==================== block 1
**Block 1: where the registers sit**

Scale: 1 px per um. Other sequential cells in the stronger gray, the rest of the logic in the fainter gray.
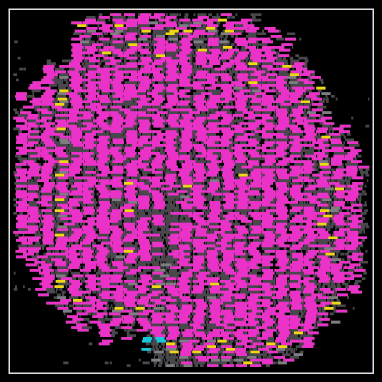

===== src/rtl/flow_field_expander_if.sv =====
// Coarse-in / fine-out stream bundle for the 2x flow-field expander.
// slave is the expander's view; master is the environment driving it.
interface flow_field_expander_if #(
  parameter int MSG_W = 64
);
  logic [MSG_W-1:0] recv_msg;
  logic             recv_val;
  logic             recv_rdy;
  logic [MSG_W-1:0] send_msg;
  logic             send_val;
  logic             send_rdy;
  logic             send_eol;
  logic             send_eof;

  modport slave (
    input  recv_msg, recv_val, send_rdy,
    output recv_rdy, send_msg, send_val, send_eol, send_eof
  );

  modport master (
    output recv_msg, recv_val, send_rdy,
    input  recv_rdy, send_msg, send_val, send_eol, send_eof
  );
endinterface


===== src/rtl/flow_field_expander.sv =====
// Nearest-neighbour 2x (u,v) expander: each coarse vector is doubled and emitted as a 2x2
// fine block, horizontal copy from a hold register, vertical copy from a one-line buffer.

module ffe_lane_scale #(
  parameter int VEC_W = 32
) (
  input  logic [VEC_W-1:0] din,
  output logic [VEC_W-1:0] dout
);
  // x2 with two's-complement wrap: the sign bit simply falls off the top
  assign dout = din << 1;
endmodule

module flow_field_expander #(
  parameter int COARSE_W  = 32,
  parameter int COARSE_H  = 32,
  parameter int NUM_LANES = 2,
  parameter int VEC_W     = 32
) (
  input  logic                 clk,
  input  logic                 reset,
  flow_field_expander_if.slave ffi
);
  localparam int CXW = (COARSE_W > 1) ? $clog2(COARSE_W) : 1;
  localparam int CYW = (COARSE_H > 1) ? $clog2(COARSE_H) : 1;

  typedef logic [NUM_LANES-1:0][VEC_W-1:0] vec_t;
  typedef enum logic {ROW_A, ROW_B} state_e;

  vec_t in_vec, sc_vec;
  assign in_vec = ffi.recv_msg;

  for (genvar l = 0; l < NUM_LANES; l++) begin : g_lane
    ffe_lane_scale #(.VEC_W(VEC_W)) u_scale (.din(in_vec[l]), .dout(sc_vec[l]));
  end

  state_e         state_q, state_d;
  logic [CXW-1:0] cx_q, cx_d;
  logic [CYW-1:0] cy_q, cy_d;
  logic           phase_q, phase_d;
  vec_t           hold_q, hold_d;
  vec_t           msg_q, msg_d;
  logic           val_q, val_d;
  logic           eol_q, eol_d;
  logic           eof_q, eof_d;
  vec_t           line_q [COARSE_W];

  logic load, recv_rdy, xfer, last_x, last_y, line_we;

  always_comb begin
    load     = !val_q | ffi.send_rdy;
    recv_rdy = reset & load & (state_q == ROW_A) & !phase_q;
    xfer     = ffi.recv_val & recv_rdy;
    last_x   = (cx_q == CXW'(COARSE_W - 1));
    last_y   = (cy_q == CYW'(COARSE_H - 1));

    state_d = state_q;
    cx_d    = cx_q;
    cy_d    = cy_q;
    phase_d = phase_q;
    hold_d  = hold_q;
    msg_d   = msg_q;
    val_d   = val_q;
    eol_d   = eol_q;
    eof_d   = eof_q;
    line_we = 1'b0;

    if (load) begin
      case (state_q)
        ROW_A: begin
          if (!phase_q) begin
            if (xfer) begin
              line_we = 1'b1;
              hold_d  = sc_vec;
              msg_d   = sc_vec;
              val_d   = 1'b1;
              eol_d   = 1'b0;
              eof_d   = 1'b0;
              phase_d = 1'b1;
            end else begin
              // bubble: nothing arrived, keep position
              val_d = 1'b0;
              eol_d = 1'b0;
              eof_d = 1'b0;
            end
          end else begin
            msg_d   = hold_q;
            val_d   = 1'b1;
            eol_d   = last_x;
            eof_d   = 1'b0;
            phase_d = 1'b0;
            if (last_x) begin
              cx_d    = '0;
              state_d = ROW_B;
            end else begin
              cx_d = cx_q + CXW'(1);
            end
          end
        end
        ROW_B: begin
          msg_d   = line_q[cx_q];
          val_d   = 1'b1;
          eol_d   = 1'b0;
          eof_d   = 1'b0;
          phase_d = !phase_q;
          if (phase_q) begin
            eol_d = last_x;
            if (last_x) begin
              cx_d    = '0;
              state_d = ROW_A;
              eof_d   = last_y;
              cy_d    = last_y ? '0 : cy_q + CYW'(1);
            end else begin
              cx_d = cx_q + CXW'(1);
            end
          end
        end
        default: state_d = ROW_A;
      endcase
    end
  end

  always_ff @(posedge clk or negedge reset) begin
    if (!reset) begin
      state_q <= ROW_A;
      cx_q    <= '0;
      cy_q    <= '0;
      phase_q <= 1'b0;
      hold_q  <= '0;
      msg_q   <= '0;
      val_q   <= 1'b0;
      eol_q   <= 1'b0;
      eof_q   <= 1'b0;
    end else begin
      state_q <= state_d;
      cx_q    <= cx_d;
      cy_q    <= cy_d;
      phase_q <= phase_d;
      hold_q  <= hold_d;
      msg_q   <= msg_d;
      val_q   <= val_d;
      eol_q   <= eol_d;
      eof_q   <= eof_d;
    end
  end

  // line buffer is never cleared; ROW_B only reads what the preceding ROW_A wrote
  always_ff @(posedge clk) begin
    if (line_we) line_q[cx_q] <= sc_vec;
  end

  assign ffi.recv_rdy = recv_rdy;
  assign ffi.send_msg = msg_q;
  assign ffi.send_val = val_q;
  assign ffi.send_eol = eol_q;
  assign ffi.send_eof = eof_q;
endmodule

===== src/flat_wrapper.sv =====
// flat-port wrapper written by rule: the top's interface ports become plain ports
module flow_field_expander_flat 
#(
  parameter int COARSE_W  = 32,
  parameter int COARSE_H  = 32,
  parameter int NUM_LANES = 2,
  parameter int VEC_W     = 32
)
  (clk, reset, ffi_recv_msg, ffi_recv_val, ffi_send_rdy, ffi_recv_rdy, ffi_send_msg, ffi_send_val, ffi_send_eol, ffi_send_eof);
  flow_field_expander_if ffi_i ();
  input  logic clk;
  input  logic reset;
  input wire logic [$bits(ffi_i.recv_msg)-1:0] ffi_recv_msg;
  input wire logic [$bits(ffi_i.recv_val)-1:0] ffi_recv_val;
  input wire logic [$bits(ffi_i.send_rdy)-1:0] ffi_send_rdy;
  output wire logic [$bits(ffi_i.recv_rdy)-1:0] ffi_recv_rdy;
  output wire logic [$bits(ffi_i.send_msg)-1:0] ffi_send_msg;
  output wire logic [$bits(ffi_i.send_val)-1:0] ffi_send_val;
  output wire logic [$bits(ffi_i.send_eol)-1:0] ffi_send_eol;
  output wire logic [$bits(ffi_i.send_eof)-1:0] ffi_send_eof;
  assign ffi_i.recv_msg = ffi_recv_msg;
  assign ffi_i.recv_val = ffi_recv_val;
  assign ffi_i.send_rdy = ffi_send_rdy;
  assign ffi_recv_rdy = ffi_i.recv_rdy;
  assign ffi_send_msg = ffi_i.send_msg;
  assign ffi_send_val = ffi_i.send_val;
  assign ffi_send_eol = ffi_i.send_eol;
  assign ffi_send_eof = ffi_i.send_eof;
  flow_field_expander #(.COARSE_W(COARSE_W), .COARSE_H(COARSE_H), .NUM_LANES(NUM_LANES), .VEC_W(VEC_W)) u_core (.clk(clk), .reset(reset), .ffi(ffi_i));
endmodule

===== config.mk =====
export PLATFORM = sky130hd
export DESIGN_NAME = flow_field_expander_flat
export DESIGN_NICKNAME = d
export VERILOG_FILES = /design/src/rtl/flow_field_expander_if.sv /design/src/rtl/flow_field_expander.sv /design/src/flat_wrapper.sv
export SDC_FILE = /design/constraint.sdc
export NUM_CORES = 2
export LEC_CHECK = 0
export CORE_MARGIN = 3
export CORE_UTILIZATION = 65
export DETAILED_ROUTE_END_ITERATION = 12
export PLACE_DENSITY = 0.87
export SLEW_MARGIN = 20
export SYNTH_ARGS = -nofsm -noshare
export SYNTH_HDL_FRONTEND = slang
export SYNTH_SLANG_ARGS = --single-unit

===== constraint.sdc =====
create_clock -name clk -period 15.67 [get_ports clk]
set_input_delay 3.134 -clock clk [delete_from_list [all_inputs] [get_ports clk]]
set_output_delay 3.134 -clock clk [all_outputs]
set_load 0.005 [all_outputs]

==================== block 2
[config.mk]
export PLATFORM = sky130hd
export DESIGN_NAME = game_round_sequencer_flat
export DESIGN_NICKNAME = d
export VERILOG_FILES = /design/src/rtl/game_round_sequencer_if.sv /design/src/rtl/game_round_sequencer.sv /design/src/flat_wrapper.sv
export SDC_FILE = /design/constraint.sdc
export NUM_CORES = 1
export LEC_CHECK = 0
export CAP_MARGIN = 20
export CORE_ASPECT_RATIO = 1.5
export CORE_MARGIN = 5
export CORE_UTILIZATION = 40
export DETAILED_ROUTE_END_ITERATION = 10
export PLACE_DENSITY = 0.67
export SLEW_MARGIN = 0
export SYNTH_ARGS = -nofsm -noshare
export SYNTH_HDL_FRONTEND = slang
export SYNTH_SLANG_ARGS = --single-unit
export TNS_END_PERCENT = 50
[constraint.sdc]
create_clock -name clock -period 2.5 [get_ports clock]
set_clock_uncertainty 0.2 [all_clocks]
set_input_delay 0.5 -clock clock [delete_from_list [all_inputs] [get_ports clock]]
set_output_delay 0.5 -clock clock [all_outputs]
set_load 0.02 [all_outputs]
[src/rtl/game_round_sequencer_if.sv]
// Player/LFSR/score bus of the game round sequencer.
// master = environment (switches, LFSR, score display), slave = sequencer.
interface game_round_sequencer_if;
  logic       ready;
  logic [1:0] gameMode;
  logic [3:0] userGuess;
  logic [3:0] randValue;
  logic       randStep;
  logic [3:0] userCorrect;
  logic [3:0] userIncorrect;
  logic [3:0] roundCount;
  logic       playSound;
  logic       val;
  logic       gameOver;
  logic [2:0] state;

  modport master (
    output ready, gameMode, userGuess, randValue,
    input  randStep, userCorrect, userIncorrect, roundCount,
           playSound, val, gameOver, state
  );

  modport slave (
    input  ready, gameMode, userGuess, randValue,
    output randStep, userCorrect, userIncorrect, roundCount,
           playSound, val, gameOver, state
  );
endinterface

[src/rtl/game_round_sequencer.sv]
// Game round sequencer: steps the LFSR, captures a target, times the guess
// window, judges the player's guess, plays a tone and keeps saturating scores.
// Optional macro MODE_RANGE_EN: range-limit the captured target to the digit
// range of the latched game mode (decimal / hex / octal).
module game_round_sequencer #(
  parameter logic [31:0] ROUND_TICKS = 32'd500_000_000,
  parameter logic [31:0] SOUND_TICKS = 32'd25_000_000,
  parameter int unsigned NUM_ROUNDS  = 10
) (
  input  logic                  clock,
  input  logic                  reset,
  game_round_sequencer_if.slave bus
);

  typedef enum logic [2:0] {
    IDLE    = 3'd0,
    STEP    = 3'd1,
    CAPTURE = 3'd2,
    GUESS   = 3'd3,
    JUDGE   = 3'd4,
    SOUND   = 3'd5,
    DONE    = 3'd6
  } state_t;

  localparam logic [3:0] LAST_ROUND = 4'(NUM_ROUNDS);

  state_t      state_q;
  state_t      state_d;
  logic [31:0] timer;
  logic [3:0]  target;
  logic [1:0]  mode;
  logic [3:0]  correct;
  logic [3:0]  incorrect;
  logic [3:0]  rounds;
  logic        val_q;

  // Counters stick at 15 instead of wrapping to 0.
  function automatic logic [3:0] sat_inc(input logic [3:0] v);
    return (v == 4'hF) ? v : v + 4'd1;
  endfunction

`ifdef MODE_RANGE_EN
  // Fold a raw 4-bit LFSR value into the digit range of the game mode.
  function automatic logic [3:0] range_target(input logic [3:0] rv, input logic [1:0] m);
    case (m)
      2'b11:   return rv & 4'h7;
      2'b10:   return rv;
      default: return (rv > 4'd9) ? rv - 4'd10 : rv;
    endcase
  endfunction
`else
  // Mode is still latched for debug visibility but does not shape the target.
  logic unused_mode;
  assign unused_mode = ^mode;
`endif

  // State register; any illegal code falls back to IDLE via next-state logic.
  always_ff @(posedge clock or posedge reset) begin
    if (reset) state_q <= IDLE;
    else       state_q <= state_d;
  end

  // Next-state logic; dropping ready aborts any active round.
  always_comb begin
    state_d = state_q;
    case (state_q)
      IDLE:    if (bus.ready) state_d = STEP;
      STEP:    state_d = bus.ready ? CAPTURE : IDLE;
      CAPTURE: state_d = bus.ready ? GUESS : IDLE;
      GUESS: begin
        if (!bus.ready)                          state_d = IDLE;
        else if (timer == ROUND_TICKS - 32'd1)   state_d = JUDGE;
      end
      JUDGE:   state_d = bus.ready ? SOUND : IDLE;
      SOUND: begin
        if (!bus.ready)                          state_d = IDLE;
        else if (timer == SOUND_TICKS - 32'd1)   state_d = (rounds == LAST_ROUND) ? DONE : STEP;
      end
      DONE:    if (!bus.ready) state_d = IDLE;
      default: state_d = IDLE;
    endcase
  end

  // Timer, target capture, mode latch and score keeping.
  always_ff @(posedge clock or posedge reset) begin
    if (reset) begin
      timer     <= 32'd0;
      target    <= 4'd0;
      mode      <= 2'd0;
      correct   <= 4'd0;
      incorrect <= 4'd0;
      rounds    <= 4'd0;
      val_q     <= 1'b0;
    end else begin
      case (state_q)
        IDLE: begin
          timer <= 32'd0;
          if (bus.ready) begin
            mode      <= bus.gameMode;
            correct   <= 4'd0;
            incorrect <= 4'd0;
            rounds    <= 4'd0;
          end
        end
        CAPTURE: begin
          timer <= 32'd0;
`ifdef MODE_RANGE_EN
          target <= range_target(bus.randValue, mode);
`else
          target <= bus.randValue;
`endif
        end
        GUESS, SOUND: timer <= bus.ready ? timer + 32'd1 : 32'd0;
        JUDGE: begin
          timer <= 32'd0;
          if (bus.ready) begin
            rounds <= sat_inc(rounds);
            if (bus.userGuess == target) begin
              correct <= sat_inc(correct);
              val_q   <= 1'b0;
            end else begin
              incorrect <= sat_inc(incorrect);
              val_q     <= 1'b1;
            end
          end
        end
        default: timer <= 32'd0;
      endcase
    end
  end

  assign bus.randStep      = (state_q == STEP);
  assign bus.playSound     = (state_q == SOUND);
  assign bus.gameOver      = (state_q == DONE);
  assign bus.val           = val_q;
  assign bus.userCorrect   = correct;
  assign bus.userIncorrect = incorrect;
  assign bus.roundCount    = rounds;
  assign bus.state         = state_q;

endmodule

[src/flat_wrapper.sv]
// flat-port wrapper written by rule: the top's interface ports become plain ports
module game_round_sequencer_flat 
#(
  parameter logic [31:0] ROUND_TICKS = 32'd500_000_000,
  parameter logic [31:0] SOUND_TICKS = 32'd25_000_000,
  parameter int unsigned NUM_ROUNDS  = 10
)
  (clock, reset, bus_ready, bus_gameMode, bus_userGuess, bus_randValue, bus_randStep, bus_userCorrect, bus_userIncorrect, bus_roundCount, bus_playSound, bus_val, bus_gameOver, bus_state);
  game_round_sequencer_if bus_i ();
  input  logic clock;
  input  logic reset;
  input wire logic [$bits(bus_i.ready)-1:0] bus_ready;
  input wire logic [$bits(bus_i.gameMode)-1:0] bus_gameMode;
  input wire logic [$bits(bus_i.userGuess)-1:0] bus_userGuess;
  input wire logic [$bits(bus_i.randValue)-1:0] bus_randValue;
  output wire logic [$bits(bus_i.randStep)-1:0] bus_randStep;
  output wire logic [$bits(bus_i.userCorrect)-1:0] bus_userCorrect;
  output wire logic [$bits(bus_i.userIncorrect)-1:0] bus_userIncorrect;
  output wire logic [$bits(bus_i.roundCount)-1:0] bus_roundCount;
  output wire logic [$bits(bus_i.playSound)-1:0] bus_playSound;
  output wire logic [$bits(bus_i.val)-1:0] bus_val;
  output wire logic [$bits(bus_i.gameOver)-1:0] bus_gameOver;
  output wire logic [$bits(bus_i.state)-1:0] bus_state;
  assign bus_i.ready = bus_ready;
  assign bus_i.gameMode = bus_gameMode;
  assign bus_i.userGuess = bus_userGuess;
  assign bus_i.randValue = bus_randValue;
  assign bus_randStep = bus_i.randStep;
  assign bus_userCorrect = bus_i.userCorrect;
  assign bus_userIncorrect = bus_i.userIncorrect;
  assign bus_roundCount = bus_i.roundCount;
  assign bus_playSound = bus_i.playSound;
  assign bus_val = bus_i.val;
  assign bus_gameOver = bus_i.gameOver;
  assign bus_state = bus_i.state;
  game_round_sequencer #(.ROUND_TICKS(ROUND_TICKS), .SOUND_TICKS(SOUND_TICKS), .NUM_ROUNDS(NUM_ROUNDS)) u_core (.clock(clock), .reset(reset), .bus(bus_i));
endmodule
==================== block 3
==> src/rtl/ndata_width_converter_ratio_if.sv <==
// Stream bus carrying WIDTH lanes of data_t per beat.
//
// Handshake: a beat transfers on a rising clk edge where valid && ready are
// both high. While valid is high and ready is low the master holds data,
// keep, last and valid stable. valid never depends combinationally on ready.
//
// Signals:
//   data   WIDTH x data_t  lanes, lane 0 = first element
//   keep   WIDTH           per-lane valid mask
//   last   1               last beat of a packet
//   valid  1               beat valid (master -> slave)
//   ready  1               beat accepted (slave -> master)
interface ndata_width_converter_ratio_if #(
  parameter type data_t = logic [31:0],
  parameter int  WIDTH  = 8
);
  data_t [WIDTH-1:0] data;
  logic  [WIDTH-1:0] keep;
  logic              last;
  logic              valid;
  logic              ready;

  modport master (output data, keep, last, valid, input ready);
  modport slave  (input data, keep, last, valid, output ready);
endinterface

==> src/rtl/ndata_width_converter_ratio.sv <==
// Generic lane-count converter between two streams whose widths divide evenly.
//   - OUT = R*IN (upsize): R input beats are packed into one output beat;
//     in.last flushes a partially filled beat early.
//   - IN = R*OUT (downsize): each input beat is split into R slices; a last
//     beat stops after its highest slice that carries any kept lane.
//   - IN == OUT: combinational pass-through.
//
// Ports:
//   clk    clock, all state on the rising edge
//   rst_n  asynchronous active-low reset, discards any partial beat
//   in     slave stream, IN_WIDTH lanes
//   out    master stream, OUT_WIDTH lanes, out.valid comes from a register
module ndata_width_converter_ratio #(
  parameter type data_t    = logic [31:0],
  parameter int  IN_WIDTH  = 8,
  parameter int  OUT_WIDTH = 32
) (
  input  logic                               clk,
  input  logic                               rst_n,
  ndata_width_converter_ratio_if.slave  in,
  ndata_width_converter_ratio_if.master out
);

  localparam int MAX_W  = (IN_WIDTH > OUT_WIDTH) ? IN_WIDTH : OUT_WIDTH;
  localparam int MIN_W  = (IN_WIDTH > OUT_WIDTH) ? OUT_WIDTH : IN_WIDTH;
  localparam int R      = MAX_W / MIN_W;
  localparam int SLOT_W = (R > 1) ? $clog2(R) : 1;

  if ((MAX_W % MIN_W) != 0) begin : g_bad_ratio
    $error("ndata_width_converter_ratio: widths %0d and %0d are not integer multiples",
           IN_WIDTH, OUT_WIDTH);
  end

  if (IN_WIDTH == OUT_WIDTH) begin : g_pass
    assign out.data  = in.data;
    assign out.keep  = in.keep;
    assign out.last  = in.last;
    assign out.valid = in.valid;
    assign in.ready  = out.ready;

  end else if (OUT_WIDTH > IN_WIDTH) begin : g_up
    // The packing buffer is also the output register: once a beat is
    // complete it is presented on out.* until taken.
    data_t [OUT_WIDTH-1:0] buf_data;
    logic  [OUT_WIDTH-1:0] buf_keep;
    logic                  buf_last;
    logic                  buf_valid;
    logic  [SLOT_W-1:0]    slot;
    logic                  in_accept;
    logic                  slot_full;

    // Slot counter only advances while buf_valid is low, so a slot-0 write
    // is the only write that can coincide with an outgoing beat.
    assign in.ready  = !buf_valid || out.ready;
    assign in_accept = in.valid && in.ready;
    assign slot_full = (slot == SLOT_W'(R - 1));

    always_ff @(posedge clk or negedge rst_n) begin
      if (!rst_n) begin
        buf_keep  <= '0;
        buf_last  <= 1'b0;
        buf_valid <= 1'b0;
        slot      <= '0;
      end else begin
        if (buf_valid && out.ready) begin
          buf_valid <= 1'b0;
          buf_last  <= 1'b0;
        end
        if (in_accept) begin
          // Starting a new beat wipes the keep of every higher slot so an
          // early flush shows unfilled slots as empty.
          if (slot == '0) begin
            buf_keep <= {{(OUT_WIDTH - IN_WIDTH){1'b0}}, in.keep};
          end else begin
            buf_keep[int'(slot)*IN_WIDTH +: IN_WIDTH] <= in.keep;
          end
          if (slot_full || in.last) begin
            buf_valid <= 1'b1;
            buf_last  <= in.last;
            slot      <= '0;
          end else begin
            slot <= slot + SLOT_W'(1);
          end
        end
      end
    end

    // Lane payload carries no control meaning, so it is left unreset.
    always_ff @(posedge clk) begin
      if (in_accept) begin
        buf_data[int'(slot)*IN_WIDTH +: IN_WIDTH] <= in.data;
      end
    end

    assign out.data  = buf_data;
    assign out.keep  = buf_keep;
    assign out.last  = buf_last;
    assign out.valid = buf_valid;

  end else begin : g_down
    data_t [IN_WIDTH-1:0] hold_data;
    logic  [IN_WIDTH-1:0] hold_keep;
    logic                 hold_last;
    logic                 held;
    logic  [SLOT_W-1:0]   slice;
    logic  [SLOT_W-1:0]   final_slice;
    logic  [SLOT_W-1:0]   accept_final;
    logic                 at_final;
    logic                 in_accept;
    logic                 out_fire;

    // Index of the slice that ends the incoming beat: all R slices for a
    // non-last beat, otherwise the highest slice with any kept lane. An
    // all-empty last beat still yields slice 0 so the last marker survives.
    always_comb begin
      accept_final = SLOT_W'(R - 1);
      if (in.last) begin
        accept_final = '0;
        for (int s = 0; s < R; s++) begin
          if (|in.keep[s*OUT_WIDTH +: OUT_WIDTH]) begin
            accept_final = SLOT_W'(s);
          end
        end
      end
    end

    assign at_final  = (slice == final_slice);
    assign out_fire  = held && out.ready;
    // A new beat may load in the same cycle the final slice leaves.
    assign in.ready  = !held || (out.ready && at_final);
    assign in_accept = in.valid && in.ready;

    always_ff @(posedge clk or negedge rst_n) begin
      if (!rst_n) begin
        held        <= 1'b0;
        slice       <= '0;
        final_slice <= '0;
        hold_keep   <= '0;
        hold_last   <= 1'b0;
      end else if (in_accept) begin
        held        <= 1'b1;
        slice       <= '0;
        final_slice <= accept_final;
        hold_keep   <= in.keep;
        hold_last   <= in.last;
      end else if (out_fire) begin
        if (at_final) begin
          held <= 1'b0;
        end else begin
          slice <= slice + SLOT_W'(1);
        end
      end
    end

    always_ff @(posedge clk) begin
      if (in_accept) begin
        hold_data <= in.data;
      end
    end

    assign out.data  = hold_data[int'(slice)*OUT_WIDTH +: OUT_WIDTH];
    assign out.keep  = hold_keep[int'(slice)*OUT_WIDTH +: OUT_WIDTH];
    assign out.last  = held && hold_last && at_final;
    assign out.valid = held;
  end

endmodule
==> src/flat_wrapper.sv <==
// flat-port wrapper written by rule: the top's interface ports become plain ports
module ndata_width_converter_ratio_flat 
#(
  parameter type data_t    = logic [31:0],
  parameter int  IN_WIDTH  = 8,
  parameter int  OUT_WIDTH = 32
)
  (clk, rst_n, in_data, in_keep, in_last, in_valid, in_ready, out_data, out_keep, out_last, out_valid, out_ready);
  ndata_width_converter_ratio_if #(.data_t(data_t)) in_i ();
  ndata_width_converter_ratio_if #(.data_t(data_t)) out_i ();
  input  logic clk;
  input  logic rst_n;
  input wire logic [$bits(in_i.data)-1:0] in_data;
  input wire logic [$bits(in_i.keep)-1:0] in_keep;
  input wire logic [$bits(in_i.last)-1:0] in_last;
  input wire logic [$bits(in_i.valid)-1:0] in_valid;
  output wire logic [$bits(in_i.ready)-1:0] in_ready;
  output wire logic [$bits(out_i.data)-1:0] out_data;
  output wire logic [$bits(out_i.keep)-1:0] out_keep;
  output wire logic [$bits(out_i.last)-1:0] out_last;
  output wire logic [$bits(out_i.valid)-1:0] out_valid;
  input wire logic [$bits(out_i.ready)-1:0] out_ready;
  assign in_i.data = in_data;
  assign in_i.keep = in_keep;
  assign in_i.last = in_last;
  assign in_i.valid = in_valid;
  assign in_ready = in_i.ready;
  assign out_data = out_i.data;
  assign out_keep = out_i.keep;
  assign out_last = out_i.last;
  assign out_valid = out_i.valid;
  assign out_i.ready = out_ready;
  ndata_width_converter_ratio #(.data_t(data_t), .IN_WIDTH(IN_WIDTH), .OUT_WIDTH(OUT_WIDTH)) u_core (.clk(clk), .rst_n(rst_n), .in(in_i), .out(out_i));
endmodule
==> config.mk <==
export PLATFORM = sky130hd
export DESIGN_NAME = ndata_width_converter_ratio_flat
export DESIGN_NICKNAME = d
export VERILOG_FILES = /design/src/rtl/ndata_width_converter_ratio_if.sv /design/src/rtl/ndata_width_converter_ratio.sv /design/src/flat_wrapper.sv
export SDC_FILE = /design/constraint.sdc
export NUM_CORES = 1
export LEC_CHECK = 0
export CAP_MARGIN = 20
export CORE_AREA = 2 2 205 207
export DETAILED_ROUTE_END_ITERATION = 7
export DIE_AREA = 0 0 207 209
export GPL_TIMING_DRIVEN = 0
export HOLD_SLACK_MARGIN = 0.06
export SLEW_MARGIN = 10
export SYNTH_ARGS = -nofsm -noshare
export SYNTH_HDL_FRONTEND = slang
export SYNTH_SLANG_ARGS = --single-unit
==> constraint.sdc <==
create_clock -name clk -period 20.5 [get_ports clk]
set_input_delay 4.1 -clock clk [delete_from_list [all_inputs] [get_ports clk]]
set_output_delay 4.1 -clock clk [all_outputs]
set_load 0.01 [all_outputs]
==================== block 4
### src/rtl/regfile_bypass_pkg.sv
// Shared sizing constants for the register file and its pending-write scoreboard.
package regfile_bypass_pkg;

  localparam int DATA_W   = 16;
  localparam int REG_N    = 8;
  localparam int SEL_W    = $clog2(REG_N);
  localparam int PEND_W   = 2;
  localparam int PEND_MAX = 3;

endpackage

### src/rtl/pend_ctr.sv
// Saturating up/down counter that tracks the in-flight writes owed to one register.
module pend_ctr #(
  parameter int PEND_W   = regfile_bypass_pkg::PEND_W,
  parameter int PEND_MAX = regfile_bypass_pkg::PEND_MAX
) (
  input  logic              clk,
  input  logic              rst,
  input  logic              inc,
  input  logic              dec,
  output logic [PEND_W-1:0] count,
  output logic              err_pulse
);

  localparam logic [PEND_W-1:0] MAX_V = PEND_W'(PEND_MAX);

  logic inc_only;
  logic dec_only;

  always_comb begin
    inc_only  = inc && !dec;
    dec_only  = dec && !inc;
    err_pulse = (inc_only && (count == MAX_V)) || (dec_only && (count == '0));
  end

  always_ff @(posedge clk) begin
    if (rst) begin
      count <= '0;
    end else if (inc_only && (count != MAX_V)) begin
      count <= count + 1'b1;
    end else if (dec_only && (count != '0)) begin
      count <= count - 1'b1;
    end
  end

endmodule

### src/rtl/regfile_bypass.sv
// Eight-entry register file with write-to-read bypass and a per-register
// pending-write scoreboard that drives the decode stall.
module regfile_bypass #(
  parameter int DATA_W = regfile_bypass_pkg::DATA_W,
  parameter int REG_N  = regfile_bypass_pkg::REG_N,
  parameter int PEND_W = regfile_bypass_pkg::PEND_W
) (
  input  logic                     clk,
  input  logic                     rst,
  input  logic                     writeEn,
  input  logic [$clog2(REG_N)-1:0] writeRegSel,
  input  logic [DATA_W-1:0]        writeData,
  input  logic                     read1En,
  input  logic [$clog2(REG_N)-1:0] read1RegSel,
  output logic [DATA_W-1:0]        read1Data,
  input  logic                     read2En,
  input  logic [$clog2(REG_N)-1:0] read2RegSel,
  output logic [DATA_W-1:0]        read2Data,
  input  logic                     issueEn,
  input  logic [$clog2(REG_N)-1:0] issueRegSel,
  output logic                     stall,
  output logic                     err
);

  import regfile_bypass_pkg::*;

  localparam int SW = $clog2(REG_N);
  localparam logic [PEND_W-1:0] ONE = PEND_W'(1);

  logic [DATA_W-1:0] regs [REG_N];
  logic [PEND_W-1:0] pend [REG_N];
  logic [REG_N-1:0]  err_vec;

  logic wr_hit1;
  logic wr_hit2;
  logic ready1;
  logic ready2;

  for (genvar g = 0; g < REG_N; g++) begin : g_pend
    pend_ctr #(
      .PEND_W  (PEND_W),
      .PEND_MAX((1 << PEND_W) - 1)
    ) u_pend_ctr (
      .clk      (clk),
      .rst      (rst),
      .inc      (issueEn && (issueRegSel == SW'(g))),
      .dec      (writeEn && (writeRegSel == SW'(g))),
      .count    (pend[g]),
      .err_pulse(err_vec[g])
    );
  end

  always_ff @(posedge clk) begin
    if (rst) begin
      for (int unsigned i = 0; i < REG_N; i++) begin
        regs[i] <= '0;
      end
    end else if (writeEn) begin
      regs[writeRegSel] <= writeData;
    end
  end

  always_ff @(posedge clk) begin
    if (rst) begin
      err <= 1'b0;
    end else if (|err_vec) begin
      err <= 1'b1;
    end
  end

  // A single owed write that lands this cycle is covered by the bypass, so it does not stall.
  always_comb begin
    wr_hit1   = writeEn && (writeRegSel == read1RegSel);
    wr_hit2   = writeEn && (writeRegSel == read2RegSel);
    read1Data = wr_hit1 ? writeData : regs[read1RegSel];
    read2Data = wr_hit2 ? writeData : regs[read2RegSel];
    ready1    = (pend[read1RegSel] == '0) || ((pend[read1RegSel] == ONE) && wr_hit1);
    ready2    = (pend[read2RegSel] == '0) || ((pend[read2RegSel] == ONE) && wr_hit2);
    stall     = (read1En && !ready1) || (read2En && !ready2);
  end

endmodule
### config.mk
export PLATFORM = sky130hd
export DESIGN_NAME = regfile_bypass
export DESIGN_NICKNAME = d
export VERILOG_FILES = /design/src/rtl/regfile_bypass_pkg.sv /design/src/rtl/pend_ctr.sv /design/src/rtl/regfile_bypass.sv
export SDC_FILE = /design/constraint.sdc
export NUM_CORES = 1
export LEC_CHECK = 0
export CAP_MARGIN = 20
export CORE_ASPECT_RATIO = 1.5
export CORE_UTILIZATION = 58
export CTS_BUF_LIST = sky130_fd_sc_hd__clkbuf_4 sky130_fd_sc_hd__clkbuf_8 sky130_fd_sc_hd__clkbuf_16
export DETAILED_ROUTE_END_ITERATION = 10
export PLACE_DENSITY = 0.8
export SKIP_CTS_REPAIR_TIMING = 1
export SLEW_MARGIN = 40
export SYNTH_ARGS = -nofsm -noshare
export SYNTH_HDL_FRONTEND = slang
export SYNTH_SLANG_ARGS = --single-unit
### constraint.sdc
create_clock -name clk -period 3.4 [get_ports clk]
set_clock_uncertainty 0.15 [all_clocks]
set_input_delay 1.02 -clock clk [delete_from_list [all_inputs] [get_ports clk]]
set_output_delay 1.02 -clock clk [all_outputs]
set_load 0.01 [all_outputs]

## Gallery

The clock network.
Plate I
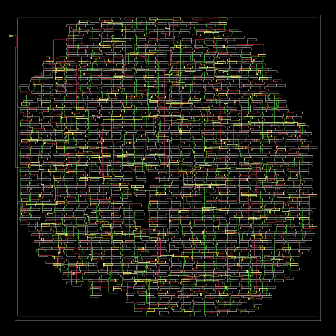
Plate II
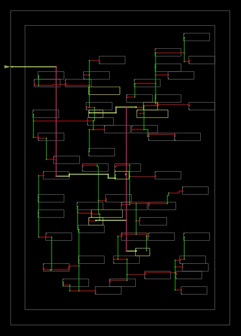
Plate III
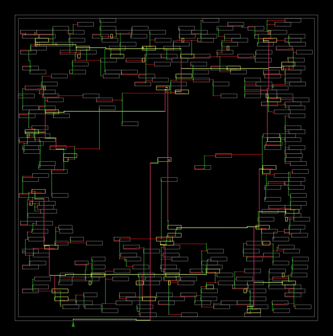
Plate IV
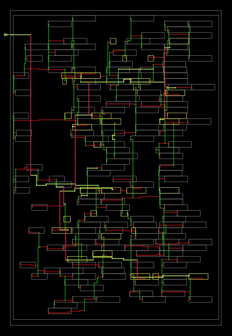
The one with the most clock buffers is Plate I.
The one with the fewest sequential cells is Plate II.
Plate I: block 1
Plate IV: block 4
Plate II: block 2
Plate III: block 3

**Block 2: gate-type map**

Scale: 3 px per um.
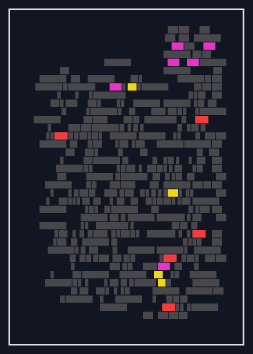
[multiplexers] magenta | cells: 6 | most used: mux2_2
[AND-OR and OR-AND gates] yellow | cells: 4
[adder and majority cells] red | cells: 5 | most used: ha_1

==> flow_metrics.env, block 2 <==
# implementation run metrics
export IMPL_drv_slew=0
export IMPL_antenna_found_initial=0
export IMPL_start_kind="flip-flop"
export IMPL_slowest_delay_ps=630
export IMPL_wl_met1_um=2310
export IMPL_cellPowerDensity_mw_per_mm2=579
export IMPL_grt_pass1_vias=2276
export IMPL_synth_edff_count=0
export IMPL_hold_buffers=0
export IMPL_postRouteAntennaNets=0
export IMPL_top_area_cell="dfrtp_1"
export IMPL_cellLeakagePower_nw=1.38
export IMPL_cts_sinks=52
export IMPL_gp_congestion=0.814
export IMPL_status="finished clean"
export IMPL_io_pins=32
export IMPL_clkTransAtPathRegs_ps=100
export IMPL_logic_area_mm2=0.00136
export IMPL_flop_count=52
export IMPL_design_core_area_mm2=0.00676
export IMPL_grt_start_max_net_pins=23
export IMPL_r2r_start="u_core.timer[15]$_DFF_PP0_"
export IMPL_grtUsageMet2_pct=25.7
export IMPL_synthCells=296
export IMPL_gr_usage_met1_pct=16.4
export IMPL_cpLargestDelayFamily="buffers and inverters"
export IMPL_synthDistinctLibCells=44
export IMPL_peakVddDrop_mv=0.267
export IMPL_fill_cells=660
export IMPL_clkCellAreaFrac_pct=4.72
export IMPL_ys_flops=52
export IMPL_largest_reg_flops=32
export IMPL_wl_per_cell_um=14.3
export IMPL_synth_nets=314
export IMPL_crit_type="reg -> out"
export IMPL_drv_cap=0
export IMPL_hold_ws_ps=295
export IMPL_cts_repair_resized=0
export IMPL_met3_length_um=241
export IMPL_cts_buffer_depth=2
[block 2: layout by cell type, fill, tap and decap left out, types with 3 or more instances in the layout]
| master | n |
|---|---|
| a21oi_1 | 9 |
| clkbuf_8 | 5 |
| xnor2_1 | 10 |
| bufinv_16 | 3 |
| and3_1 | 5 |
| nor3_1 | 7 |
| nor2_1 | 47 |
| nand2_1 | 31 |
| and4_1 | 4 |
| dfrtp_1 | 50 |
| o21ai_0 | 13 |
| nor4_1 | 4 |
| buf_4 | 12 |
| ha_1 | 5 |
| mux2_2 | 6 |
| inv_1 | 11 |
| or3_1 | 5 |
| nand3_1 | 20 |
| clkdlybuf4s50_1 | 29 |
| xor2_1 | 22 |
| nand4_1 | 6 |
[block 2: report_power, final]
group          total (mW)  internal (mW)  switching [mW]
Sequential          0.919          0.881          0.0371
Combinational       0.242          0.118           0.123
Clock               0.788          0.500           0.288
Total                1.95           1.50           0.448
[block 2: worst reg2reg max path, stage by stage (launching register included)]
cell	delay, ps
dfrtp_1	440
or4b_1	540
nor4_1	250
and4_1	260
nand4b_1	150
a21boi_0	220
o211ai_1	110
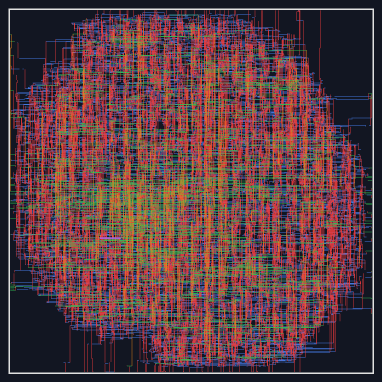
**Above:** block 1 (signal wires by layer).
Scale: 1 px per um.
[met1] blue | wire length: 71.1 mm
[met5] purple | wire length: 19.3 um
[met2] red | wire length: 105 mm
[met3] green | wire length: 26.2 mm
[met4] orange | wire length: 11900 um

About 'where the registers sit' of block 1:
[u_core.line_q] magenta | flops: 1984 | where: spread over the die
[u_core.cy_q] cyan | flops: 5
[u_core.ffi.send_msg] yellow | flops: 62 | where: spread over the die

==> flow_metrics.env, block 1 <==
# implementation run metrics
export IMPL_die_w_um=362
export IMPL_status="finished clean"
export IMPL_start_kind="primary input"
export IMPL_slowest_delay_ps=500
export IMPL_drt_vias_per_instance=7.17
export IMPL_r2r_start="u_core.phase_q$_DFFE_PN0N_"
export IMPL_clkTransAtPathRegs_ps=60
export IMPL_p_int_mw=10.5
export IMPL_route_detailed_drc=0
export IMPL_grt_overflow=0
export IMPL_avgSynthCellArea_um2=17.7
export IMPL_die_h_um=362
export IMPL_min_to="u_core.hold_q[34]$_DFFE_PN0P_"
export IMPL_crit_path_start="ffi_send_rdy"
export IMPL_switchingPower_mw=4.52
export IMPL_yosysCellCount=4672
export IMPL_cts_buffer_depth=3
export IMPL_gp_congestion=0.790
==> block 1: layout by cell type (no fill, tap or decap), drive strengths merged, types with 2 or more instances in the layout <==
cell	count
clkinv	70
a211oi	181
bufinv	16
a21oi	58
clkdlybuf4s50	97
mux4	140
nand4b	2
nor2	146
o32ai	4
o221ai	4
or3	5
diode	4
nor2b	181
clkinvlp	12
edfxtp	1984
a22oi	6
and3	5
nor3	12
buf	138
nand4	2
ha	7
a311oi	5
a31oi	63
nor4	112
clkbuf	265
nand3	8
conb	2
nand2	331
o22ai	288
nand2b	7
mux2	228
o21ai	76
dfrtp	139
inv	10
and2	3
mux2i	373
==> block 1: state kept, by name, indices dropped and copies added, names as in the netlist <==
register	flops
u_core.cx_q	5
u_core.cy_q	5
u_core.ffi.send_eof	1
u_core.ffi.send_eol	1
u_core.ffi.send_msg	62
u_core.ffi.send_val	1
u_core.hold_q	62
u_core.line_q	1984
u_core.phase_q	1
u_core.state_q	1
==> block 1: final cells by class <==
type	count	area share [%]
Antenna cell	4	0.0109
Clock buffer	264	5.85
Clock inverter	104	1.10
Inverter	4	0.0163
Multi-Input combinational cell	2258	19.9
Sequential cell	2123	68.7
Tap cell	1650	2.25
Timing Repair Buffer	236	2.22
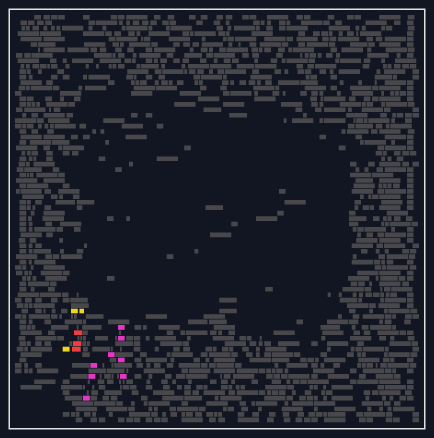
**Above:** block 3 (gate-type map).
Scale: 2 px per um.
[AND-OR and OR-AND gates] yellow | cells: 3
[adder and majority cells] red | cells: 3 | most used: ha_1
[multiplexers] magenta | cells: 8 | most used: mux2i_1 | where: lower left

==> flow_metrics.env, block 3 <==
# implementation run metrics
export IMPL_nonClkBufAreaFrac_pct=32.8
export IMPL_finalHoldViolations=0
export IMPL_vias=6831
export IMPL_fill_cells=3881
export IMPL_routed_wl_um=30600
export IMPL_hpwl_um=23400
export IMPL_design_core_area_mm2=0.0413
export IMPL_ys_sh_xor_pct=0
export IMPL_num_clock_buffers=44
export IMPL_seq_area_frac_synth_pct=79.4
export IMPL_setup_viol=0
export IMPL_cts_sinks=268
export IMPL_post_place_ws_ps=10980
export IMPL_cpLargestDelayFamily="buffers and inverters"
export IMPL_drt_vias_per_instance=3.94
export IMPL_grt_usage_pct=13.4
export IMPL_cts_repair_resized=0
export IMPL_inv_count=10
export IMPL_taps=539
export IMPL_adder_share_pct=0.373
export IMPL_cp_cell_sequence="clkdlybuf4s50_1 -> nand2b_1 -> buf_2 -> clkdlybuf4s50_1"
export IMPL_synthCells=600
export IMPL_die_area_mm2=0.0433
export IMPL_cellLeakagePower_nw=6.25
export IMPL_worst_slack_ps=10970
export IMPL_grt_pass1_wl_um=44400
export IMPL_cp_common_cell="clkdlybuf4s50_1"
export IMPL_slew_headroom_pct=57.4
export IMPL_status="finished clean"
export IMPL_clkTransAtPathRegs_ps=60
export IMPL_lay_top_cells="534 x clkdlybuf4s50_1, 256 x and2_1, 256 x edfxtp_1"
export IMPL_start_kind="primary input"
export IMPL_r2r_end="u_core.out.data[120]$_DFFE_PP_"
export IMPL_synth_nets=872
-- block 3: cell usage after synthesis (all sizes together) --
cell	instances	area share, %
o21ai	1	0.050
a41o	1	0.099
edfxtp	256	76
nand3	1	0.050
nand2b	1	0.062
ha	3	0.37
buf	10	0.77
dfrtp	12	3.0
clkbuf	22	1.1
nor3b	1	0.19
inv	10	0.37
o21bai	1	0.075
mux2i	8	0.80
nor2	1	0.037
nand2	10	0.37
a32o	1	0.099
and2	256	16
a21o	1	0.075
and3	2	0.12
a21oi	2	0.099
-- block 3: per-layer routing --
layer	part of all wire, %	GRT usage [%]	vias to the layer above
met1	38	15.6	3236
met4	2.4	4.16	2
met3	9.8	5.14	49
li1	-	-	3219
met2	49	23.0	325
met5	0.042	0	-
-- block 3: cells by family after synthesis --
family | after synthesis
compound gates | 7
flops | 268
fa+ha+maj | 3
mux | 8
simple gates | 272
buf+inv | 42
-- block 3: power breakdown --
part / internal, mW / total (mW) / switching, mW / leakage, nW
logic: 0.282 / 0.524 / 0.242 / 3.14
registers: 0.744 / 0.771 / 0.0272 / 2.62
clock network: 0.328 / 0.547 / 0.218 / 0.490
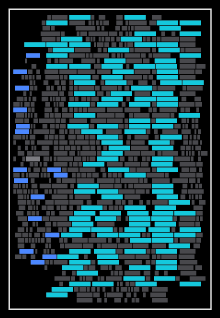
**Above:** block 4 (where the registers sit).
Scale: 2 px per um. Other sequential cells in the stronger gray, the rest of the logic in the fainter gray.
[g_pend.u_pend_ctr.count] blue | flops: 16
[regs] cyan | flops: 128

==> flow_metrics.env, block 4 <==
# implementation run metrics
export IMPL_die_w_um=100
export IMPL_topCellsByArea="edfxtp_1 46%, mux4_2 19%, and2_1 9.6%"
export IMPL_total_power_mw=4.86
export IMPL_fin_crit_sh_pct=108
export IMPL_worst_slack_ps=-255
export IMPL_yosys_warnings=0
export IMPL_cellPowerDensity_mw_per_mm2=445
export IMPL_crit_path_end="read2Data[15]"
export IMPL_r2r_start="g_pend[4].u_pend_ctr.count[1]$_SDFFE_PP0P_"
export IMPL_synth_edff_count=128
export IMPL_setup_viol=33
export IMPL_met3_length_um=2540
export IMPL_antenna_found_initial=0
export IMPL_synth_nets=672
export IMPL_drv_slew=0
export IMPL_cts_buffer_depth=2
export IMPL_violations="negative setup slack"
export IMPL_status="finished with violations"
export IMPL_netlist_area_mm2=0.00838
export IMPL_cts_tree="built"
-- block 4: area by class of cell --
cell class                 count  area (um^2)  area share (%)
clock buffer                  22          515            4.72
clock inverter                10         73.8           0.676
inverter                       5         18.8           0.172
multi-input combinational    447         4130            37.8
sequential                   145         4180            38.3
tap                          192          240            2.20
timing repair buffer         172         1760            16.1
-- block 4: cells in the final DEF (no fill, tap or decap), types with 7 or more instances in the layout --
cell type,netlist,final
mux2i_1,32,21
dfxtp_1,17,17
o21ai_0,10,10
mux2i_2,0,7
buf_4,4,66
a21oi_2,0,11
mux4_2,72,72
buf_2,15,11
clkbuf_2,0,25
clkbuf_16,0,25
nor2_1,45,43
nand2_1,22,22
buf_6,0,10
clkdlybuf4s50_1,0,24
buf_12,0,23
or2_2,11,11
a21oi_1,49,38
edfxtp_1,128,128
and2_1,128,128
-- block 4: sequential cells by signal, indices dropped and copies added, names as in the netlist --
name,cells
regs,128
err,1
g_pend.u_pend_ctr.count,16
-- block 4: report_power, final --
group	switching [mW]	leakage (nW)	internal [mW]
sequential	0.0803	1.37	2.05
clock	0.770	0.289	1.08
combinational	0.426	2.48	0.454
total	1.28	4.14	3.59

==================== block 5
**Block 5: where the registers sit**

Scale: 3 px per um. Other sequential cells in the stronger gray, the rest of the logic in the fainter gray.
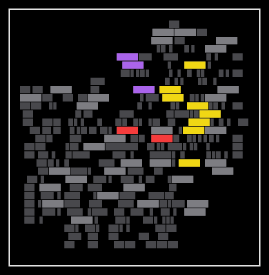

--- config.mk ---
export PLATFORM = sky130hd
export DESIGN_NAME = serial_sub_arbiter
export DESIGN_NICKNAME = d
export VERILOG_FILES = /design/src/rtl/serial_sub_arbiter.sv
export SDC_FILE = /design/constraint.sdc
export NUM_CORES = 1
export LEC_CHECK = 0
export CORE_AREA = 3 3 80 82
export CTS_BUF_LIST = sky130_fd_sc_hd__clkbuf_8
export DETAILED_ROUTE_END_ITERATION = 10
export DIE_AREA = 0 0 83 85
export PLACE_DENSITY = 0.65
export SYNTH_ARGS = -nofsm -noshare
export SYNTH_HDL_FRONTEND = slang
export SYNTH_SLANG_ARGS = --single-unit
--- constraint.sdc ---
create_clock -name clk -period 4.2 [get_ports clk]
set_input_delay 0.84 -clock clk [delete_from_list [all_inputs] [get_ports clk]]
set_output_delay 0.84 -clock clk [all_outputs]
set_load 0.01 [all_outputs]
--- src/rtl/serial_sub_arbiter.sv ---
// serial_sub_arbiter: round-robin share of one bit-serial full-subtractor slice between two requesters
module serial_sub_arbiter #(
  parameter int WIDTH = 8
) (
  input  logic             clk,
  input  logic             rst,
  input  logic             req0,
  input  logic [WIDTH-1:0] a0,
  input  logic [WIDTH-1:0] b0,
  input  logic             req1,
  input  logic [WIDTH-1:0] a1,
  input  logic [WIDTH-1:0] b1,
  output logic             ack0,
  output logic             ack1,
  output logic             busy,
  output logic             done,
  output logic             gid,
  output logic [WIDTH-1:0] diff,
  output logic             bout
);
  localparam logic [1:0] IDLE = 2'd0, RUN = 2'd1, FIN = 2'd2;
  localparam int CW = $clog2(WIDTH);
  logic [1:0] state;
  logic last_grant, brw, win, d, bo;
  logic [WIDTH-1:0] sa, sb, res;
  logic [CW-1:0] cnt;
  // winner selection and the shared subtractor slice
  always_comb begin
    win = (req0 & req1) ? ~last_grant : req1;
    d = sa[0] ^ sb[0] ^ brw;
    bo = (~sa[0] & sb[0]) | (~(sa[0] ^ sb[0]) & brw);
  end
  assign busy = state != IDLE;
  // arbitration, serial datapath and registered result outputs
  always_ff @(posedge clk) begin
    if (rst) begin
      state <= IDLE;
      last_grant <= 1'b1;
      ack0 <= 1'b0;
      ack1 <= 1'b0;
      done <= 1'b0;
      gid <= 1'b0;
      diff <= '0;
      bout <= 1'b0;
      brw <= 1'b0;
      cnt <= '0;
      sa <= '0;
      sb <= '0;
      res <= '0;
    end else begin
      ack0 <= 1'b0;
      ack1 <= 1'b0;
      done <= 1'b0;
      if (state == IDLE && (req0 | req1)) begin
        sa <= win ? a1 : a0;
        sb <= win ? b1 : b0;
        brw <= 1'b0;
        cnt <= '0;
        gid <= win;
        last_grant <= win;
        ack0 <= ~win;
        ack1 <= win;
        state <= RUN;
      end else if (state == RUN) begin
        res <= {d, res[WIDTH-1:1]};
        sa <= sa >> 1;
        sb <= sb >> 1;
        brw <= bo;
        cnt <= cnt + 1'b1;
        if (cnt == CW'(WIDTH - 1)) state <= FIN;
      end else if (state == FIN) begin
        done <= 1'b1;
        diff <= res;
        bout <= brw;
        state <= IDLE;
      end
    end
  end
endmodule
==================== block 6
==> src/rtl/timing_control.sv <==
// Instruction timing controller for a small accumulator CPU: tracks T1..T4,
// latches the opcode and decodes per-cycle bus, address and ALU controls.
//
// state | meaning
// T1    | opcode fetch, ir loaded at end of cycle
// T2    | operand/low-address fetch, immediate execute, NOP/illegal end
// T3    | zero-page memory access, or absolute high-address fetch
// T4    | absolute memory access
module timing_control (
    input  logic       phi2,
    input  logic       rst,
    input  logic       rdy,
    input  logic [7:0] data_in,
    output logic [2:0] t_state,
    output logic [7:0] ir,
    output logic       sync,
    output logic       rw,
    output logic [1:0] ab_sel,
    output logic       pc_inc,
    output logic       lo_ld,
    output logic       hi_ld,
    output logic [2:0] alu_op,
    output logic       ac_load,
    output logic       ac_db,
    output logic       illegal
);

    typedef enum logic [2:0] {
        T1 = 3'd1,
        T2 = 3'd2,
        T3 = 3'd3,
        T4 = 3'd4
    } state_t;

    state_t     state;
    state_t     state_nxt;
    logic [2:0] aaa;
    logic [2:0] bbb;
    logic [1:0] cc;
    logic       grp;
    logic       is_imm;
    logic       is_zp;
    logic       is_abs;
    logic       is_sta;
    logic       is_nop;
    logic [2:0] alu_sel;
    logic       stall;
    logic       pc_raw;
    logic       lo_raw;
    logic       hi_raw;
    logic       acl_raw;
    logic       ill_raw;
    logic       mem_cyc;

    assign aaa    = ir[7:5];
    assign bbb    = ir[4:2];
    assign cc     = ir[1:0];
    assign grp    = (cc == 2'b01) && (aaa <= 3'd5);
    assign is_imm = grp && (bbb == 3'b010) && (ir != 8'h89);
    assign is_zp  = grp && (bbb == 3'b001);
    assign is_abs = grp && (bbb == 3'b011);
    assign is_sta = (aaa == 3'b100);
    assign is_nop = (ir == 8'hEA);

    always_comb begin
        case (aaa)
            3'b000:  alu_sel = 3'b100;
            3'b001:  alu_sel = 3'b010;
            3'b010:  alu_sel = 3'b011;
            3'b011:  alu_sel = 3'b001;
            3'b101:  alu_sel = 3'b101;
            default: alu_sel = 3'b000;
        endcase
    end

    always_comb begin
        state_nxt = T1;
        sync      = 1'b0;
        rw        = 1'b1;
        ab_sel    = 2'b00;
        alu_op    = 3'b000;
        ac_db     = 1'b0;
        pc_raw    = 1'b0;
        lo_raw    = 1'b0;
        hi_raw    = 1'b0;
        acl_raw   = 1'b0;
        ill_raw   = 1'b0;
        mem_cyc   = 1'b0;
        case (state)
            T1: begin
                sync      = 1'b1;
                pc_raw    = 1'b1;
                state_nxt = T2;
            end
            T2: begin
                if (is_imm) begin
                    pc_raw  = 1'b1;
                    alu_op  = alu_sel;
                    acl_raw = 1'b1;
                end else if (is_zp || is_abs) begin
                    pc_raw    = 1'b1;
                    lo_raw    = 1'b1;
                    state_nxt = T3;
                end else if (!is_nop) begin
                    ill_raw = 1'b1;
                end
            end
            T3: begin
                if (is_zp) begin
                    ab_sel  = 2'b01;
                    mem_cyc = 1'b1;
                end else if (is_abs) begin
                    pc_raw    = 1'b1;
                    hi_raw    = 1'b1;
                    state_nxt = T4;
                end
            end
            T4: begin
                if (is_abs) begin
                    ab_sel  = 2'b10;
                    mem_cyc = 1'b1;
                end
            end
            default: state_nxt = T1;
        endcase

        // Memory access cycle: stores drive the accumulator, everything else loads it.
        if (mem_cyc) begin
            if (is_sta) begin
                rw    = 1'b0;
                ac_db = 1'b1;
            end else begin
                alu_op  = alu_sel;
                acl_raw = 1'b1;
            end
        end

        if (rst) begin
            rw    = 1'b1;
            ac_db = 1'b0;
        end

        stall   = rw && !rdy;
        pc_inc  = pc_raw  && !stall && !rst;
        lo_ld   = lo_raw  && !stall && !rst;
        hi_ld   = hi_raw  && !stall && !rst;
        ac_load = acl_raw && !stall && !rst;
        illegal = ill_raw && !stall && !rst;
    end

    always_ff @(posedge phi2) begin
        if (rst) begin
            state <= T1;
            ir    <= 8'hEA;
        end else if (!stall) begin
            state <= state_nxt;
            if (state == T1) begin
                ir <= data_in;
            end
        end
    end

    assign t_state = state;

endmodule

==> config.mk <==
export PLATFORM = sky130hd
export DESIGN_NAME = timing_control
export DESIGN_NICKNAME = d
export VERILOG_FILES = /design/src/rtl/timing_control.sv
export SDC_FILE = /design/constraint.sdc
export NUM_CORES = 1
export LEC_CHECK = 0
export ABC_CLOCK_PERIOD_IN_PS = 3900
export CORE_MARGIN = 2
export CORE_UTILIZATION = 42
export CTS_BUF_LIST = sky130_fd_sc_hd__clkbuf_16
export CTS_CLUSTER_SIZE = 10
export DETAILED_ROUTE_END_ITERATION = 10
export MAX_ROUTING_LAYER = met4
export PLACE_DENSITY = 0.81
export SLEW_MARGIN = 30
export SYNTH_ARGS = -nofsm -noshare
export SYNTH_HDL_FRONTEND = slang
export SYNTH_SLANG_ARGS = --single-unit
export TNS_END_PERCENT = 20
==> constraint.sdc <==
create_clock -name phi2 -period 3.9 [get_ports phi2]
set_clock_uncertainty 0.15 [all_clocks]
set_input_delay 0.585 -clock phi2 [delete_from_list [all_inputs] [get_ports phi2]]
set_output_delay 0.585 -clock phi2 [all_outputs]
set_load 0.05 [all_outputs]
==================== block 7
### config.mk
export PLATFORM = sky130hd
export DESIGN_NAME = pswd_verifier_flat
export DESIGN_NICKNAME = d
export VERILOG_FILES = /design/src/rtl/pswd_pkg.sv /design/src/rtl/pswd_verifier_if.sv /design/src/rtl/pswd_cycle_timer.sv /design/src/rtl/pswd_verifier.sv /design/src/flat_wrapper.sv
export SDC_FILE = /design/constraint.sdc
export NUM_CORES = 1
export LEC_CHECK = 0
export CAP_MARGIN = 20
export CORE_UTILIZATION = 56
export CTS_CLUSTER_DIAMETER = 120
export DETAILED_ROUTE_END_ITERATION = 7
export GPL_ROUTABILITY_DRIVEN = 0
export PLACE_DENSITY = 0.85
export SLEW_MARGIN = 15
export SYNTH_ARGS = -nofsm -noshare
export SYNTH_HDL_FRONTEND = slang
export SYNTH_SLANG_ARGS = --single-unit
### constraint.sdc
create_clock -name clk -period 3 [get_ports clk]
set_clock_uncertainty 0.15 [all_clocks]
set_input_delay 0.3 -clock clk [delete_from_list [all_inputs] [get_ports clk]]
set_output_delay 0.3 -clock clk [all_outputs]
set_load 0.02 [all_outputs]
### src/rtl/pswd_pkg.sv
// -----------------------------------------------------------------------------
// pswd_pkg
// Shared types and constants for the password verifier slice.
//   state_e    : verifier FSM encoding
//   DIGIT_W    : width of one BCD digit
//   MAX_DIGIT  : largest legal BCD digit value
//   cnt_width(): bits needed to hold 0..max_val (at least 1)
//   ERR_W      : width of the consecutive-failure counter (covers MAX_ERR up to 7)
// -----------------------------------------------------------------------------
package pswd_pkg;

    typedef enum logic [2:0] {
        ST_IDLE,
        ST_CMP,
        ST_RESULT,
        ST_UNLOCK,
        ST_ALARM
    } state_e;

    localparam int         DIGIT_W   = 4;
    localparam logic [3:0] MAX_DIGIT = 4'd9;

    function automatic int cnt_width(input int max_val);
        return (max_val < 2) ? 1 : $clog2(max_val + 1);
    endfunction

    localparam int ERR_W = cnt_width(7);

endpackage

### src/rtl/pswd_verifier_if.sv
// -----------------------------------------------------------------------------
// pswd_verifier_if
// Request/result bundle between the entry register / lock FSM (master) and
// the password verifier (slave).
//   check_req, entered, stored, relock, admin_clr : master -> slave
//   check_busy, check_done, check_pass,
//   unlocked, alarm, err_count                   : slave -> master
// -----------------------------------------------------------------------------
interface pswd_verifier_if #(
    parameter int DIGITS = 4
);
    logic                                   check_req;
    logic [pswd_pkg::DIGIT_W*DIGITS-1:0]    entered;
    logic [pswd_pkg::DIGIT_W*DIGITS-1:0]    stored;
    logic                                   relock;
    logic                                   admin_clr;
    logic                                   check_busy;
    logic                                   check_done;
    logic                                   check_pass;
    logic                                   unlocked;
    logic                                   alarm;
    logic [pswd_pkg::ERR_W-1:0]             err_count;

    modport master (
        output check_req, entered, stored, relock, admin_clr,
        input  check_busy, check_done, check_pass, unlocked, alarm, err_count
    );

    modport slave (
        input  check_req, entered, stored, relock, admin_clr,
        output check_busy, check_done, check_pass, unlocked, alarm, err_count
    );
endinterface

### src/rtl/pswd_cycle_timer.sv
// -----------------------------------------------------------------------------
// pswd_cycle_timer
// Loadable down-counter used for the unlock window and the alarm timeout.
//   clk, rst_n : clock, asynchronous active-low reset
//   load       : load value with load_val (wins over run)
//   load_val   : value loaded
//   run        : count down while high; when low the counter is held at 0
//   value      : current count
//   expire     : high while value == 1 (last cycle of the window)
// -----------------------------------------------------------------------------
module pswd_cycle_timer #(
    parameter int W = 8
) (
    input  logic         clk,
    input  logic         rst_n,
    input  logic         load,
    input  logic [W-1:0] load_val,
    input  logic         run,
    output logic [W-1:0] value,
    output logic         expire
);

    logic [W-1:0] value_d, value_q;

    always_comb begin
        value_d = value_q;
        if (load) begin
            value_d = load_val;
        end else if (!run) begin
            value_d = '0;
        end else if (value_q != '0) begin
            value_d = value_q - 1'b1;
        end
    end

    always_ff @(posedge clk or negedge rst_n) begin
        if (!rst_n) begin
            value_q <= '0;
        end else begin
            value_q <= value_d;
        end
    end

    assign value  = value_q;
    assign expire = (value_q == W'(1));

endmodule

### src/rtl/pswd_verifier.sv
// -----------------------------------------------------------------------------
// pswd_verifier
// Compares the entered BCD word with the stored password one digit per cycle
// (constant time), tracks consecutive failures, and drives the unlock window
// and alarm lockout.
//   clk, rst_n : clock, asynchronous active-low reset
//   bus        : pswd_verifier_if.slave (request inputs, status/result outputs)
// Optional build macro PSWD_ALARM_TIMEOUT_EN: alarm clears itself after
// ALARM_CYCLES cycles; otherwise only admin_clr or reset leave the alarm.
// -----------------------------------------------------------------------------
module pswd_verifier
    import pswd_pkg::*;
#(
    parameter int DIGITS        = 4,
    parameter int MAX_ERR       = 3,
    parameter int UNLOCK_CYCLES = 20,
    parameter int ALARM_CYCLES  = 60
) (
    input  logic             clk,
    input  logic             rst_n,
    pswd_verifier_if.slave   bus
);

    localparam int WORD_W  = DIGIT_W * DIGITS;
    localparam int IDX_W   = cnt_width(DIGITS - 1);
    localparam int TMR_MAX = (UNLOCK_CYCLES > ALARM_CYCLES) ? UNLOCK_CYCLES : ALARM_CYCLES;
    localparam int TMR_W   = cnt_width(TMR_MAX);

    localparam logic [ERR_W-1:0] ERR_LIMIT   = ERR_W'(MAX_ERR);
    localparam logic [IDX_W-1:0] IDX_LAST    = IDX_W'(DIGITS - 1);
    localparam logic [TMR_W-1:0] UNLOCK_LOAD = TMR_W'(UNLOCK_CYCLES);
`ifdef PSWD_ALARM_TIMEOUT_EN
    localparam logic [TMR_W-1:0] ALARM_LOAD  = TMR_W'(ALARM_CYCLES);
`endif

    state_e              state_d, state_q;
    logic [WORD_W-1:0]   ent_d, ent_q;
    logic [WORD_W-1:0]   sto_d, sto_q;
    logic [IDX_W-1:0]    idx_d, idx_q;
    logic                mis_d, mis_q;
    logic [ERR_W-1:0]    err_d, err_q;
    logic                busy_d, busy_q;
    logic                done_d, done_q;
    logic                pass_d, pass_q;
    logic                unlocked_d, unlocked_q;
    logic                alarm_d, alarm_q;

    logic                tmr_load, tmr_run, tmr_expire;
    logic [TMR_W-1:0]    tmr_val;
    // Count value is for other timer users; this block only needs expiry.
    logic [TMR_W-1:0]    tmr_value_unused;

    logic [DIGIT_W-1:0]  ent_nib, sto_nib;

    assign ent_nib = ent_q[idx_q*DIGIT_W +: DIGIT_W];
    assign sto_nib = sto_q[idx_q*DIGIT_W +: DIGIT_W];

    pswd_cycle_timer #(.W(TMR_W)) u_timer (
        .clk      (clk),
        .rst_n    (rst_n),
        .load     (tmr_load),
        .load_val (tmr_val),
        .run      (tmr_run),
        .value    (tmr_value_unused),
        .expire   (tmr_expire)
    );

    always_comb begin
        state_d  = state_q;
        ent_d    = ent_q;
        sto_d    = sto_q;
        idx_d    = idx_q;
        mis_d    = mis_q;
        err_d    = err_q;
        tmr_load = 1'b0;
        tmr_val  = UNLOCK_LOAD;
        tmr_run  = 1'b0;

        unique case (state_q)
            ST_IDLE: begin
                if (bus.admin_clr) begin
                    err_d = '0;
                end
                if (bus.check_req) begin
                    ent_d   = bus.entered;
                    sto_d   = bus.stored;
                    idx_d   = '0;
                    mis_d   = 1'b0;
                    state_d = ST_CMP;
                end
            end
            ST_CMP: begin
                // Every digit is visited regardless of earlier mismatches so
                // the check time does not leak where the first error is.
                // An entered digit > 9 is a mismatch, so an invalid stored
                // digit can never be matched either.
                mis_d = mis_q | (ent_nib != sto_nib) | (ent_nib > MAX_DIGIT);
                if (idx_q == IDX_LAST) begin
                    state_d = ST_RESULT;
                end else begin
                    idx_d = idx_q + 1'b1;
                end
            end
            ST_RESULT: begin
                if (!mis_q) begin
                    err_d    = '0;
                    tmr_load = 1'b1;
                    tmr_val  = UNLOCK_LOAD;
                    state_d  = ST_UNLOCK;
                end else begin
                    err_d = (err_q >= ERR_LIMIT) ? ERR_LIMIT : err_q + 1'b1;
                    if (err_d == ERR_LIMIT) begin
                        state_d = ST_ALARM;
`ifdef PSWD_ALARM_TIMEOUT_EN
                        tmr_load = 1'b1;
                        tmr_val  = ALARM_LOAD;
`endif
                    end else begin
                        state_d = ST_IDLE;
                    end
                end
            end
            ST_UNLOCK: begin
                tmr_run = 1'b1;
                if (bus.admin_clr) begin
                    err_d = '0;
                end
                if (bus.relock || tmr_expire) begin
                    state_d = ST_IDLE;
                end
            end
            ST_ALARM: begin
`ifdef PSWD_ALARM_TIMEOUT_EN
                tmr_run = 1'b1;
                if (bus.admin_clr || tmr_expire) begin
`else
                if (bus.admin_clr) begin
`endif
                    err_d   = '0;
                    state_d = ST_IDLE;
                end
            end
            default: begin
                state_d = ST_IDLE;
            end
        endcase

        // Outputs are registered from the next state so they line up with it.
        busy_d     = (state_d == ST_CMP);
        done_d     = (state_d == ST_RESULT);
        pass_d     = (state_d == ST_RESULT) && !mis_d;
        unlocked_d = (state_d == ST_UNLOCK);
        alarm_d    = (state_d == ST_ALARM);
    end

    always_ff @(posedge clk or negedge rst_n) begin
        if (!rst_n) begin
            state_q    <= ST_IDLE;
            ent_q      <= '0;
            sto_q      <= '0;
            idx_q      <= '0;
            mis_q      <= 1'b0;
            err_q      <= '0;
            busy_q     <= 1'b0;
            done_q     <= 1'b0;
            pass_q     <= 1'b0;
            unlocked_q <= 1'b0;
            alarm_q    <= 1'b0;
        end else begin
            state_q    <= state_d;
            ent_q      <= ent_d;
            sto_q      <= sto_d;
            idx_q      <= idx_d;
            mis_q      <= mis_d;
            err_q      <= err_d;
            busy_q     <= busy_d;
            done_q     <= done_d;
            pass_q     <= pass_d;
            unlocked_q <= unlocked_d;
            alarm_q    <= alarm_d;
        end
    end

    assign bus.check_busy = busy_q;
    assign bus.check_done = done_q;
    assign bus.check_pass = pass_q;
    assign bus.unlocked   = unlocked_q;
    assign bus.alarm      = alarm_q;
    assign bus.err_count  = err_q;

endmodule

### src/flat_wrapper.sv
// flat-port wrapper written by rule: the top's interface ports become plain ports
module pswd_verifier_flat import pswd_pkg::*;
#(
    parameter int DIGITS        = 4,
    parameter int MAX_ERR       = 3,
    parameter int UNLOCK_CYCLES = 20,
    parameter int ALARM_CYCLES  = 60
)
  (clk, rst_n, bus_check_req, bus_entered, bus_stored, bus_relock, bus_admin_clr, bus_check_busy, bus_check_done, bus_check_pass, bus_unlocked, bus_alarm, bus_err_count);
  pswd_verifier_if #(.DIGITS(DIGITS)) bus_i ();
  input  logic clk;
  input  logic rst_n;
  input wire logic [$bits(bus_i.check_req)-1:0] bus_check_req;
  input wire logic [$bits(bus_i.entered)-1:0] bus_entered;
  input wire logic [$bits(bus_i.stored)-1:0] bus_stored;
  input wire logic [$bits(bus_i.relock)-1:0] bus_relock;
  input wire logic [$bits(bus_i.admin_clr)-1:0] bus_admin_clr;
  output wire logic [$bits(bus_i.check_busy)-1:0] bus_check_busy;
  output wire logic [$bits(bus_i.check_done)-1:0] bus_check_done;
  output wire logic [$bits(bus_i.check_pass)-1:0] bus_check_pass;
  output wire logic [$bits(bus_i.unlocked)-1:0] bus_unlocked;
  output wire logic [$bits(bus_i.alarm)-1:0] bus_alarm;
  output wire logic [$bits(bus_i.err_count)-1:0] bus_err_count;
  assign bus_i.check_req = bus_check_req;
  assign bus_i.entered = bus_entered;
  assign bus_i.stored = bus_stored;
  assign bus_i.relock = bus_relock;
  assign bus_i.admin_clr = bus_admin_clr;
  assign bus_check_busy = bus_i.check_busy;
  assign bus_check_done = bus_i.check_done;
  assign bus_check_pass = bus_i.check_pass;
  assign bus_unlocked = bus_i.unlocked;
  assign bus_alarm = bus_i.alarm;
  assign bus_err_count = bus_i.err_count;
  pswd_verifier #(.DIGITS(DIGITS), .MAX_ERR(MAX_ERR), .UNLOCK_CYCLES(UNLOCK_CYCLES), .ALARM_CYCLES(ALARM_CYCLES)) u_core (.clk(clk), .rst_n(rst_n), .bus(bus_i));
endmodule
==================== block 8
--- src/rtl/fetch_queue.sv ---
// Show-ahead instruction queue between fetch and decode.
// Holds {pc, instr} pairs; flush drops everything in one cycle.
module fetch_queue #(
  parameter int bits  = 32,
  parameter int DEPTH = 4
) (
  input  logic                       clk,
  input  logic                       rst,
  input  logic                       in_valid,
  input  logic [bits-1:0]            in_instr,
  input  logic [bits-1:0]            in_pc,
  output logic                       in_ready,
  output logic                       out_valid,
  output logic [bits-1:0]            out_instr,
  output logic [bits-1:0]            out_pc,
  input  logic                       out_ready,
  input  logic                       flush,
  output logic [$clog2(DEPTH):0]     count,
  output logic                       full,
  output logic                       empty
);

  localparam int AW = $clog2(DEPTH);
  localparam int CW = AW + 1;
  localparam logic [CW-1:0] FULLV = CW'(DEPTH);

  logic [bits-1:0] r_instr [DEPTH];
  logic [bits-1:0] r_pc    [DEPTH];
  logic [AW-1:0]   r_wr;
  logic [AW-1:0]   r_rd;
  logic [CW-1:0]   r_cnt;

  logic w_push;
  logic w_pop;
  logic w_full;
  logic w_empty;

  assign w_full  = (r_cnt == FULLV);
  assign w_empty = (r_cnt == '0);
  assign w_push  = in_valid & ~w_full;
  assign w_pop   = out_ready & ~w_empty;

  assign in_ready  = ~w_full;
  assign out_valid = ~w_empty;
  assign out_instr = r_instr[r_rd];
  assign out_pc    = r_pc[r_rd];
  assign count     = r_cnt;
  assign full      = w_full;
  assign empty     = w_empty;

  always_ff @(posedge clk) begin
    if (rst) begin
      r_wr  <= '0;
      r_rd  <= '0;
      r_cnt <= '0;
    end else if (flush) begin
      r_wr  <= '0;
      r_rd  <= '0;
      r_cnt <= '0;
    end else begin
      if (w_push) r_wr <= r_wr + 1'b1;
      if (w_pop)  r_rd <= r_rd + 1'b1;
      if (w_push && !w_pop)
        r_cnt <= r_cnt + 1'b1;
      else if (w_pop && !w_push)
        r_cnt <= r_cnt - 1'b1;
    end
  end

  // Storage needs no reset; only pointers define validity.
  always_ff @(posedge clk) begin
    if (!rst && !flush && w_push) begin
      r_instr[r_wr] <= in_instr;
      r_pc[r_wr]    <= in_pc;
    end
  end

endmodule

--- config.mk ---
export PLATFORM = sky130hd
export DESIGN_NAME = fetch_queue
export DESIGN_NICKNAME = d
export VERILOG_FILES = /design/src/rtl/fetch_queue.sv
export SDC_FILE = /design/constraint.sdc
export NUM_CORES = 1
export LEC_CHECK = 0
export ABC_AREA = 0
export CORE_AREA = 5 5 141 143
export CTS_BUF_LIST = sky130_fd_sc_hd__clkbuf_16
export CTS_CLUSTER_SIZE = 16
export DETAILED_ROUTE_END_ITERATION = 7
export DIE_AREA = 0 0 146 148
export GPL_TIMING_DRIVEN = 0
export PLACE_DENSITY_LB_ADDON = 0.25
export SYNTH_ARGS = -nofsm -noshare
export SYNTH_HDL_FRONTEND = slang
export SYNTH_SLANG_ARGS = --single-unit
--- constraint.sdc ---
create_clock -name clk -period 8.7 [get_ports clk]
set_clock_uncertainty 0.15 [all_clocks]
set_input_delay 1.74 -clock clk [delete_from_list [all_inputs] [get_ports clk]]
set_output_delay 1.74 -clock clk [all_outputs]
set_load 0.1 [all_outputs]

==> layout pictures side by side <==
The clock network.
(a)
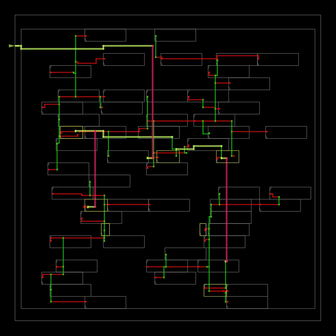
(b)
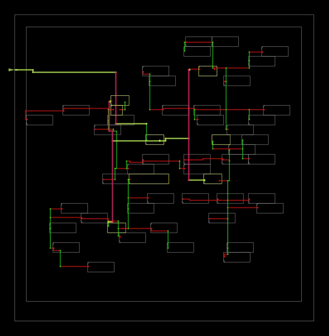
(c)
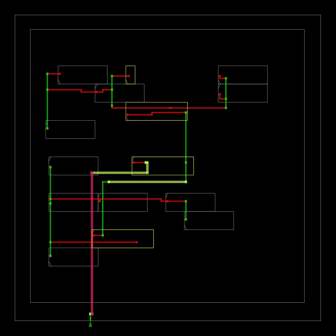
(d)
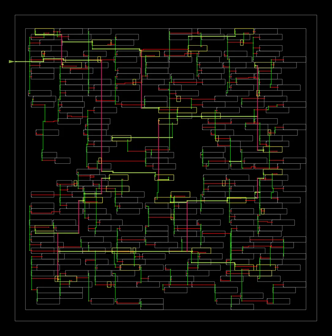
For block 5, see (b).
For block 6, see (c).
For block 7, see (a).
For block 8, see (d).
Of these, most sequential cells: (d)
Of these, fewest sequential cells: (c)

**Block 8: nets reached from selected ports**

Scale: 3 px per um.
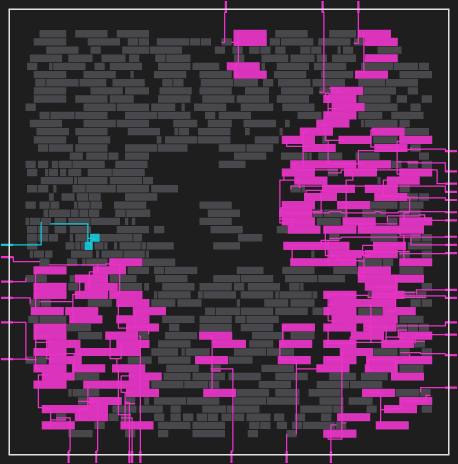
[out_ready] cyan | direction: input | edge: left | end cells: 2 | buffers: 1 | wire: 41.6 um
[in_pc] magenta | direction: input | edge: 16 right, 8 bottom, 5 left, 3 top | end cells: 128 | buffers: 32 | wire: 1770 um

==> flow_metrics.env, block 8 <==
# implementation run metrics
export IMPL_area_growth_synth_to_final_pct=26.9
export IMPL_clk_power_mw=1.04
export IMPL_first_pass_iters=4
export IMPL_nNonClkBuffers=160
export IMPL_cp_common_cell="clkbuf_1"
export IMPL_setup_viol=0
export IMPL_period_minus_slack_ps=5280
export IMPL_cp_end_kind="primary output"
export IMPL_multi_input_comb_cells=99
export IMPL_rsz0062_at_grt="no"
export IMPL_grt_overflow=0
export IMPL_gr_usage_met1_pct=21.9
export IMPL_warnings=29
export IMPL_top_layer_used="met4"
export IMPL_status="finished clean"
export IMPL_yosys_warnings=0
export IMPL_vias=4445
export IMPL_topCellsByArea="edfxtp_1 79%, mux4_2 15%, dfxtp_1 1.9%"
export IMPL_ctsRootBufferMaster="clkbuf_16"
export IMPL_design_core_area_mm2=0.0185
export IMPL_power_frac_comb_pct=12.0
[block 8: through the flow]
stage / power [mW] / utilization (%) / cells / hold WS, ps / area [um^2]
2_1_floorplan: 1.69 / - / 386 / 335 / 9700
3_3_place_gp: 1.78 / 61.7 / 759 / 355 / 11400
3_5_place_dp: 1.79 / 62.4 / 763 / 361 / 11500
4_1_cts: 2.83 / 66.7 / 809 / 386 / 12300
5_1_grt: 2.90 / 66.7 / 809 / 429 / 12300
6_report: 2.80 / 66.7 / 809 / 388 / 12300
[block 8: worst min path at each step]
stage                                    start              endpoint  slack (ps)  cells past startpoint
after floorplan           r_rd[1]$_SDFFE_PP0P_             flip-flop         330                      2
after global placement    r_rd[1]$_SDFFE_PP0P_  r_rd[1]$_SDFFE_PP0P_         350                      2
after detailed placement  r_rd[0]$_SDFFE_PP0P_             flip-flop         360                      2
after CTS                 r_rd[0]$_SDFFE_PP0P_  r_rd[0]$_SDFFE_PP0P_         390                      2
after global routing      r_rd[0]$_SDFFE_PP0P_  r_rd[0]$_SDFFE_PP0P_         430                      2
final                     r_rd[0]$_SDFFE_PP0P_             flip-flop         390                      2
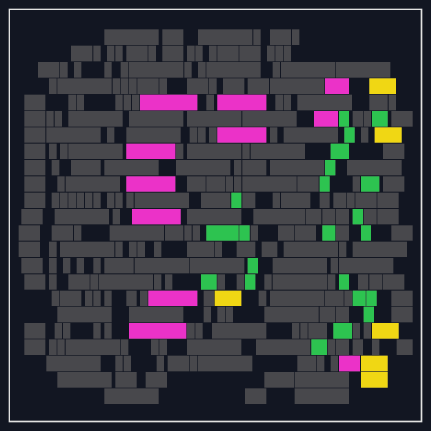
**Above:** block 7 (gate-type map).
Scale: 6 px per um.
[adder and majority cells] yellow | cells: 6 | most used: ha_1
[multiplexers] magenta | cells: 11 | most used: mux4_2
[inverting AOI/OAI gates] green | cells: 22 | most used: a21oi_1

==> flow_metrics.env, block 7 <==
# implementation run metrics
export IMPL_status="finished clean"
export IMPL_max_freq_ghz=0.445
export IMPL_wl_per_cell_um=13.1
export IMPL_avgSynthCellArea_um2=9.77
export IMPL_hp_class="reg -> reg"
export IMPL_min_to="u_core.ent_q[4]$_DFFE_PN0P_"
export IMPL_synth_edff_count=0
export IMPL_gr_usage_met3_pct=4.83
export IMPL_fin_crit_sh_pct=75.0
export IMPL_io_pins=45
export IMPL_first_pass_iters=4
export IMPL_lay_top_cells="103 x nand2_1, 52 x dfrtp_1, 43 x clkdlybuf4s50_1"
export IMPL_ys_sh_xor_pct=2.13
export IMPL_grt_pass1_wl_um=7570
export IMPL_crit_type="reg -> reg"
export IMPL_clkTransAtPathRegs_ps=90
export IMPL_r2r_start="u_core.idx_q[0]$_DFFE_PN0P_"
export IMPL_logic_family="simple AND/OR/NAND/NOR gates"
export IMPL_topCellsByArea="dfrtp_1 53%, nand2_1 16%, mux4_2 5.5%"
block 7: power breakdown:
group	leakage [nW]	internal (mW)	switching, mW
registers	0.662	0.968	0.226
clock network	0.0410	0.159	0.206
logic	0.756	0.569	0.591
total	1.46	1.70	1.02
block 7: registers in the layout, summed over array words and instances, names as in the netlist, 2 cells and up:
register	cells
u_core.sto_q	16
u_core.ent_q	16
u_core.state_q	3
u_core.u_timer.value	6
u_core.idx_q	2
u_core.bus.err_count	3
block 7: final cells by class:
cell class                 count  share of cell area [%]
sequential                    52                    43.1
multi-input combinational    180                    36.1
timing repair buffer          46                    15.1
clock buffer                   6                    2.40
tap                           50                    2.07
inverter                       9                    1.12
clock inverter                 1                   0.166
block 7: cell families (layout without fill, tap and decap cells):
family | count (synthesis) | after routing
muxes | 11 | 11
and+or+nand+nor | 133 | 133
AOI/OAI and AO/OA | 24 | 24
xor gates and xnor gates | 6 | 6
buffers and inverters | 21 | 62
DFF | 52 | 52
adders and majority gates | 6 | 6
block 7: metal layers:
metal  vias up  routed length (um)
met4         0                 105
met5         -                   0
met2        58                2180
met1       864                2030
li1        915                   -
met3        12                 186
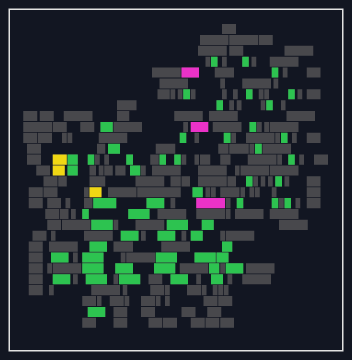
**Above:** block 5 (gate-type map).
Scale: 4 px per um.
[inverting AOI/OAI gates] green | cells: 57 | most used: a21oi_1
[adder and majority cells] magenta | cells: 3 | most used: ha_1
[AND-OR and OR-AND gates] yellow | cells: 3

Notes on 'where the registers sit' of block 5 above:
[res] yellow | flops: 8 | where: middle right
[state] red | flops: 2
[cnt] purple | flops: 3
not colored: 31

==> flow_metrics.env, block 5 <==
# implementation run metrics
export IMPL_status="finished clean"
export IMPL_finClkSkew_ps=2.84
export IMPL_slew_headroom_pct=33.3
export IMPL_grt_start_max_net_pins=24
export IMPL_critPathRequiredTime_ps=3360
export IMPL_grtUsageMet2_pct=19.9
export IMPL_grt_pass1_vias=1560
export IMPL_start_kind="flip-flop"
export IMPL_yosysCellCount=218
export IMPL_max_freq_ghz=0.337
export IMPL_die_h_um=85
export IMPL_warnings=26
export IMPL_setup_viol=0
export IMPL_gr_usage_met3_pct=3.11
export IMPL_drv_cap=0
export IMPL_r2r_end="sb[3]$_SDFFE_PP0P_"
export IMPL_synth_nets=257
export IMPL_crit_slowest_cell="dfxtp_1"
export IMPL_total_power_uw=933
export IMPL_route_detailed_drc=0
export IMPL_area_growth_synth_to_final_pct=31.2
export IMPL_first_pass_iters=4
export IMPL_post_place_ws_ps=1380
export IMPL_cts_tree="built"
==> block 5: per-layer routing <==
layer	vias up	wire length, um
li1	842	-
met1	712	1970
met2	33	1890
met3	8	182
met4	0	79
met5	-	0
==> block 5: cell type report <==
| class | instances | area, um^2 |
|---|---|---|
| clock inverters | 2 | 38.8 |
| fillers | 615 | 3220 |
| repair buffers | 51 | 505 |
| inverters | 5 | 18.8 |
| clock buffers | 6 | 82.6 |
| well taps | 75 | 93.8 |
| multi-input cells | 153 | 977 |
| flip-flops and latches | 44 | 881 |
==> block 5: per-stage QoR <==
stage	hold slack, ps	area, um^2
final	457	2600
after detailed placement	448	2480
after global placement	441	2480
after floorplan	432	1980
after global routing	481	2600
after CTS	460	2600
==> block 5: power breakdown <==
part,leakage (nW),internal [mW],switching (mW),total [mW]
logic,0.498,0.0738,0.0637,0.138
clock network,0.0614,0.194,0.143,0.338
registers,0.359,0.438,0.0197,0.457
total,0.919,0.706,0.227,0.933
==> block 5: flip-flops by register name, summed over array words and instances (netlist names) <==
register    flops
sb              8
sa              8
cnt             3
ack0            1
done            1
res             8
diff            8
ack1            1
brw             1
last_grant      1
state           2
gid             1
bout            1
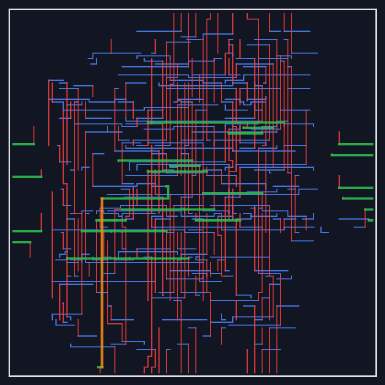
**Above:** block 6 (signal wires by layer).
Scale: 8 px per um.
[met1] blue | wire length: 864 um
[met4] orange | wire length: 21.1 um
[met2] red | wire length: 1070 um
[met3] green | wire length: 139 um

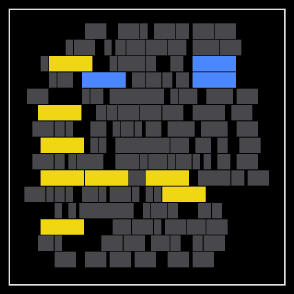
**Above:** block 6 (where the registers sit).
Scale: 6 px per um. Other cells in gray.
[ir] yellow | flops: 8
[t_state] blue | flops: 3

==> flow_metrics.env, block 6 <==
# implementation run metrics
export IMPL_design_area_mm2=0.00115
export IMPL_status="finished clean"
export IMPL_flop_count=11
export IMPL_top_layer_used="met4"
export IMPL_synthCells=93
export IMPL_ys_sh_xor_pct=2.40
export IMPL_synth_nets=104
export IMPL_fp_util_pct=43.7
export IMPL_hold_ws_ps=359
export IMPL_met3_length_um=138
export IMPL_nNonClkBuffers=34
export IMPL_multi_input_comb_cells=74
export IMPL_rsz0062_at_grt="no"
export IMPL_seq_area_frac_synth_pct=30.2
export IMPL_gr_usage_met1_pct=30.8
export IMPL_cp_end_kind="primary output"
export IMPL_drt_vias_per_instance=5.65
export IMPL_grt_pass1_vias=733
export IMPL_wl_met1_um=863
export IMPL_setup_viol=0
export IMPL_die_w_um=45.7
[block 6: flip-flops by register name (all words and copies together) (netlist names)]
register,count
ir,8
t_state,3
[block 6: worst max-delay path, stage by stage]
cell and delay (ps):
clkdlybuf4s50_1 690, a21oi_1 340, and2_1 190, clkdlybuf4s50_1 820
[block 6: path summary, 6_finish.rpt]
kind / end / slack, ps / start
setup / recovery: hi_ld / 540 / rst
hold / removal: ir[4]$_SDFFE_PP0P_ / 360 / ir[4]$_SDFFE_PP0P_
setup reg to reg: t_state[2]$_SDFFE_PP0N_ / 2160 / ir[3]$_SDFFE_PP1P_
hold reg to reg: ir[4]$_SDFFE_PP0P_ / 360 / ir[4]$_SDFFE_PP0P_
[block 6: cell usage after synthesis (2+ instances only)]
master	number	area share [%]
nand2_1	20	10
dfxtp_1	11	30
a21oi_1	6	4.1
nand3b_1	6	6.2
nor2_1	5	2.6
clkbuf_1	3	1.5
inv_1	3	1.5
nor3_1	3	2.1
a31oi_1	2	1.7
and2_1	2	1.7
and3_1	2	1.7
and4bb_1	2	3.4
buf_2	2	1.4
nand3_1	2	1.4
nand4b_1	2	2.4
nor3b_2	2	3.4

==================== block 9
**Block 9: nets reached from selected ports**

Scale: 6 px per um.
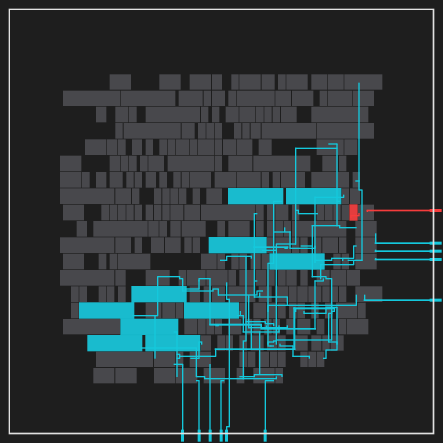

--- config.mk ---
export PLATFORM = sky130hd
export DESIGN_NAME = vga_sync_gen
export DESIGN_NICKNAME = d
export VERILOG_FILES = /design/src/rtl/vga_sync_gen_pkg.sv /design/src/rtl/vga_pix_div.sv /design/src/rtl/vga_sync_gen.sv
export SDC_FILE = /design/constraint.sdc
export NUM_CORES = 1
export LEC_CHECK = 0
export ABC_AREA = 1
export CAP_MARGIN = 25
export CORE_MARGIN = 8
export CORE_UTILIZATION = 52
export DETAILED_ROUTE_END_ITERATION = 12
export GPL_ROUTABILITY_DRIVEN = 1
export GPL_TIMING_DRIVEN = 0
export MAX_ROUTING_LAYER = met4
export PLACE_DENSITY = 0.79
export SKIP_CTS_REPAIR_TIMING = 1
export SYNTH_ARGS = -nofsm -noshare
export SYNTH_HDL_FRONTEND = slang
export SYNTH_SLANG_ARGS = --single-unit
--- constraint.sdc ---
create_clock -name clk_i -period 1.85 [get_ports clk_i]
set_clock_uncertainty 0.05 [all_clocks]
set_input_delay 0.37 -clock clk_i [delete_from_list [all_inputs] [get_ports clk_i]]
set_output_delay 0.37 -clock clk_i [all_outputs]
set_load 0.005 [all_outputs]
--- src/rtl/vga_sync_gen_pkg.sv ---
// rtl/vga_sync_gen_pkg.sv - shared VGA 640x480@60 timing constants and coordinate type
//
// Purpose: default raster timing shared by the sync generator, the GPU top
// level and its delay pipeline, plus the 10-bit coordinate type and a small
// half-open window decode helper.
package vga_sync_gen_pkg;

  localparam int unsigned COORD_W = 10;
  typedef logic [COORD_W-1:0] coord_t;

  localparam int unsigned DEF_H_VISIBLE = 640;
  localparam int unsigned DEF_H_FRONT   = 16;
  localparam int unsigned DEF_H_SYNC    = 96;
  localparam int unsigned DEF_H_BACK    = 48;
  localparam int unsigned DEF_V_VISIBLE = 480;
  localparam int unsigned DEF_V_FRONT   = 10;
  localparam int unsigned DEF_V_SYNC    = 2;
  localparam int unsigned DEF_V_BACK    = 33;

  // True when lo <= v < hi. The coordinate is widened by one bit so a window
  // ending exactly at 1024 still decodes correctly.
  function automatic logic in_window(input logic [COORD_W:0] v,
                                     input int unsigned lo,
                                     input int unsigned hi);
    return (v >= (COORD_W+1)'(lo)) && (v < (COORD_W+1)'(hi));
  endfunction

endpackage

--- src/rtl/vga_pix_div.sv ---
// rtl/vga_pix_div.sv - pixel tick generator dividing the system clock by CLK_DIV
//
// Purpose: counts 0..CLK_DIV-1 and flags the last count as the pixel tick.
// Ports:
//   clk_i   system clock
//   rst_ni  asynchronous active-low reset (counter to 0)
//   tick_o  high for one clk_i cycle every CLK_DIV cycles; constant 1 when CLK_DIV==1
module vga_pix_div #(
  parameter int unsigned CLK_DIV = 1
) (
  input  logic clk_i,
  input  logic rst_ni,
  output logic tick_o
);

  localparam int unsigned DIV_W = (CLK_DIV > 1) ? $clog2(CLK_DIV) : 1;
  localparam logic [DIV_W-1:0] DIV_LAST = DIV_W'(CLK_DIV - 1);

  logic [DIV_W-1:0] cnt_q, cnt_d;

  assign tick_o = (cnt_q == DIV_LAST);

  always_comb begin
    cnt_d = tick_o ? '0 : cnt_q + DIV_W'(1);
  end

  always_ff @(posedge clk_i or negedge rst_ni) begin
    if (!rst_ni) cnt_q <= '0;
    else         cnt_q <= cnt_d;
  end

endmodule

--- src/rtl/vga_sync_gen.sv ---
// rtl/vga_sync_gen.sv - VGA raster timing generator (counters, sync and blanking decode)
//
// Purpose: advances x/y raster counters on each pixel tick and produces
// registered sync, active-video and start-of-vertical-blanking flags.
// Ports:
//   clk_i             system clock
//   rst_ni            asynchronous active-low reset, raster restarts at (0,0)
//   pix_tick_o        one-cycle pulse when the counters advance
//   x_o / y_o         current column / line
//   h_sync_o          horizontal sync, active low
//   v_sync_o          vertical sync, active low
//   active_o          high inside the visible area
//   blanking_start_o  one pixel period high at (0, V_VISIBLE)
module vga_sync_gen
  import vga_sync_gen_pkg::*;
#(
  parameter int unsigned H_VISIBLE = DEF_H_VISIBLE,
  parameter int unsigned H_FRONT   = DEF_H_FRONT,
  parameter int unsigned H_SYNC    = DEF_H_SYNC,
  parameter int unsigned H_BACK    = DEF_H_BACK,
  parameter int unsigned V_VISIBLE = DEF_V_VISIBLE,
  parameter int unsigned V_FRONT   = DEF_V_FRONT,
  parameter int unsigned V_SYNC    = DEF_V_SYNC,
  parameter int unsigned V_BACK    = DEF_V_BACK,
  parameter int unsigned CLK_DIV   = 1
) (
  input  logic         clk_i,
  input  logic         rst_ni,
  output logic         pix_tick_o,
  output logic [9:0]   x_o,
  output logic [9:0]   y_o,
  output logic         h_sync_o,
  output logic         v_sync_o,
  output logic         active_o,
  output logic         blanking_start_o
);

  localparam int unsigned H_TOTAL = H_VISIBLE + H_FRONT + H_SYNC + H_BACK;
  localparam int unsigned V_TOTAL = V_VISIBLE + V_FRONT + V_SYNC + V_BACK;
  localparam coord_t H_LAST = coord_t'(H_TOTAL - 1);
  localparam coord_t V_LAST = coord_t'(V_TOTAL - 1);
  localparam int unsigned HS_START = H_VISIBLE + H_FRONT;
  localparam int unsigned VS_START = V_VISIBLE + V_FRONT;

  logic   tick;
  coord_t x_q, x_d, y_q, y_d;
  logic   h_sync_q, h_sync_d;
  logic   v_sync_q, v_sync_d;
  logic   active_q, active_d;
  logic   blank_q, blank_d;

  vga_pix_div #(.CLK_DIV(CLK_DIV)) u_pix_div (
    .clk_i  (clk_i),
    .rst_ni (rst_ni),
    .tick_o (tick)
  );

  always_comb begin
    x_d = x_q;
    y_d = y_q;
    if (tick) begin
      if (x_q == H_LAST) begin
        x_d = '0;
        y_d = (y_q == V_LAST) ? '0 : y_q + coord_t'(1);
      end else begin
        x_d = x_q + coord_t'(1);
      end
    end
  end

  // Flags decode the next coordinates so they register on the same edge as
  // the counters and never lag x_o/y_o.
  always_comb begin
    h_sync_d = !in_window({1'b0, x_d}, HS_START, HS_START + H_SYNC);
    v_sync_d = !in_window({1'b0, y_d}, VS_START, VS_START + V_SYNC);
    active_d = in_window({1'b0, x_d}, 0, H_VISIBLE) &&
               in_window({1'b0, y_d}, 0, V_VISIBLE);
    blank_d  = (x_d == '0) && ({1'b0, y_d} == (COORD_W+1)'(V_VISIBLE));
  end

  always_ff @(posedge clk_i or negedge rst_ni) begin
    if (!rst_ni) begin
      x_q      <= '0;
      y_q      <= '0;
      h_sync_q <= 1'b1;
      v_sync_q <= 1'b1;
      active_q <= 1'b1;
      blank_q  <= 1'b0;
    end else begin
      x_q      <= x_d;
      y_q      <= y_d;
      h_sync_q <= h_sync_d;
      v_sync_q <= v_sync_d;
      active_q <= active_d;
      blank_q  <= blank_d;
    end
  end

  assign pix_tick_o       = tick;
  assign x_o              = x_q;
  assign y_o              = y_q;
  assign h_sync_o         = h_sync_q;
  assign v_sync_o         = v_sync_q;
  assign active_o         = active_q;
  assign blanking_start_o = blank_q;

endmodule

==================== block 10
===== config.mk =====
export PLATFORM = sky130hd
export DESIGN_NAME = mem_port_arbiter
export DESIGN_NICKNAME = d
export VERILOG_FILES = /design/src/rtl/mem_port_arbiter.sv
export SDC_FILE = /design/constraint.sdc
export NUM_CORES = 1
export LEC_CHECK = 0
export CORE_ASPECT_RATIO = 1.5
export CORE_MARGIN = 3
export CORE_UTILIZATION = 36
export DETAILED_ROUTE_END_ITERATION = 12
export HOLD_SLACK_MARGIN = 0.02
export PLACE_DENSITY = 0.81
export SYNTH_ARGS = -nofsm -noshare
export SYNTH_HDL_FRONTEND = slang
export SYNTH_SLANG_ARGS = --single-unit

===== constraint.sdc =====
create_clock -name clk -period 1.8 [get_ports clk]
set_input_delay 0.18 -clock clk [delete_from_list [all_inputs] [get_ports clk]]
set_output_delay 0.18 -clock clk [all_outputs]
set_load 0.03 [all_outputs]

===== src/rtl/mem_port_arbiter.sv =====
// -----------------------------------------------------------------------------
// mem_port_arbiter
//
// Shares one single-port data memory between the instruction-fetch requester
// and the load/store requester. One request is accepted at a time, issued to
// the memory for a single cycle, and for reads the fixed memory latency is
// timed so the read data returns to the requester that issued it.
//
// Sequence: IDLE -> ISSUE -> (WAIT for reads) -> IDLE.
//   request seen in cycle N -> gnt + mem strobe in N+1
//   read:  rvalid in N+RD_LAT+2
//   store: back in IDLE in N+2
//
// Parameters
//   ADDR_W  address width (requesters and memory)
//   DATA_W  data width
//   RD_LAT  memory read latency in cycles, 1..15 (4-bit latency counter)
//
// Ports
//   clk, reset            clock (rising edge), synchronous active-high reset
//   if_req/if_addr        fetch read request (held until if_gnt)
//   if_gnt                1-cycle pulse: fetch issued to memory
//   if_rvalid/if_rdata    1-cycle pulse + registered fetch read data
//   d_req/d_we/d_addr/d_wdata  load/store request (held until d_gnt)
//   d_gnt                 1-cycle pulse: load/store issued to memory
//   d_rvalid/d_rdata      1-cycle pulse + registered load data
//   mem_addr/mem_wdata    registered memory address / write data
//   mem_wr/mem_rd         1-cycle memory strobes, never both high
//   mem_rdata             memory read data, valid RD_LAT cycles after mem_rd
//   busy                  high whenever the sequencer is not idle
//
// Configuration macro
//   ARB_ROUND_ROBIN_EN  defined: on a tie, grant the requester that did not
//                       own the previous transaction.
//                       undefined: fixed priority, load/store wins every tie.
// -----------------------------------------------------------------------------
module mem_port_arbiter #(
  parameter int ADDR_W = 32,
  parameter int DATA_W = 32,
  parameter int RD_LAT = 2
) (
  input  logic              clk,
  input  logic              reset,
  // instruction-fetch requester
  input  logic              if_req,
  input  logic [ADDR_W-1:0] if_addr,
  output logic              if_gnt,
  output logic              if_rvalid,
  output logic [DATA_W-1:0] if_rdata,
  // load/store requester
  input  logic              d_req,
  input  logic              d_we,
  input  logic [ADDR_W-1:0] d_addr,
  input  logic [DATA_W-1:0] d_wdata,
  output logic              d_gnt,
  output logic              d_rvalid,
  output logic [DATA_W-1:0] d_rdata,
  // memory side
  output logic [ADDR_W-1:0] mem_addr,
  output logic [DATA_W-1:0] mem_wdata,
  output logic              mem_wr,
  output logic              mem_rd,
  input  logic [DATA_W-1:0] mem_rdata,
  // status
  output logic              busy
);

  typedef enum logic [1:0] {
    ST_IDLE  = 2'd0,
    ST_ISSUE = 2'd1,
    ST_WAIT  = 2'd2
  } state_t;

  localparam logic       OWNER_FETCH = 1'b0;
  localparam logic       OWNER_DATA  = 1'b1;
  localparam logic [3:0] RD_LAT_CNT  = 4'(RD_LAT);

  state_t     state_reg;
  logic [3:0] lat_cnt_reg;
  logic       we_reg;      // latched transaction is a store
  logic       owner_reg;   // latched transaction owner (OWNER_*)
  logic       pick_data;   // arbitration result for the current IDLE cycle

`ifdef ARB_ROUND_ROBIN_EN
  logic last_owner_reg;

  // On a tie, hand the memory to whoever did not have it last time.
  always_comb begin
    pick_data = d_req;
    if (d_req && if_req) begin
      pick_data = (last_owner_reg == OWNER_FETCH);
    end
  end
`else
  // Fixed priority: a pending load/store always finishes before the next fetch.
  assign pick_data = d_req;
`endif

  assign busy = (state_reg != ST_IDLE);

  always_ff @(posedge clk) begin
    if (reset) begin
      state_reg   <= ST_IDLE;
      lat_cnt_reg <= 4'd0;
      we_reg      <= 1'b0;
      owner_reg   <= OWNER_FETCH;
      if_gnt      <= 1'b0;
      if_rvalid   <= 1'b0;
      if_rdata    <= '0;
      d_gnt       <= 1'b0;
      d_rvalid    <= 1'b0;
      d_rdata     <= '0;
      mem_addr    <= '0;
      mem_wdata   <= '0;
      mem_wr      <= 1'b0;
      mem_rd      <= 1'b0;
`ifdef ARB_ROUND_ROBIN_EN
      last_owner_reg <= OWNER_FETCH;
`endif
    end else begin
      // All strobes and pulses default low; each is raised for one cycle only.
      if_gnt    <= 1'b0;
      d_gnt     <= 1'b0;
      if_rvalid <= 1'b0;
      d_rvalid  <= 1'b0;
      mem_wr    <= 1'b0;
      mem_rd    <= 1'b0;

      case (state_reg)
        ST_IDLE: begin
          if (if_req || d_req) begin
            // The winner's address/data are captured straight into the
            // registered memory outputs, so they appear during ISSUE together
            // with the strobe and the grant pulse.
            owner_reg <= pick_data ? OWNER_DATA : OWNER_FETCH;
            we_reg    <= pick_data & d_we;
            mem_addr  <= pick_data ? d_addr : if_addr;
            mem_wdata <= pick_data ? d_wdata : '0;
            mem_wr    <= pick_data & d_we;
            mem_rd    <= ~(pick_data & d_we);
            d_gnt     <= pick_data;
            if_gnt    <= ~pick_data;
            state_reg <= ST_ISSUE;
          end
        end

        ST_ISSUE: begin
`ifdef ARB_ROUND_ROBIN_EN
          last_owner_reg <= owner_reg;
`endif
          if (we_reg) begin
            lat_cnt_reg <= 4'd0;
            state_reg   <= ST_IDLE;
          end else begin
            // Counting starts at 1 in the first WAIT cycle, so reaching RD_LAT
            // lines up with the cycle in which mem_rdata becomes valid.
            lat_cnt_reg <= 4'd1;
            state_reg   <= ST_WAIT;
          end
        end

        ST_WAIT: begin
          if (lat_cnt_reg == RD_LAT_CNT) begin
            if (owner_reg == OWNER_DATA) begin
              d_rdata  <= mem_rdata;
              d_rvalid <= 1'b1;
            end else begin
              if_rdata  <= mem_rdata;
              if_rvalid <= 1'b1;
            end
            lat_cnt_reg <= 4'd0;
            state_reg   <= ST_IDLE;
          end else begin
            lat_cnt_reg <= lat_cnt_reg + 4'd1;
          end
        end

        default: begin
          state_reg <= ST_IDLE;
        end
      endcase
    end
  end

endmodule


==================== block 11
**src/rtl/matrix_stream_out.sv**
```systemverilog
// matrix_stream_out: snapshots a flattened ROWS x COLS matrix bus on a start
// pulse and drains it one element per valid/ready transfer, tagging each
// element with its linear source index r*COLS+c and a last-of-frame flag.
// Optional macro MATRIX_STREAM_TRANSPOSE_EN: walk the snapshot column-major
// so the sink receives the transpose (out_addr still reports the source index).
module matrix_stream_out #(
  parameter int ROWS   = 10,
  parameter int COLS   = 10,
  parameter int DATA_W = 8,
  parameter int ADDR_W = 7
) (
  input  logic                        clk,
  input  logic                        rst_n,
  input  logic                        start,
  input  logic [ROWS*COLS*DATA_W-1:0] mat_data,
  output logic                        busy,
  output logic                        done,
  output logic                        out_valid,
  input  logic                        out_ready,
  output logic [DATA_W-1:0]           out_data,
  output logic [ADDR_W-1:0]           out_addr,
  output logic                        out_last
);

  localparam int N     = ROWS * COLS;
  localparam int IDX_W = (N > 1) ? $clog2(N) : 1;

  typedef enum logic [1:0] {S_IDLE, S_STREAM, S_FINISH} state_t;

  state_t                       r_state;
  logic [N-1:0][DATA_W-1:0]     r_snap;
  logic [N-1:0][DATA_W-1:0]     w_mat;
  logic [ADDR_W-1:0]            r_row;
  logic [ADDR_W-1:0]            r_col;
  logic [ADDR_W-1:0]            w_nrow;
  logic [ADDR_W-1:0]            w_ncol;
  logic [ADDR_W-1:0]            w_nidx;
  logic                         w_nlast;
  logic                         w_xfer;

  assign w_mat  = mat_data;
  assign w_xfer = out_valid && out_ready;

  // Position of the element that follows the current one in traversal order
  always_comb begin
    w_nrow = r_row;
    w_ncol = r_col;
`ifdef MATRIX_STREAM_TRANSPOSE_EN
    if (r_row == ADDR_W'(ROWS - 1)) begin
      w_nrow = '0;
      w_ncol = r_col + ADDR_W'(1);
    end else begin
      w_nrow = r_row + ADDR_W'(1);
    end
`else
    if (r_col == ADDR_W'(COLS - 1)) begin
      w_ncol = '0;
      w_nrow = r_row + ADDR_W'(1);
    end else begin
      w_ncol = r_col + ADDR_W'(1);
    end
`endif
  end

  // Counters stay inside the matrix, so the source index never wraps
  assign w_nidx  = w_nrow * ADDR_W'(COLS) + w_ncol;
  assign w_nlast = (w_nrow == ADDR_W'(ROWS - 1)) && (w_ncol == ADDR_W'(COLS - 1));

  // Frame FSM; all stream outputs are registered and only move on a transfer
  always_ff @(posedge clk or negedge rst_n) begin
    if (!rst_n) begin
      r_state   <= S_IDLE;
      r_snap    <= '0;
      r_row     <= '0;
      r_col     <= '0;
      busy      <= 1'b0;
      done      <= 1'b0;
      out_valid <= 1'b0;
      out_last  <= 1'b0;
      out_data  <= '0;
      out_addr  <= '0;
    end else begin
      case (r_state)
        S_IDLE: begin
          done <= 1'b0;
          if (start) begin
            // Element 0 comes straight from the bus being captured this edge
            r_snap    <= w_mat;
            r_row     <= '0;
            r_col     <= '0;
            out_data  <= w_mat[0];
            out_addr  <= '0;
            out_last  <= (N == 1);
            out_valid <= 1'b1;
            busy      <= 1'b1;
            r_state   <= S_STREAM;
          end
        end
        S_STREAM: begin
          if (w_xfer) begin
            if (out_last) begin
              out_valid <= 1'b0;
              out_last  <= 1'b0;
              done      <= 1'b1;
              r_state   <= S_FINISH;
            end else begin
              r_row    <= w_nrow;
              r_col    <= w_ncol;
              out_data <= r_snap[w_nidx[IDX_W-1:0]];
              out_addr <= w_nidx;
              out_last <= w_nlast;
            end
          end
        end
        S_FINISH: begin
          done    <= 1'b0;
          busy    <= 1'b0;
          r_state <= S_IDLE;
        end
        default: r_state <= S_IDLE;
      endcase
    end
  end

endmodule

```
**config.mk**
```make
export PLATFORM = sky130hd
export DESIGN_NAME = matrix_stream_out
export DESIGN_NICKNAME = d
export VERILOG_FILES = /design/src/rtl/matrix_stream_out.sv
export SDC_FILE = /design/constraint.sdc
export NUM_CORES = 2
export LEC_CHECK = 0
export ABC_AREA = 1
export CORE_AREA = 2 2 323 325
export CTS_BUF_LIST = sky130_fd_sc_hd__clkbuf_16
export DETAILED_ROUTE_END_ITERATION = 10
export DIE_AREA = 0 0 325 327
export PLACE_DENSITY = 0.66
export SLEW_MARGIN = 20
export SYNTH_ARGS = -nofsm -noshare
export SYNTH_HDL_FRONTEND = slang
export SYNTH_SLANG_ARGS = --single-unit
```
**constraint.sdc**
```tcl
create_clock -name clk -period 9.7 [get_ports clk]
set_clock_uncertainty 0.15 [all_clocks]
set_input_delay 2.425 -clock clk [delete_from_list [all_inputs] [get_ports clk]]
set_output_delay 2.425 -clock clk [all_outputs]
set_load 0.01 [all_outputs]
```
==================== block 12
$ cat src/rtl/four_two_encoder.sv
// four_two_encoder: registered 4-to-2 priority encoder with request capture.
// Four active-low asynchronous request lines are synchronised, falling-edge
// captured into pending bits, and the highest-index pending request is
// presented as a 2-bit code under a valid/ack handshake.
//
// Ports:
//   clk, rst_n     clock, asynchronous active-low reset
//   Cs             active-low enable for starting a new grant
//   R0..R3         active-low request lines (asynchronous to clk)
//   ack            consumer accepts the presented code
//   A1, A0         presented code (registered)
//   valid          code on A1,A0 is valid (registered)
//   pend[3:0]      pending request bits (registered)
module four_two_encoder #(
    parameter int unsigned SYNC_STAGES = 2
) (
    input  logic       clk,
    input  logic       rst_n,
    input  logic       Cs,
    input  logic       R0,
    input  logic       R1,
    input  logic       R2,
    input  logic       R3,
    input  logic       ack,
    output logic       A1,
    output logic       A0,
    output logic       valid,
    output logic [3:0] pend
);

    localparam int unsigned NREQ   = 4;
    localparam int unsigned CODE_W = 2;

    typedef enum logic {
        ST_IDLE    = 1'b0,
        ST_PRESENT = 1'b1
    } state_e;

    logic [NREQ-1:0]                  req_raw;
    logic [SYNC_STAGES-1:0][NREQ-1:0] sync_q;
    logic [NREQ-1:0]                  sync_out;
    logic [NREQ-1:0]                  hist_q;
    logic [SYNC_STAGES-1:0]           fill_q;
    logic [NREQ-1:0]                  armed_q;
    logic [NREQ-1:0]                  armed_d;
    logic [NREQ-1:0]                  fall;

    state_e              state_q;
    state_e              state_d;
    logic [CODE_W-1:0]   code_q;
    logic [CODE_W-1:0]   code_d;
    logic                valid_q;
    logic                valid_d;
    logic [NREQ-1:0]     pend_q;
    logic [NREQ-1:0]     pend_d;
    logic [NREQ-1:0]     clr_mask;

    assign req_raw  = {R3, R2, R1, R0};
    assign sync_out = sync_q[SYNC_STAGES-1];

    // Highest set index wins.
    function automatic logic [CODE_W-1:0] prio_code(input logic [NREQ-1:0] p);
        if (p[3])      return CODE_W'(3);
        else if (p[2]) return CODE_W'(2);
        else if (p[1]) return CODE_W'(1);
        else           return CODE_W'(0);
    endfunction

    // A line is armed only once its synchronised value has been seen high
    // after reset; fill_q marks when the sync chain holds real pin samples.
    // This keeps a line already low at reset release from being captured.
    assign armed_d = armed_q | (sync_out & {NREQ{fill_q[SYNC_STAGES-1]}});
    assign fall    = armed_q & hist_q & ~sync_out;

    // Synchroniser, history and arming flops.
    always_ff @(posedge clk or negedge rst_n) begin
        if (!rst_n) begin
            sync_q  <= '1;
            hist_q  <= '1;
            fill_q  <= '0;
            armed_q <= '0;
        end else begin
            sync_q[0] <= req_raw;
            for (int unsigned s = 1; s < SYNC_STAGES; s++) begin
                sync_q[s] <= sync_q[s-1];
            end
            hist_q  <= sync_out;
            fill_q  <= {fill_q[SYNC_STAGES-2:0], 1'b1};
            armed_q <= armed_d;
        end
    end

    // State and output registers.
    always_ff @(posedge clk or negedge rst_n) begin
        if (!rst_n) begin
            state_q <= ST_IDLE;
            code_q  <= '0;
            valid_q <= 1'b0;
            pend_q  <= '0;
        end else begin
            state_q <= state_d;
            code_q  <= code_d;
            valid_q <= valid_d;
            pend_q  <= pend_d;
        end
    end

    // Next-state logic.
    always_comb begin
        state_d = state_q;
        case (state_q)
            ST_IDLE: begin
                if (!Cs && (pend_q != '0)) state_d = ST_PRESENT;
            end
            ST_PRESENT: begin
                if (ack) state_d = ST_IDLE;
            end
            default: state_d = ST_IDLE;
        endcase
    end

    // Output / datapath logic; a new capture overrides a same-cycle clear.
    always_comb begin
        code_d   = code_q;
        valid_d  = 1'b0;
        clr_mask = '0;
        case (state_q)
            ST_IDLE: begin
                if (!Cs && (pend_q != '0)) begin
                    code_d  = prio_code(pend_q);
                    valid_d = 1'b1;
                end
            end
            ST_PRESENT: begin
                if (ack) clr_mask = NREQ'(1) << code_q;
                else     valid_d  = 1'b1;
            end
            default: ;
        endcase
        pend_d = (pend_q & ~clr_mask) | fall;
    end

    assign A1    = code_q[1];
    assign A0    = code_q[0];
    assign valid = valid_q;
    assign pend  = pend_q;

endmodule

$ cat config.mk
export PLATFORM = sky130hd
export DESIGN_NAME = four_two_encoder
export DESIGN_NICKNAME = d
export VERILOG_FILES = /design/src/rtl/four_two_encoder.sv
export SDC_FILE = /design/constraint.sdc
export NUM_CORES = 1
export LEC_CHECK = 0
export ABC_AREA = 1
export CAP_MARGIN = 20
export CORE_ASPECT_RATIO = 0.9
export CORE_MARGIN = 3
export CORE_UTILIZATION = 35
export DETAILED_ROUTE_END_ITERATION = 12
export DONT_BUFFER_PORTS = 1
export HOLD_SLACK_MARGIN = 0.1
export PLACE_DENSITY = 0.6
export RECOVER_POWER = 100
export SLEW_MARGIN = 20
export SYNTH_ARGS = -nofsm -noshare
export SYNTH_HDL_FRONTEND = slang
export SYNTH_SLANG_ARGS = --single-unit
$ cat constraint.sdc
create_clock -name clk -period 0.8 [get_ports clk]
set_clock_uncertainty 0.05 [all_clocks]
set_input_delay 0.08 -clock clk [delete_from_list [all_inputs] [get_ports clk]]
set_output_delay 0.08 -clock clk [all_outputs]
set_load 0.02 [all_outputs]

==> layout pictures side by side <==
Signal wires by layer.
picture 1
Scale: 2 px per um.
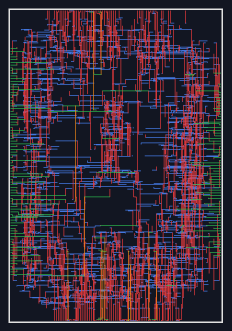
picture 2
Scale: 6 px per um.
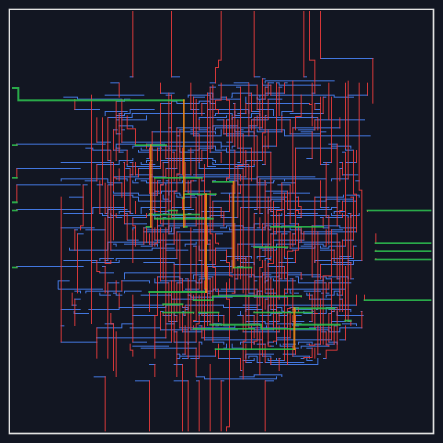
picture 3
Scale: 6 px per um.
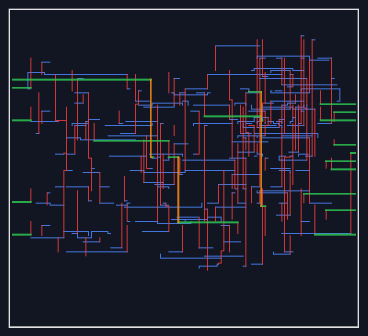
picture 4
Scale: 1 px per um.
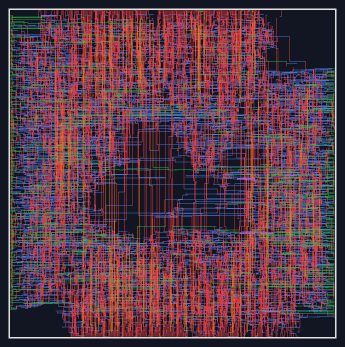
| picture | from |
|---|---|
| picture 4 | block 11 |
| picture 3 | block 12 |
| picture 2 | block 9 |
| picture 1 | block 10 |

Key to picture 1:
[met4] orange | wire length: 449 um
[met3] green | wire length: 1150 um
[met2] red | wire length: 8630 um
[met1] blue | wire length: 5960 um

**Block 10: gate-type map**

Scale: 2 px per um.
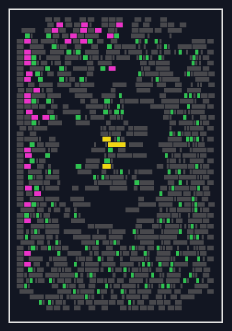
[multiplexers] magenta | cells: 32 | most used: mux2i_1
[inverting AOI/OAI gates] green | cells: 142 | most used: a21oi_1 | where: spread over the die
[adder and majority cells] yellow | cells: 3 | most used: ha_1

==> flow_metrics.env, block 10 <==
# implementation run metrics
export IMPL_status="finished clean"
export IMPL_fin_crit_sh_pct=94.5
export IMPL_rows=54
export IMPL_slowest_delay_ps=400
export IMPL_drtIter0Drc=165
export IMPL_final_cells=1093
export IMPL_yosys_area_mm2=0.00538
export IMPL_dpl_cell_area_mm2=0.00826
export IMPL_hp_class="in -> reg"
export IMPL_cts_tree="built"
export IMPL_drt_vias_per_instance=4.82
export IMPL_design_core_area_mm2=0.0146
export IMPL_die_area_mm2=0.0165
export IMPL_simple_gate_share_pct=20.2
export IMPL_grt_overflow=0
[block 10: final cells by class]
type,count,area [um^2],area share (%)
well taps,196,245,2.75
clock buffers,18,439,4.93
repair buffers,283,2940,33.0
inverters,4,15.0,0.169
multi-input cells,437,2300,25.8
clock inverters,13,131,1.47
flip-flops and latches,142,2840,31.9
[block 10: cell families (layout without fill, tap and decap cells)]
kind of cell | Yosys count | count (layout)
compound gates | 143 | 143
fa+ha+maj | 3 | 3
buf+inv | 59 | 318
flops | 142 | 142
mux | 32 | 32
simple gates | 259 | 259
[block 10: layout by cell type (no fill, tap or decap), drive strengths merged, types with 2 or more instances in the layout]
cell / netlist / routed
a211oi: 33 / 33
a21boi: 2 / 2
a21oi: 101 / 101
buf: 24 / 17
clkbuf: 31 / 20
clkdlybuf4s50: 0 / 264
clkinv: 0 / 5
clkinvlp: 0 / 2
dfxtp: 142 / 142
ha: 3 / 3
inv: 4 / 9
mux2i: 32 / 32
nand2: 165 / 165
nand2b: 4 / 4
nand3: 36 / 36
nand3b: 2 / 2
nor2: 43 / 43
nor3: 2 / 2
o21ai: 3 / 3
[block 10: power breakdown]
part,switching (mW),internal [mW]
registers,0.0959,3.34
logic,0.957,0.815
clock network,1.40,1.96
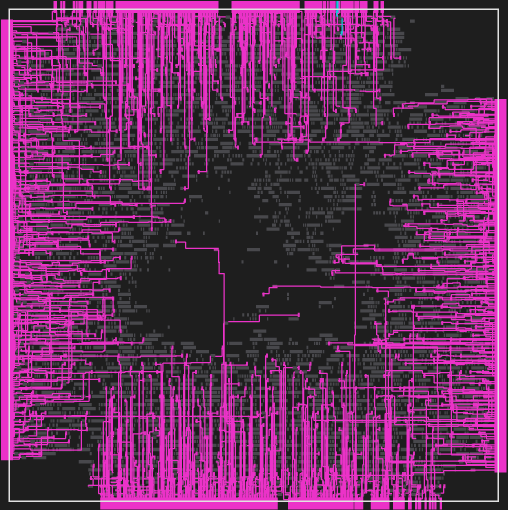
**Above:** block 11 (nets reached from selected ports).
Scale: 1.5 px per um.
[mat_data] magenta | direction: input | edge: 216 left, 212 bottom, 189 top, 183 right | end cells: 808 | buffers: 800 | wire: 43.1 mm
[out_ready] cyan | direction: input | edge: top | end cells: 1 | buffers: 1 | wire: 15.0 um

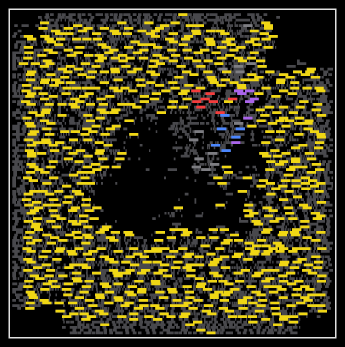
**Above:** block 11 (where the registers sit).
Scale: 1 px per um. Other sequential cells in the stronger gray, the rest of the logic in the fainter gray.
[out_addr] purple | flops: 7 | where: upper right
[out_data] red | flops: 8 | where: top center
[r_snap] yellow | flops: 800 | where: spread over the die
[r_col] blue | flops: 6

==> flow_metrics.env, block 11 <==
# implementation run metrics
export IMPL_finalHoldViolations=0
export IMPL_hold_buffers=0
export IMPL_worst_slack_ps=2480
export IMPL_clk_power_mw=3.38
export IMPL_hold_path_startpoint="r_snap[59]$_DFFE_PN0P_"
export IMPL_ys_sh_xor_pct=0.255
export IMPL_routed_wl_um=162000
export IMPL_gp_congestion=0.884
export IMPL_reg2reg_depth=20
export IMPL_synthDistinctLibCells=31
export IMPL_power_frac_comb_pct=54.7
export IMPL_nNonClkBuffers=860
export IMPL_final_nets=6802
export IMPL_critical_path_max_fanout=79
export IMPL_comb_area_share_pct=30.2
export IMPL_period_minus_slack_ps=7220
export IMPL_peakVddDrop_mv=0.414
export IMPL_warnings=66
export IMPL_fill_cells=10014
export IMPL_portBuffers=822
export IMPL_ctsRootBufferMaster="clkbuf_16"
export IMPL_r2r_end="out_data[1]$_DFFE_PN0P_"
export IMPL_cellLeakagePower_nw=24.4
export IMPL_gr_usage_met1_pct=38.0
export IMPL_netlist_area_mm2=0.0407
export IMPL_reg2reg_slack_ps=2480
export IMPL_cp_end_kind="flip-flop"
export IMPL_lay_top_cells="1765 x nand2_1, 879 x nand3_1, 834 x dfrtp_1"
export IMPL_status="finished clean"
export IMPL_crit_slowest_cell="clkinv_1"
export IMPL_die_area_mm2=0.106
export IMPL_drv_cap=0
export IMPL_switchingPower_mw=9.78
export IMPL_die_w_um=325
export IMPL_synthMuxAreaShare_pct=0
export IMPL_min_to="r_snap[59]$_DFFE_PN0P_"
export IMPL_htree_levels=3
## block 11: sequential cells by signal, summed over array words and instances, names as in the netlist
register and cells:
busy 1, out_valid 1, done 1, r_snap 800, out_last 1, out_addr 7, out_data 8, r_col 6
r_row 7, r_state 2
## block 11: Yosys cell counts
master / instances / area, um^2
inv_2: 5 / 18.8
nor3_1: 4 / 20.0
nand3_2: 1 / 10.0
o21ai_2: 2 / 17.5
a21oi_1: 48 / 240
clkinv_1: 4 / 15.0
or2_2: 10 / 62.6
buf_6: 6 / 67.6
nand4_1: 4 / 25.0
buf_4: 12 / 90.1
xnor2_1: 1 / 8.76
o22ai_1: 7 / 43.8
o21ai_1: 8 / 40.0
o211ai_1: 40 / 300
inv_1: 657 / 2470
o21ai_0: 704 / 3520
nand2_1: 1767 / 6630
buf_2: 44 / 220
xor2_1: 9 / 78.8
dfrtp_1: 834 / 20900
buf_1: 42 / 158
nand2_2: 1 / 6.26
ha_1: 10 / 125
nand3b_1: 9 / 67.6
xor2_2: 1 / 16.3
nand3_1: 879 / 4400
nor2_1: 22 / 82.6
a32o_1: 1 / 10.0
nor4_1: 1 / 6.26
clkbuf_1: 274 / 1030
fa_1: 2 / 40.0
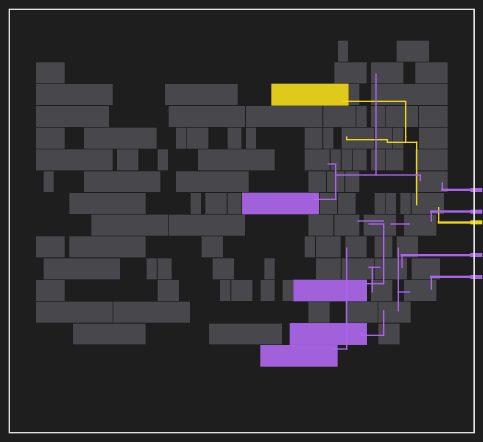
**Above:** block 12 (nets reached from selected ports).
Scale: 8 px per um.
[pend] purple | direction: output | edge: right | end cells: 4 | buffers: 7 | wire: 110 um
[A0] yellow | direction: output | edge: right | end cells: 1 | buffers: 1 | wire: 35.9 um

==> flow_metrics.env, block 12 <==
# implementation run metrics
export IMPL_final_cells=129
export IMPL_status="finished with violations"
export IMPL_violations="negative setup slack"
export IMPL_gr_usage_met1_pct=10.9
export IMPL_setup_viol=18
export IMPL_critPathRequiredTime_ps=670
export IMPL_drt_vias_per_instance=4.53
export IMPL_nonClkBufAreaFrac_pct=21.8
export IMPL_finalHoldViolations=0
export IMPL_cp_common_cell="buf_6"
export IMPL_reg2reg_depth=6
export IMPL_worst_slew_pin_slew_ps=511
export IMPL_cpLargestDelayFamily="flip-flops"
export IMPL_nNonClkBuffers=27
export IMPL_logic_family="simple AND/OR/NAND/NOR gates"
export IMPL_dpl_cell_count=108
export IMPL_r2r_start="pend[3]$_DFF_PN0_"
export IMPL_critical_path_max_fanout=2
export IMPL_aoi_share_pct=7.07
export IMPL_sequentialPowerShare_pct=49.6
export IMPL_worst_slack_ps=-321
export IMPL_area_growth_synth_to_final_pct=46.2
export IMPL_crit_slowest_cell="dfrtp_1"
export IMPL_htree_levels=1
==> block 12: worst reg2reg max path, stage by stage, from the launching register on <==
cell	delay, ps
dfrtp_2	460
buf_6	140
nor2_4	100
nand2_2	60
nand2_2	70
nand2_1	50
nand2_1	60
==> block 12: timing repair <==
action / 4_1_cts / 5_1_grt
resized: 21 / 11
pin swaps: 8 / 7
setup endpoints to repair: 18 / 18
hold buffers: 6 / 2
endpoints found under the hold margin: 36 / 25
buffers inserted: 8 / 1
==> block 12: cell usage after synthesis <==
master    instances  area [um^2]
nor2_1            2         7.51
o21ai_0           2         10.0
dfrtp_1          13          325
nor2_2            1         6.26
nand2_2           2         12.5
nand3_1           5         25.0
dfstp_2          12          315
nand2_1          15         56.3
o21ai_1           4         20.0
inv_1            10         37.5
o21bai_1          4         30.0
conb_1            1         3.75
==> block 12: sequential cells by signal (all words and copies together) (netlist names) <==
name,flops
sync_q,4
armed_q,4
code_q,2
hist_q,4
sync_out,4
pend,4
valid,1
fill_q,2
==> block 12: per-layer routing <==
layer,wire length [um],part of all wire (%)
met5,0,0
met4,42,2.8
met1,599,40
met2,753,50
met3,120,7.9
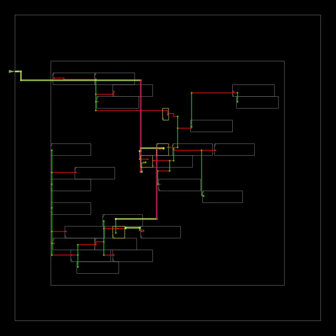
**Above:** block 9 (the clock network).
clk latency late pin: 330 ps
P_clk: 236 uW
CTS Buf Count: 3

About 'nets reached from selected ports' of block 9:
[pix_tick_o] red | direction: output | edge: right | end cells: 1 | buffers: 1 | wire: 12.7 um
[y_o] cyan | direction: output | edge: 6 bottom, 4 right | end cells: 10 | buffers: 11 | wire: 644 um

==> flow_metrics.env, block 9 <==
# implementation run metrics
export IMPL_grt_pass1_wl_um=6180
export IMPL_comb_power_uw=17.6
export IMPL_area_growth_synth_to_final_pct=38.8
export IMPL_antenna_cells=0
export IMPL_seq_power_uw=525
export IMPL_cellPowerDensity_mw_per_mm2=364
export IMPL_switchingPower_uw=163
export IMPL_grtUsageMet2_pct=22.9
export IMPL_wl_met2_um=2160
export IMPL_avgSynthCellArea_um2=6.89
export IMPL_critPathRequiredTime_ps=2040
export IMPL_die_h_um=70.5
export IMPL_synth_top_flop_cell="dfrtp_1"
export IMPL_setup_viol=0
export IMPL_worst_slew_pin_slew_ps=541
export IMPL_dpl_cell_count=281
export IMPL_logic_family="simple AND/OR/NAND/NOR gates"
export IMPL_first_pass_iters=4
export IMPL_seqCellArea_um2=612
export IMPL_gr_usage_met3_pct=2.82
export IMPL_sequentialPowerShare_pct=67.4
export IMPL_taps=31
export IMPL_status="finished clean"
export IMPL_drt_vias_per_instance=5.28
export IMPL_htree_levels=1
export IMPL_p_int_uw=615
export IMPL_rsz0062_at_grt="yes"
export IMPL_hpwl_um=2860
export IMPL_met3_length_um=248
export IMPL_final_cells=305
export IMPL_grt_usage_pct=15.1
export IMPL_layout_top_cell="nand2_1"
export IMPL_clkTransAtPathRegs_ps=140
## block 9: path summary, 6_finish.rpt
path	depth (start not counted)	slack, ps	to
max in group asynchronous	2	830	v_sync_o$_DFF_PN1_
min in group clk_i	1	500	x_o[1]$_DFF_PN0_
min reg2reg	1	500	x_o[1]$_DFF_PN0_
max reg2reg	11	2	blanking_start_o$_DFF_PN0_
max	11	2	blanking_start_o$_DFF_PN0_
min	1	330	x_o[6]$_DFF_PN0_
## block 9: worst max-delay path, cell delays in order (launching register included)
cell	delay (ps)
dfrtp_2	470
nor2_2	150
inv_1	100
nor2_2	180
nand2_4	110
nand2_2	90
nand3_1	80
nor2_1	160
nand2_2	90
nor2_2	110
nand2_1	60
nor2_1	110
## block 9: metrics by stage
stage               util (%)  hold WS (ps)  setup slack, ps  area, um^2
finish                  77.0           326             1.60        2140
global route            77.0           377            -67.3        2140
CTS                     67.3           356             -143        1870
detailed placement      66.4           463             -107        1850
global placement        65.9           459            -93.5        1830
floorplan                  -          24.4              261        1540
## block 9: sequential cells by signal, indices dropped and copies added, names as in the netlist
signal / flops
x_o: 10
y_o: 10
active_o: 1
blanking_start_o: 1
h_sync_o: 1
v_sync_o: 1


==> notes/layouts.md <==
Pictures saved along the way, in no particular order.

Gate-type map.
image #1
Scale: 6 px per um.
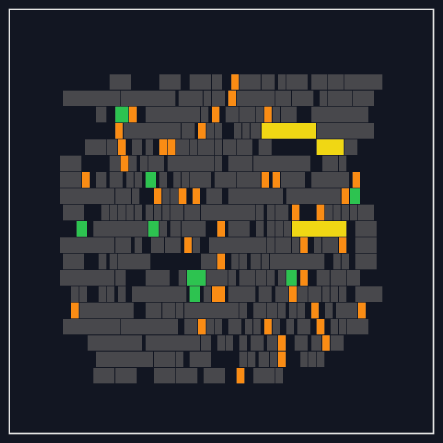
image #2
Scale: 8 px per um.
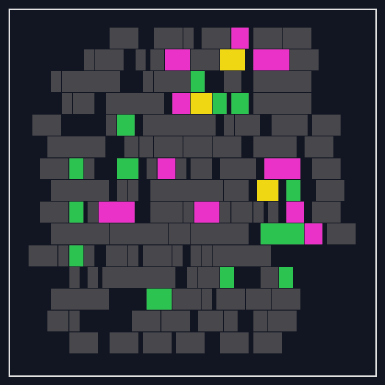
image #3
Scale: 6 px per um.
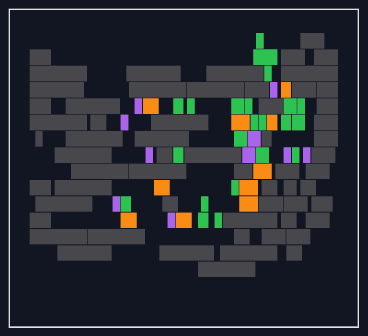
image #4
Scale: 2 px per um.
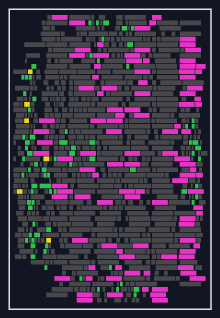
image #5
Scale: 2 px per um.
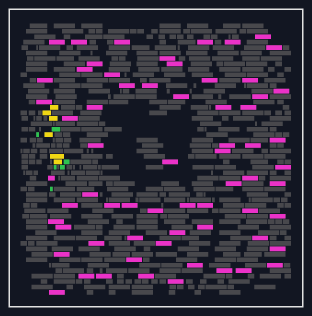
block 4: image #4
block 6: image #2
block 8: image #5
block 9: image #1
block 12: image #3

Key to image #2:
[AND and OR gates] magenta | cells: 10
[inverting AOI/OAI gates] green | cells: 13 | most used: a21oi_1
[AND-OR and OR-AND gates] yellow | cells: 3


==> notes/layouts.md <==
Pictures saved along the way, in no particular order.

Signal wires by layer.
panel A
Scale: 3 px per um.
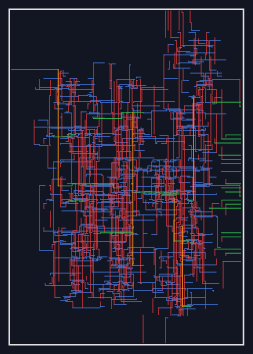
panel B
Scale: 6 px per um.
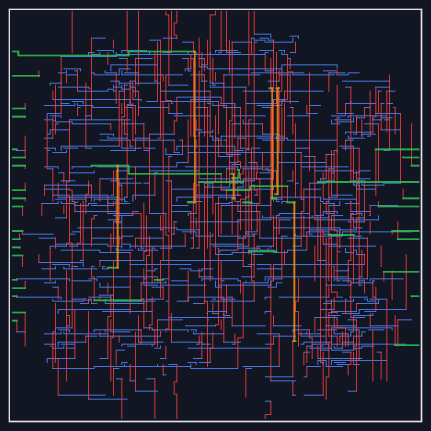
panel C
Scale: 2 px per um.
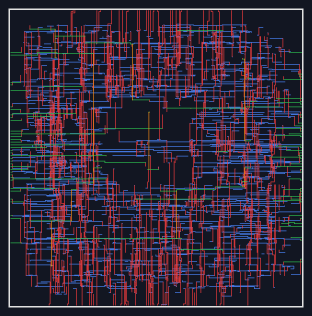
panel D
Scale: 4 px per um.
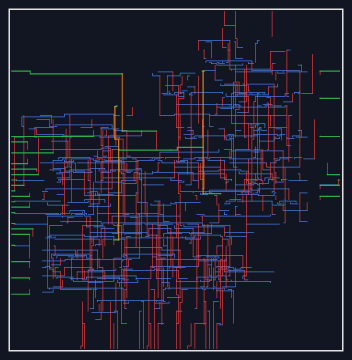
panel E
Scale: 2 px per um.
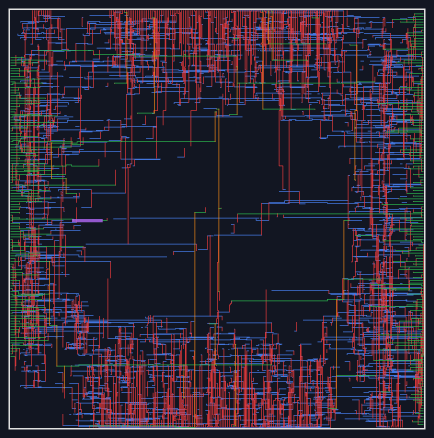
panel F
Scale: 2 px per um.
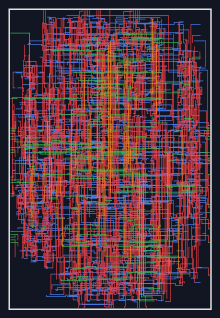
| from | picture |
|---|---|
| block 3 | panel E |
| block 7 | panel B |
| block 2 | panel A |
| block 5 | panel D |
| block 8 | panel C |
| block 4 | panel F |

Power is estimated from default activity; no workload was simulated.
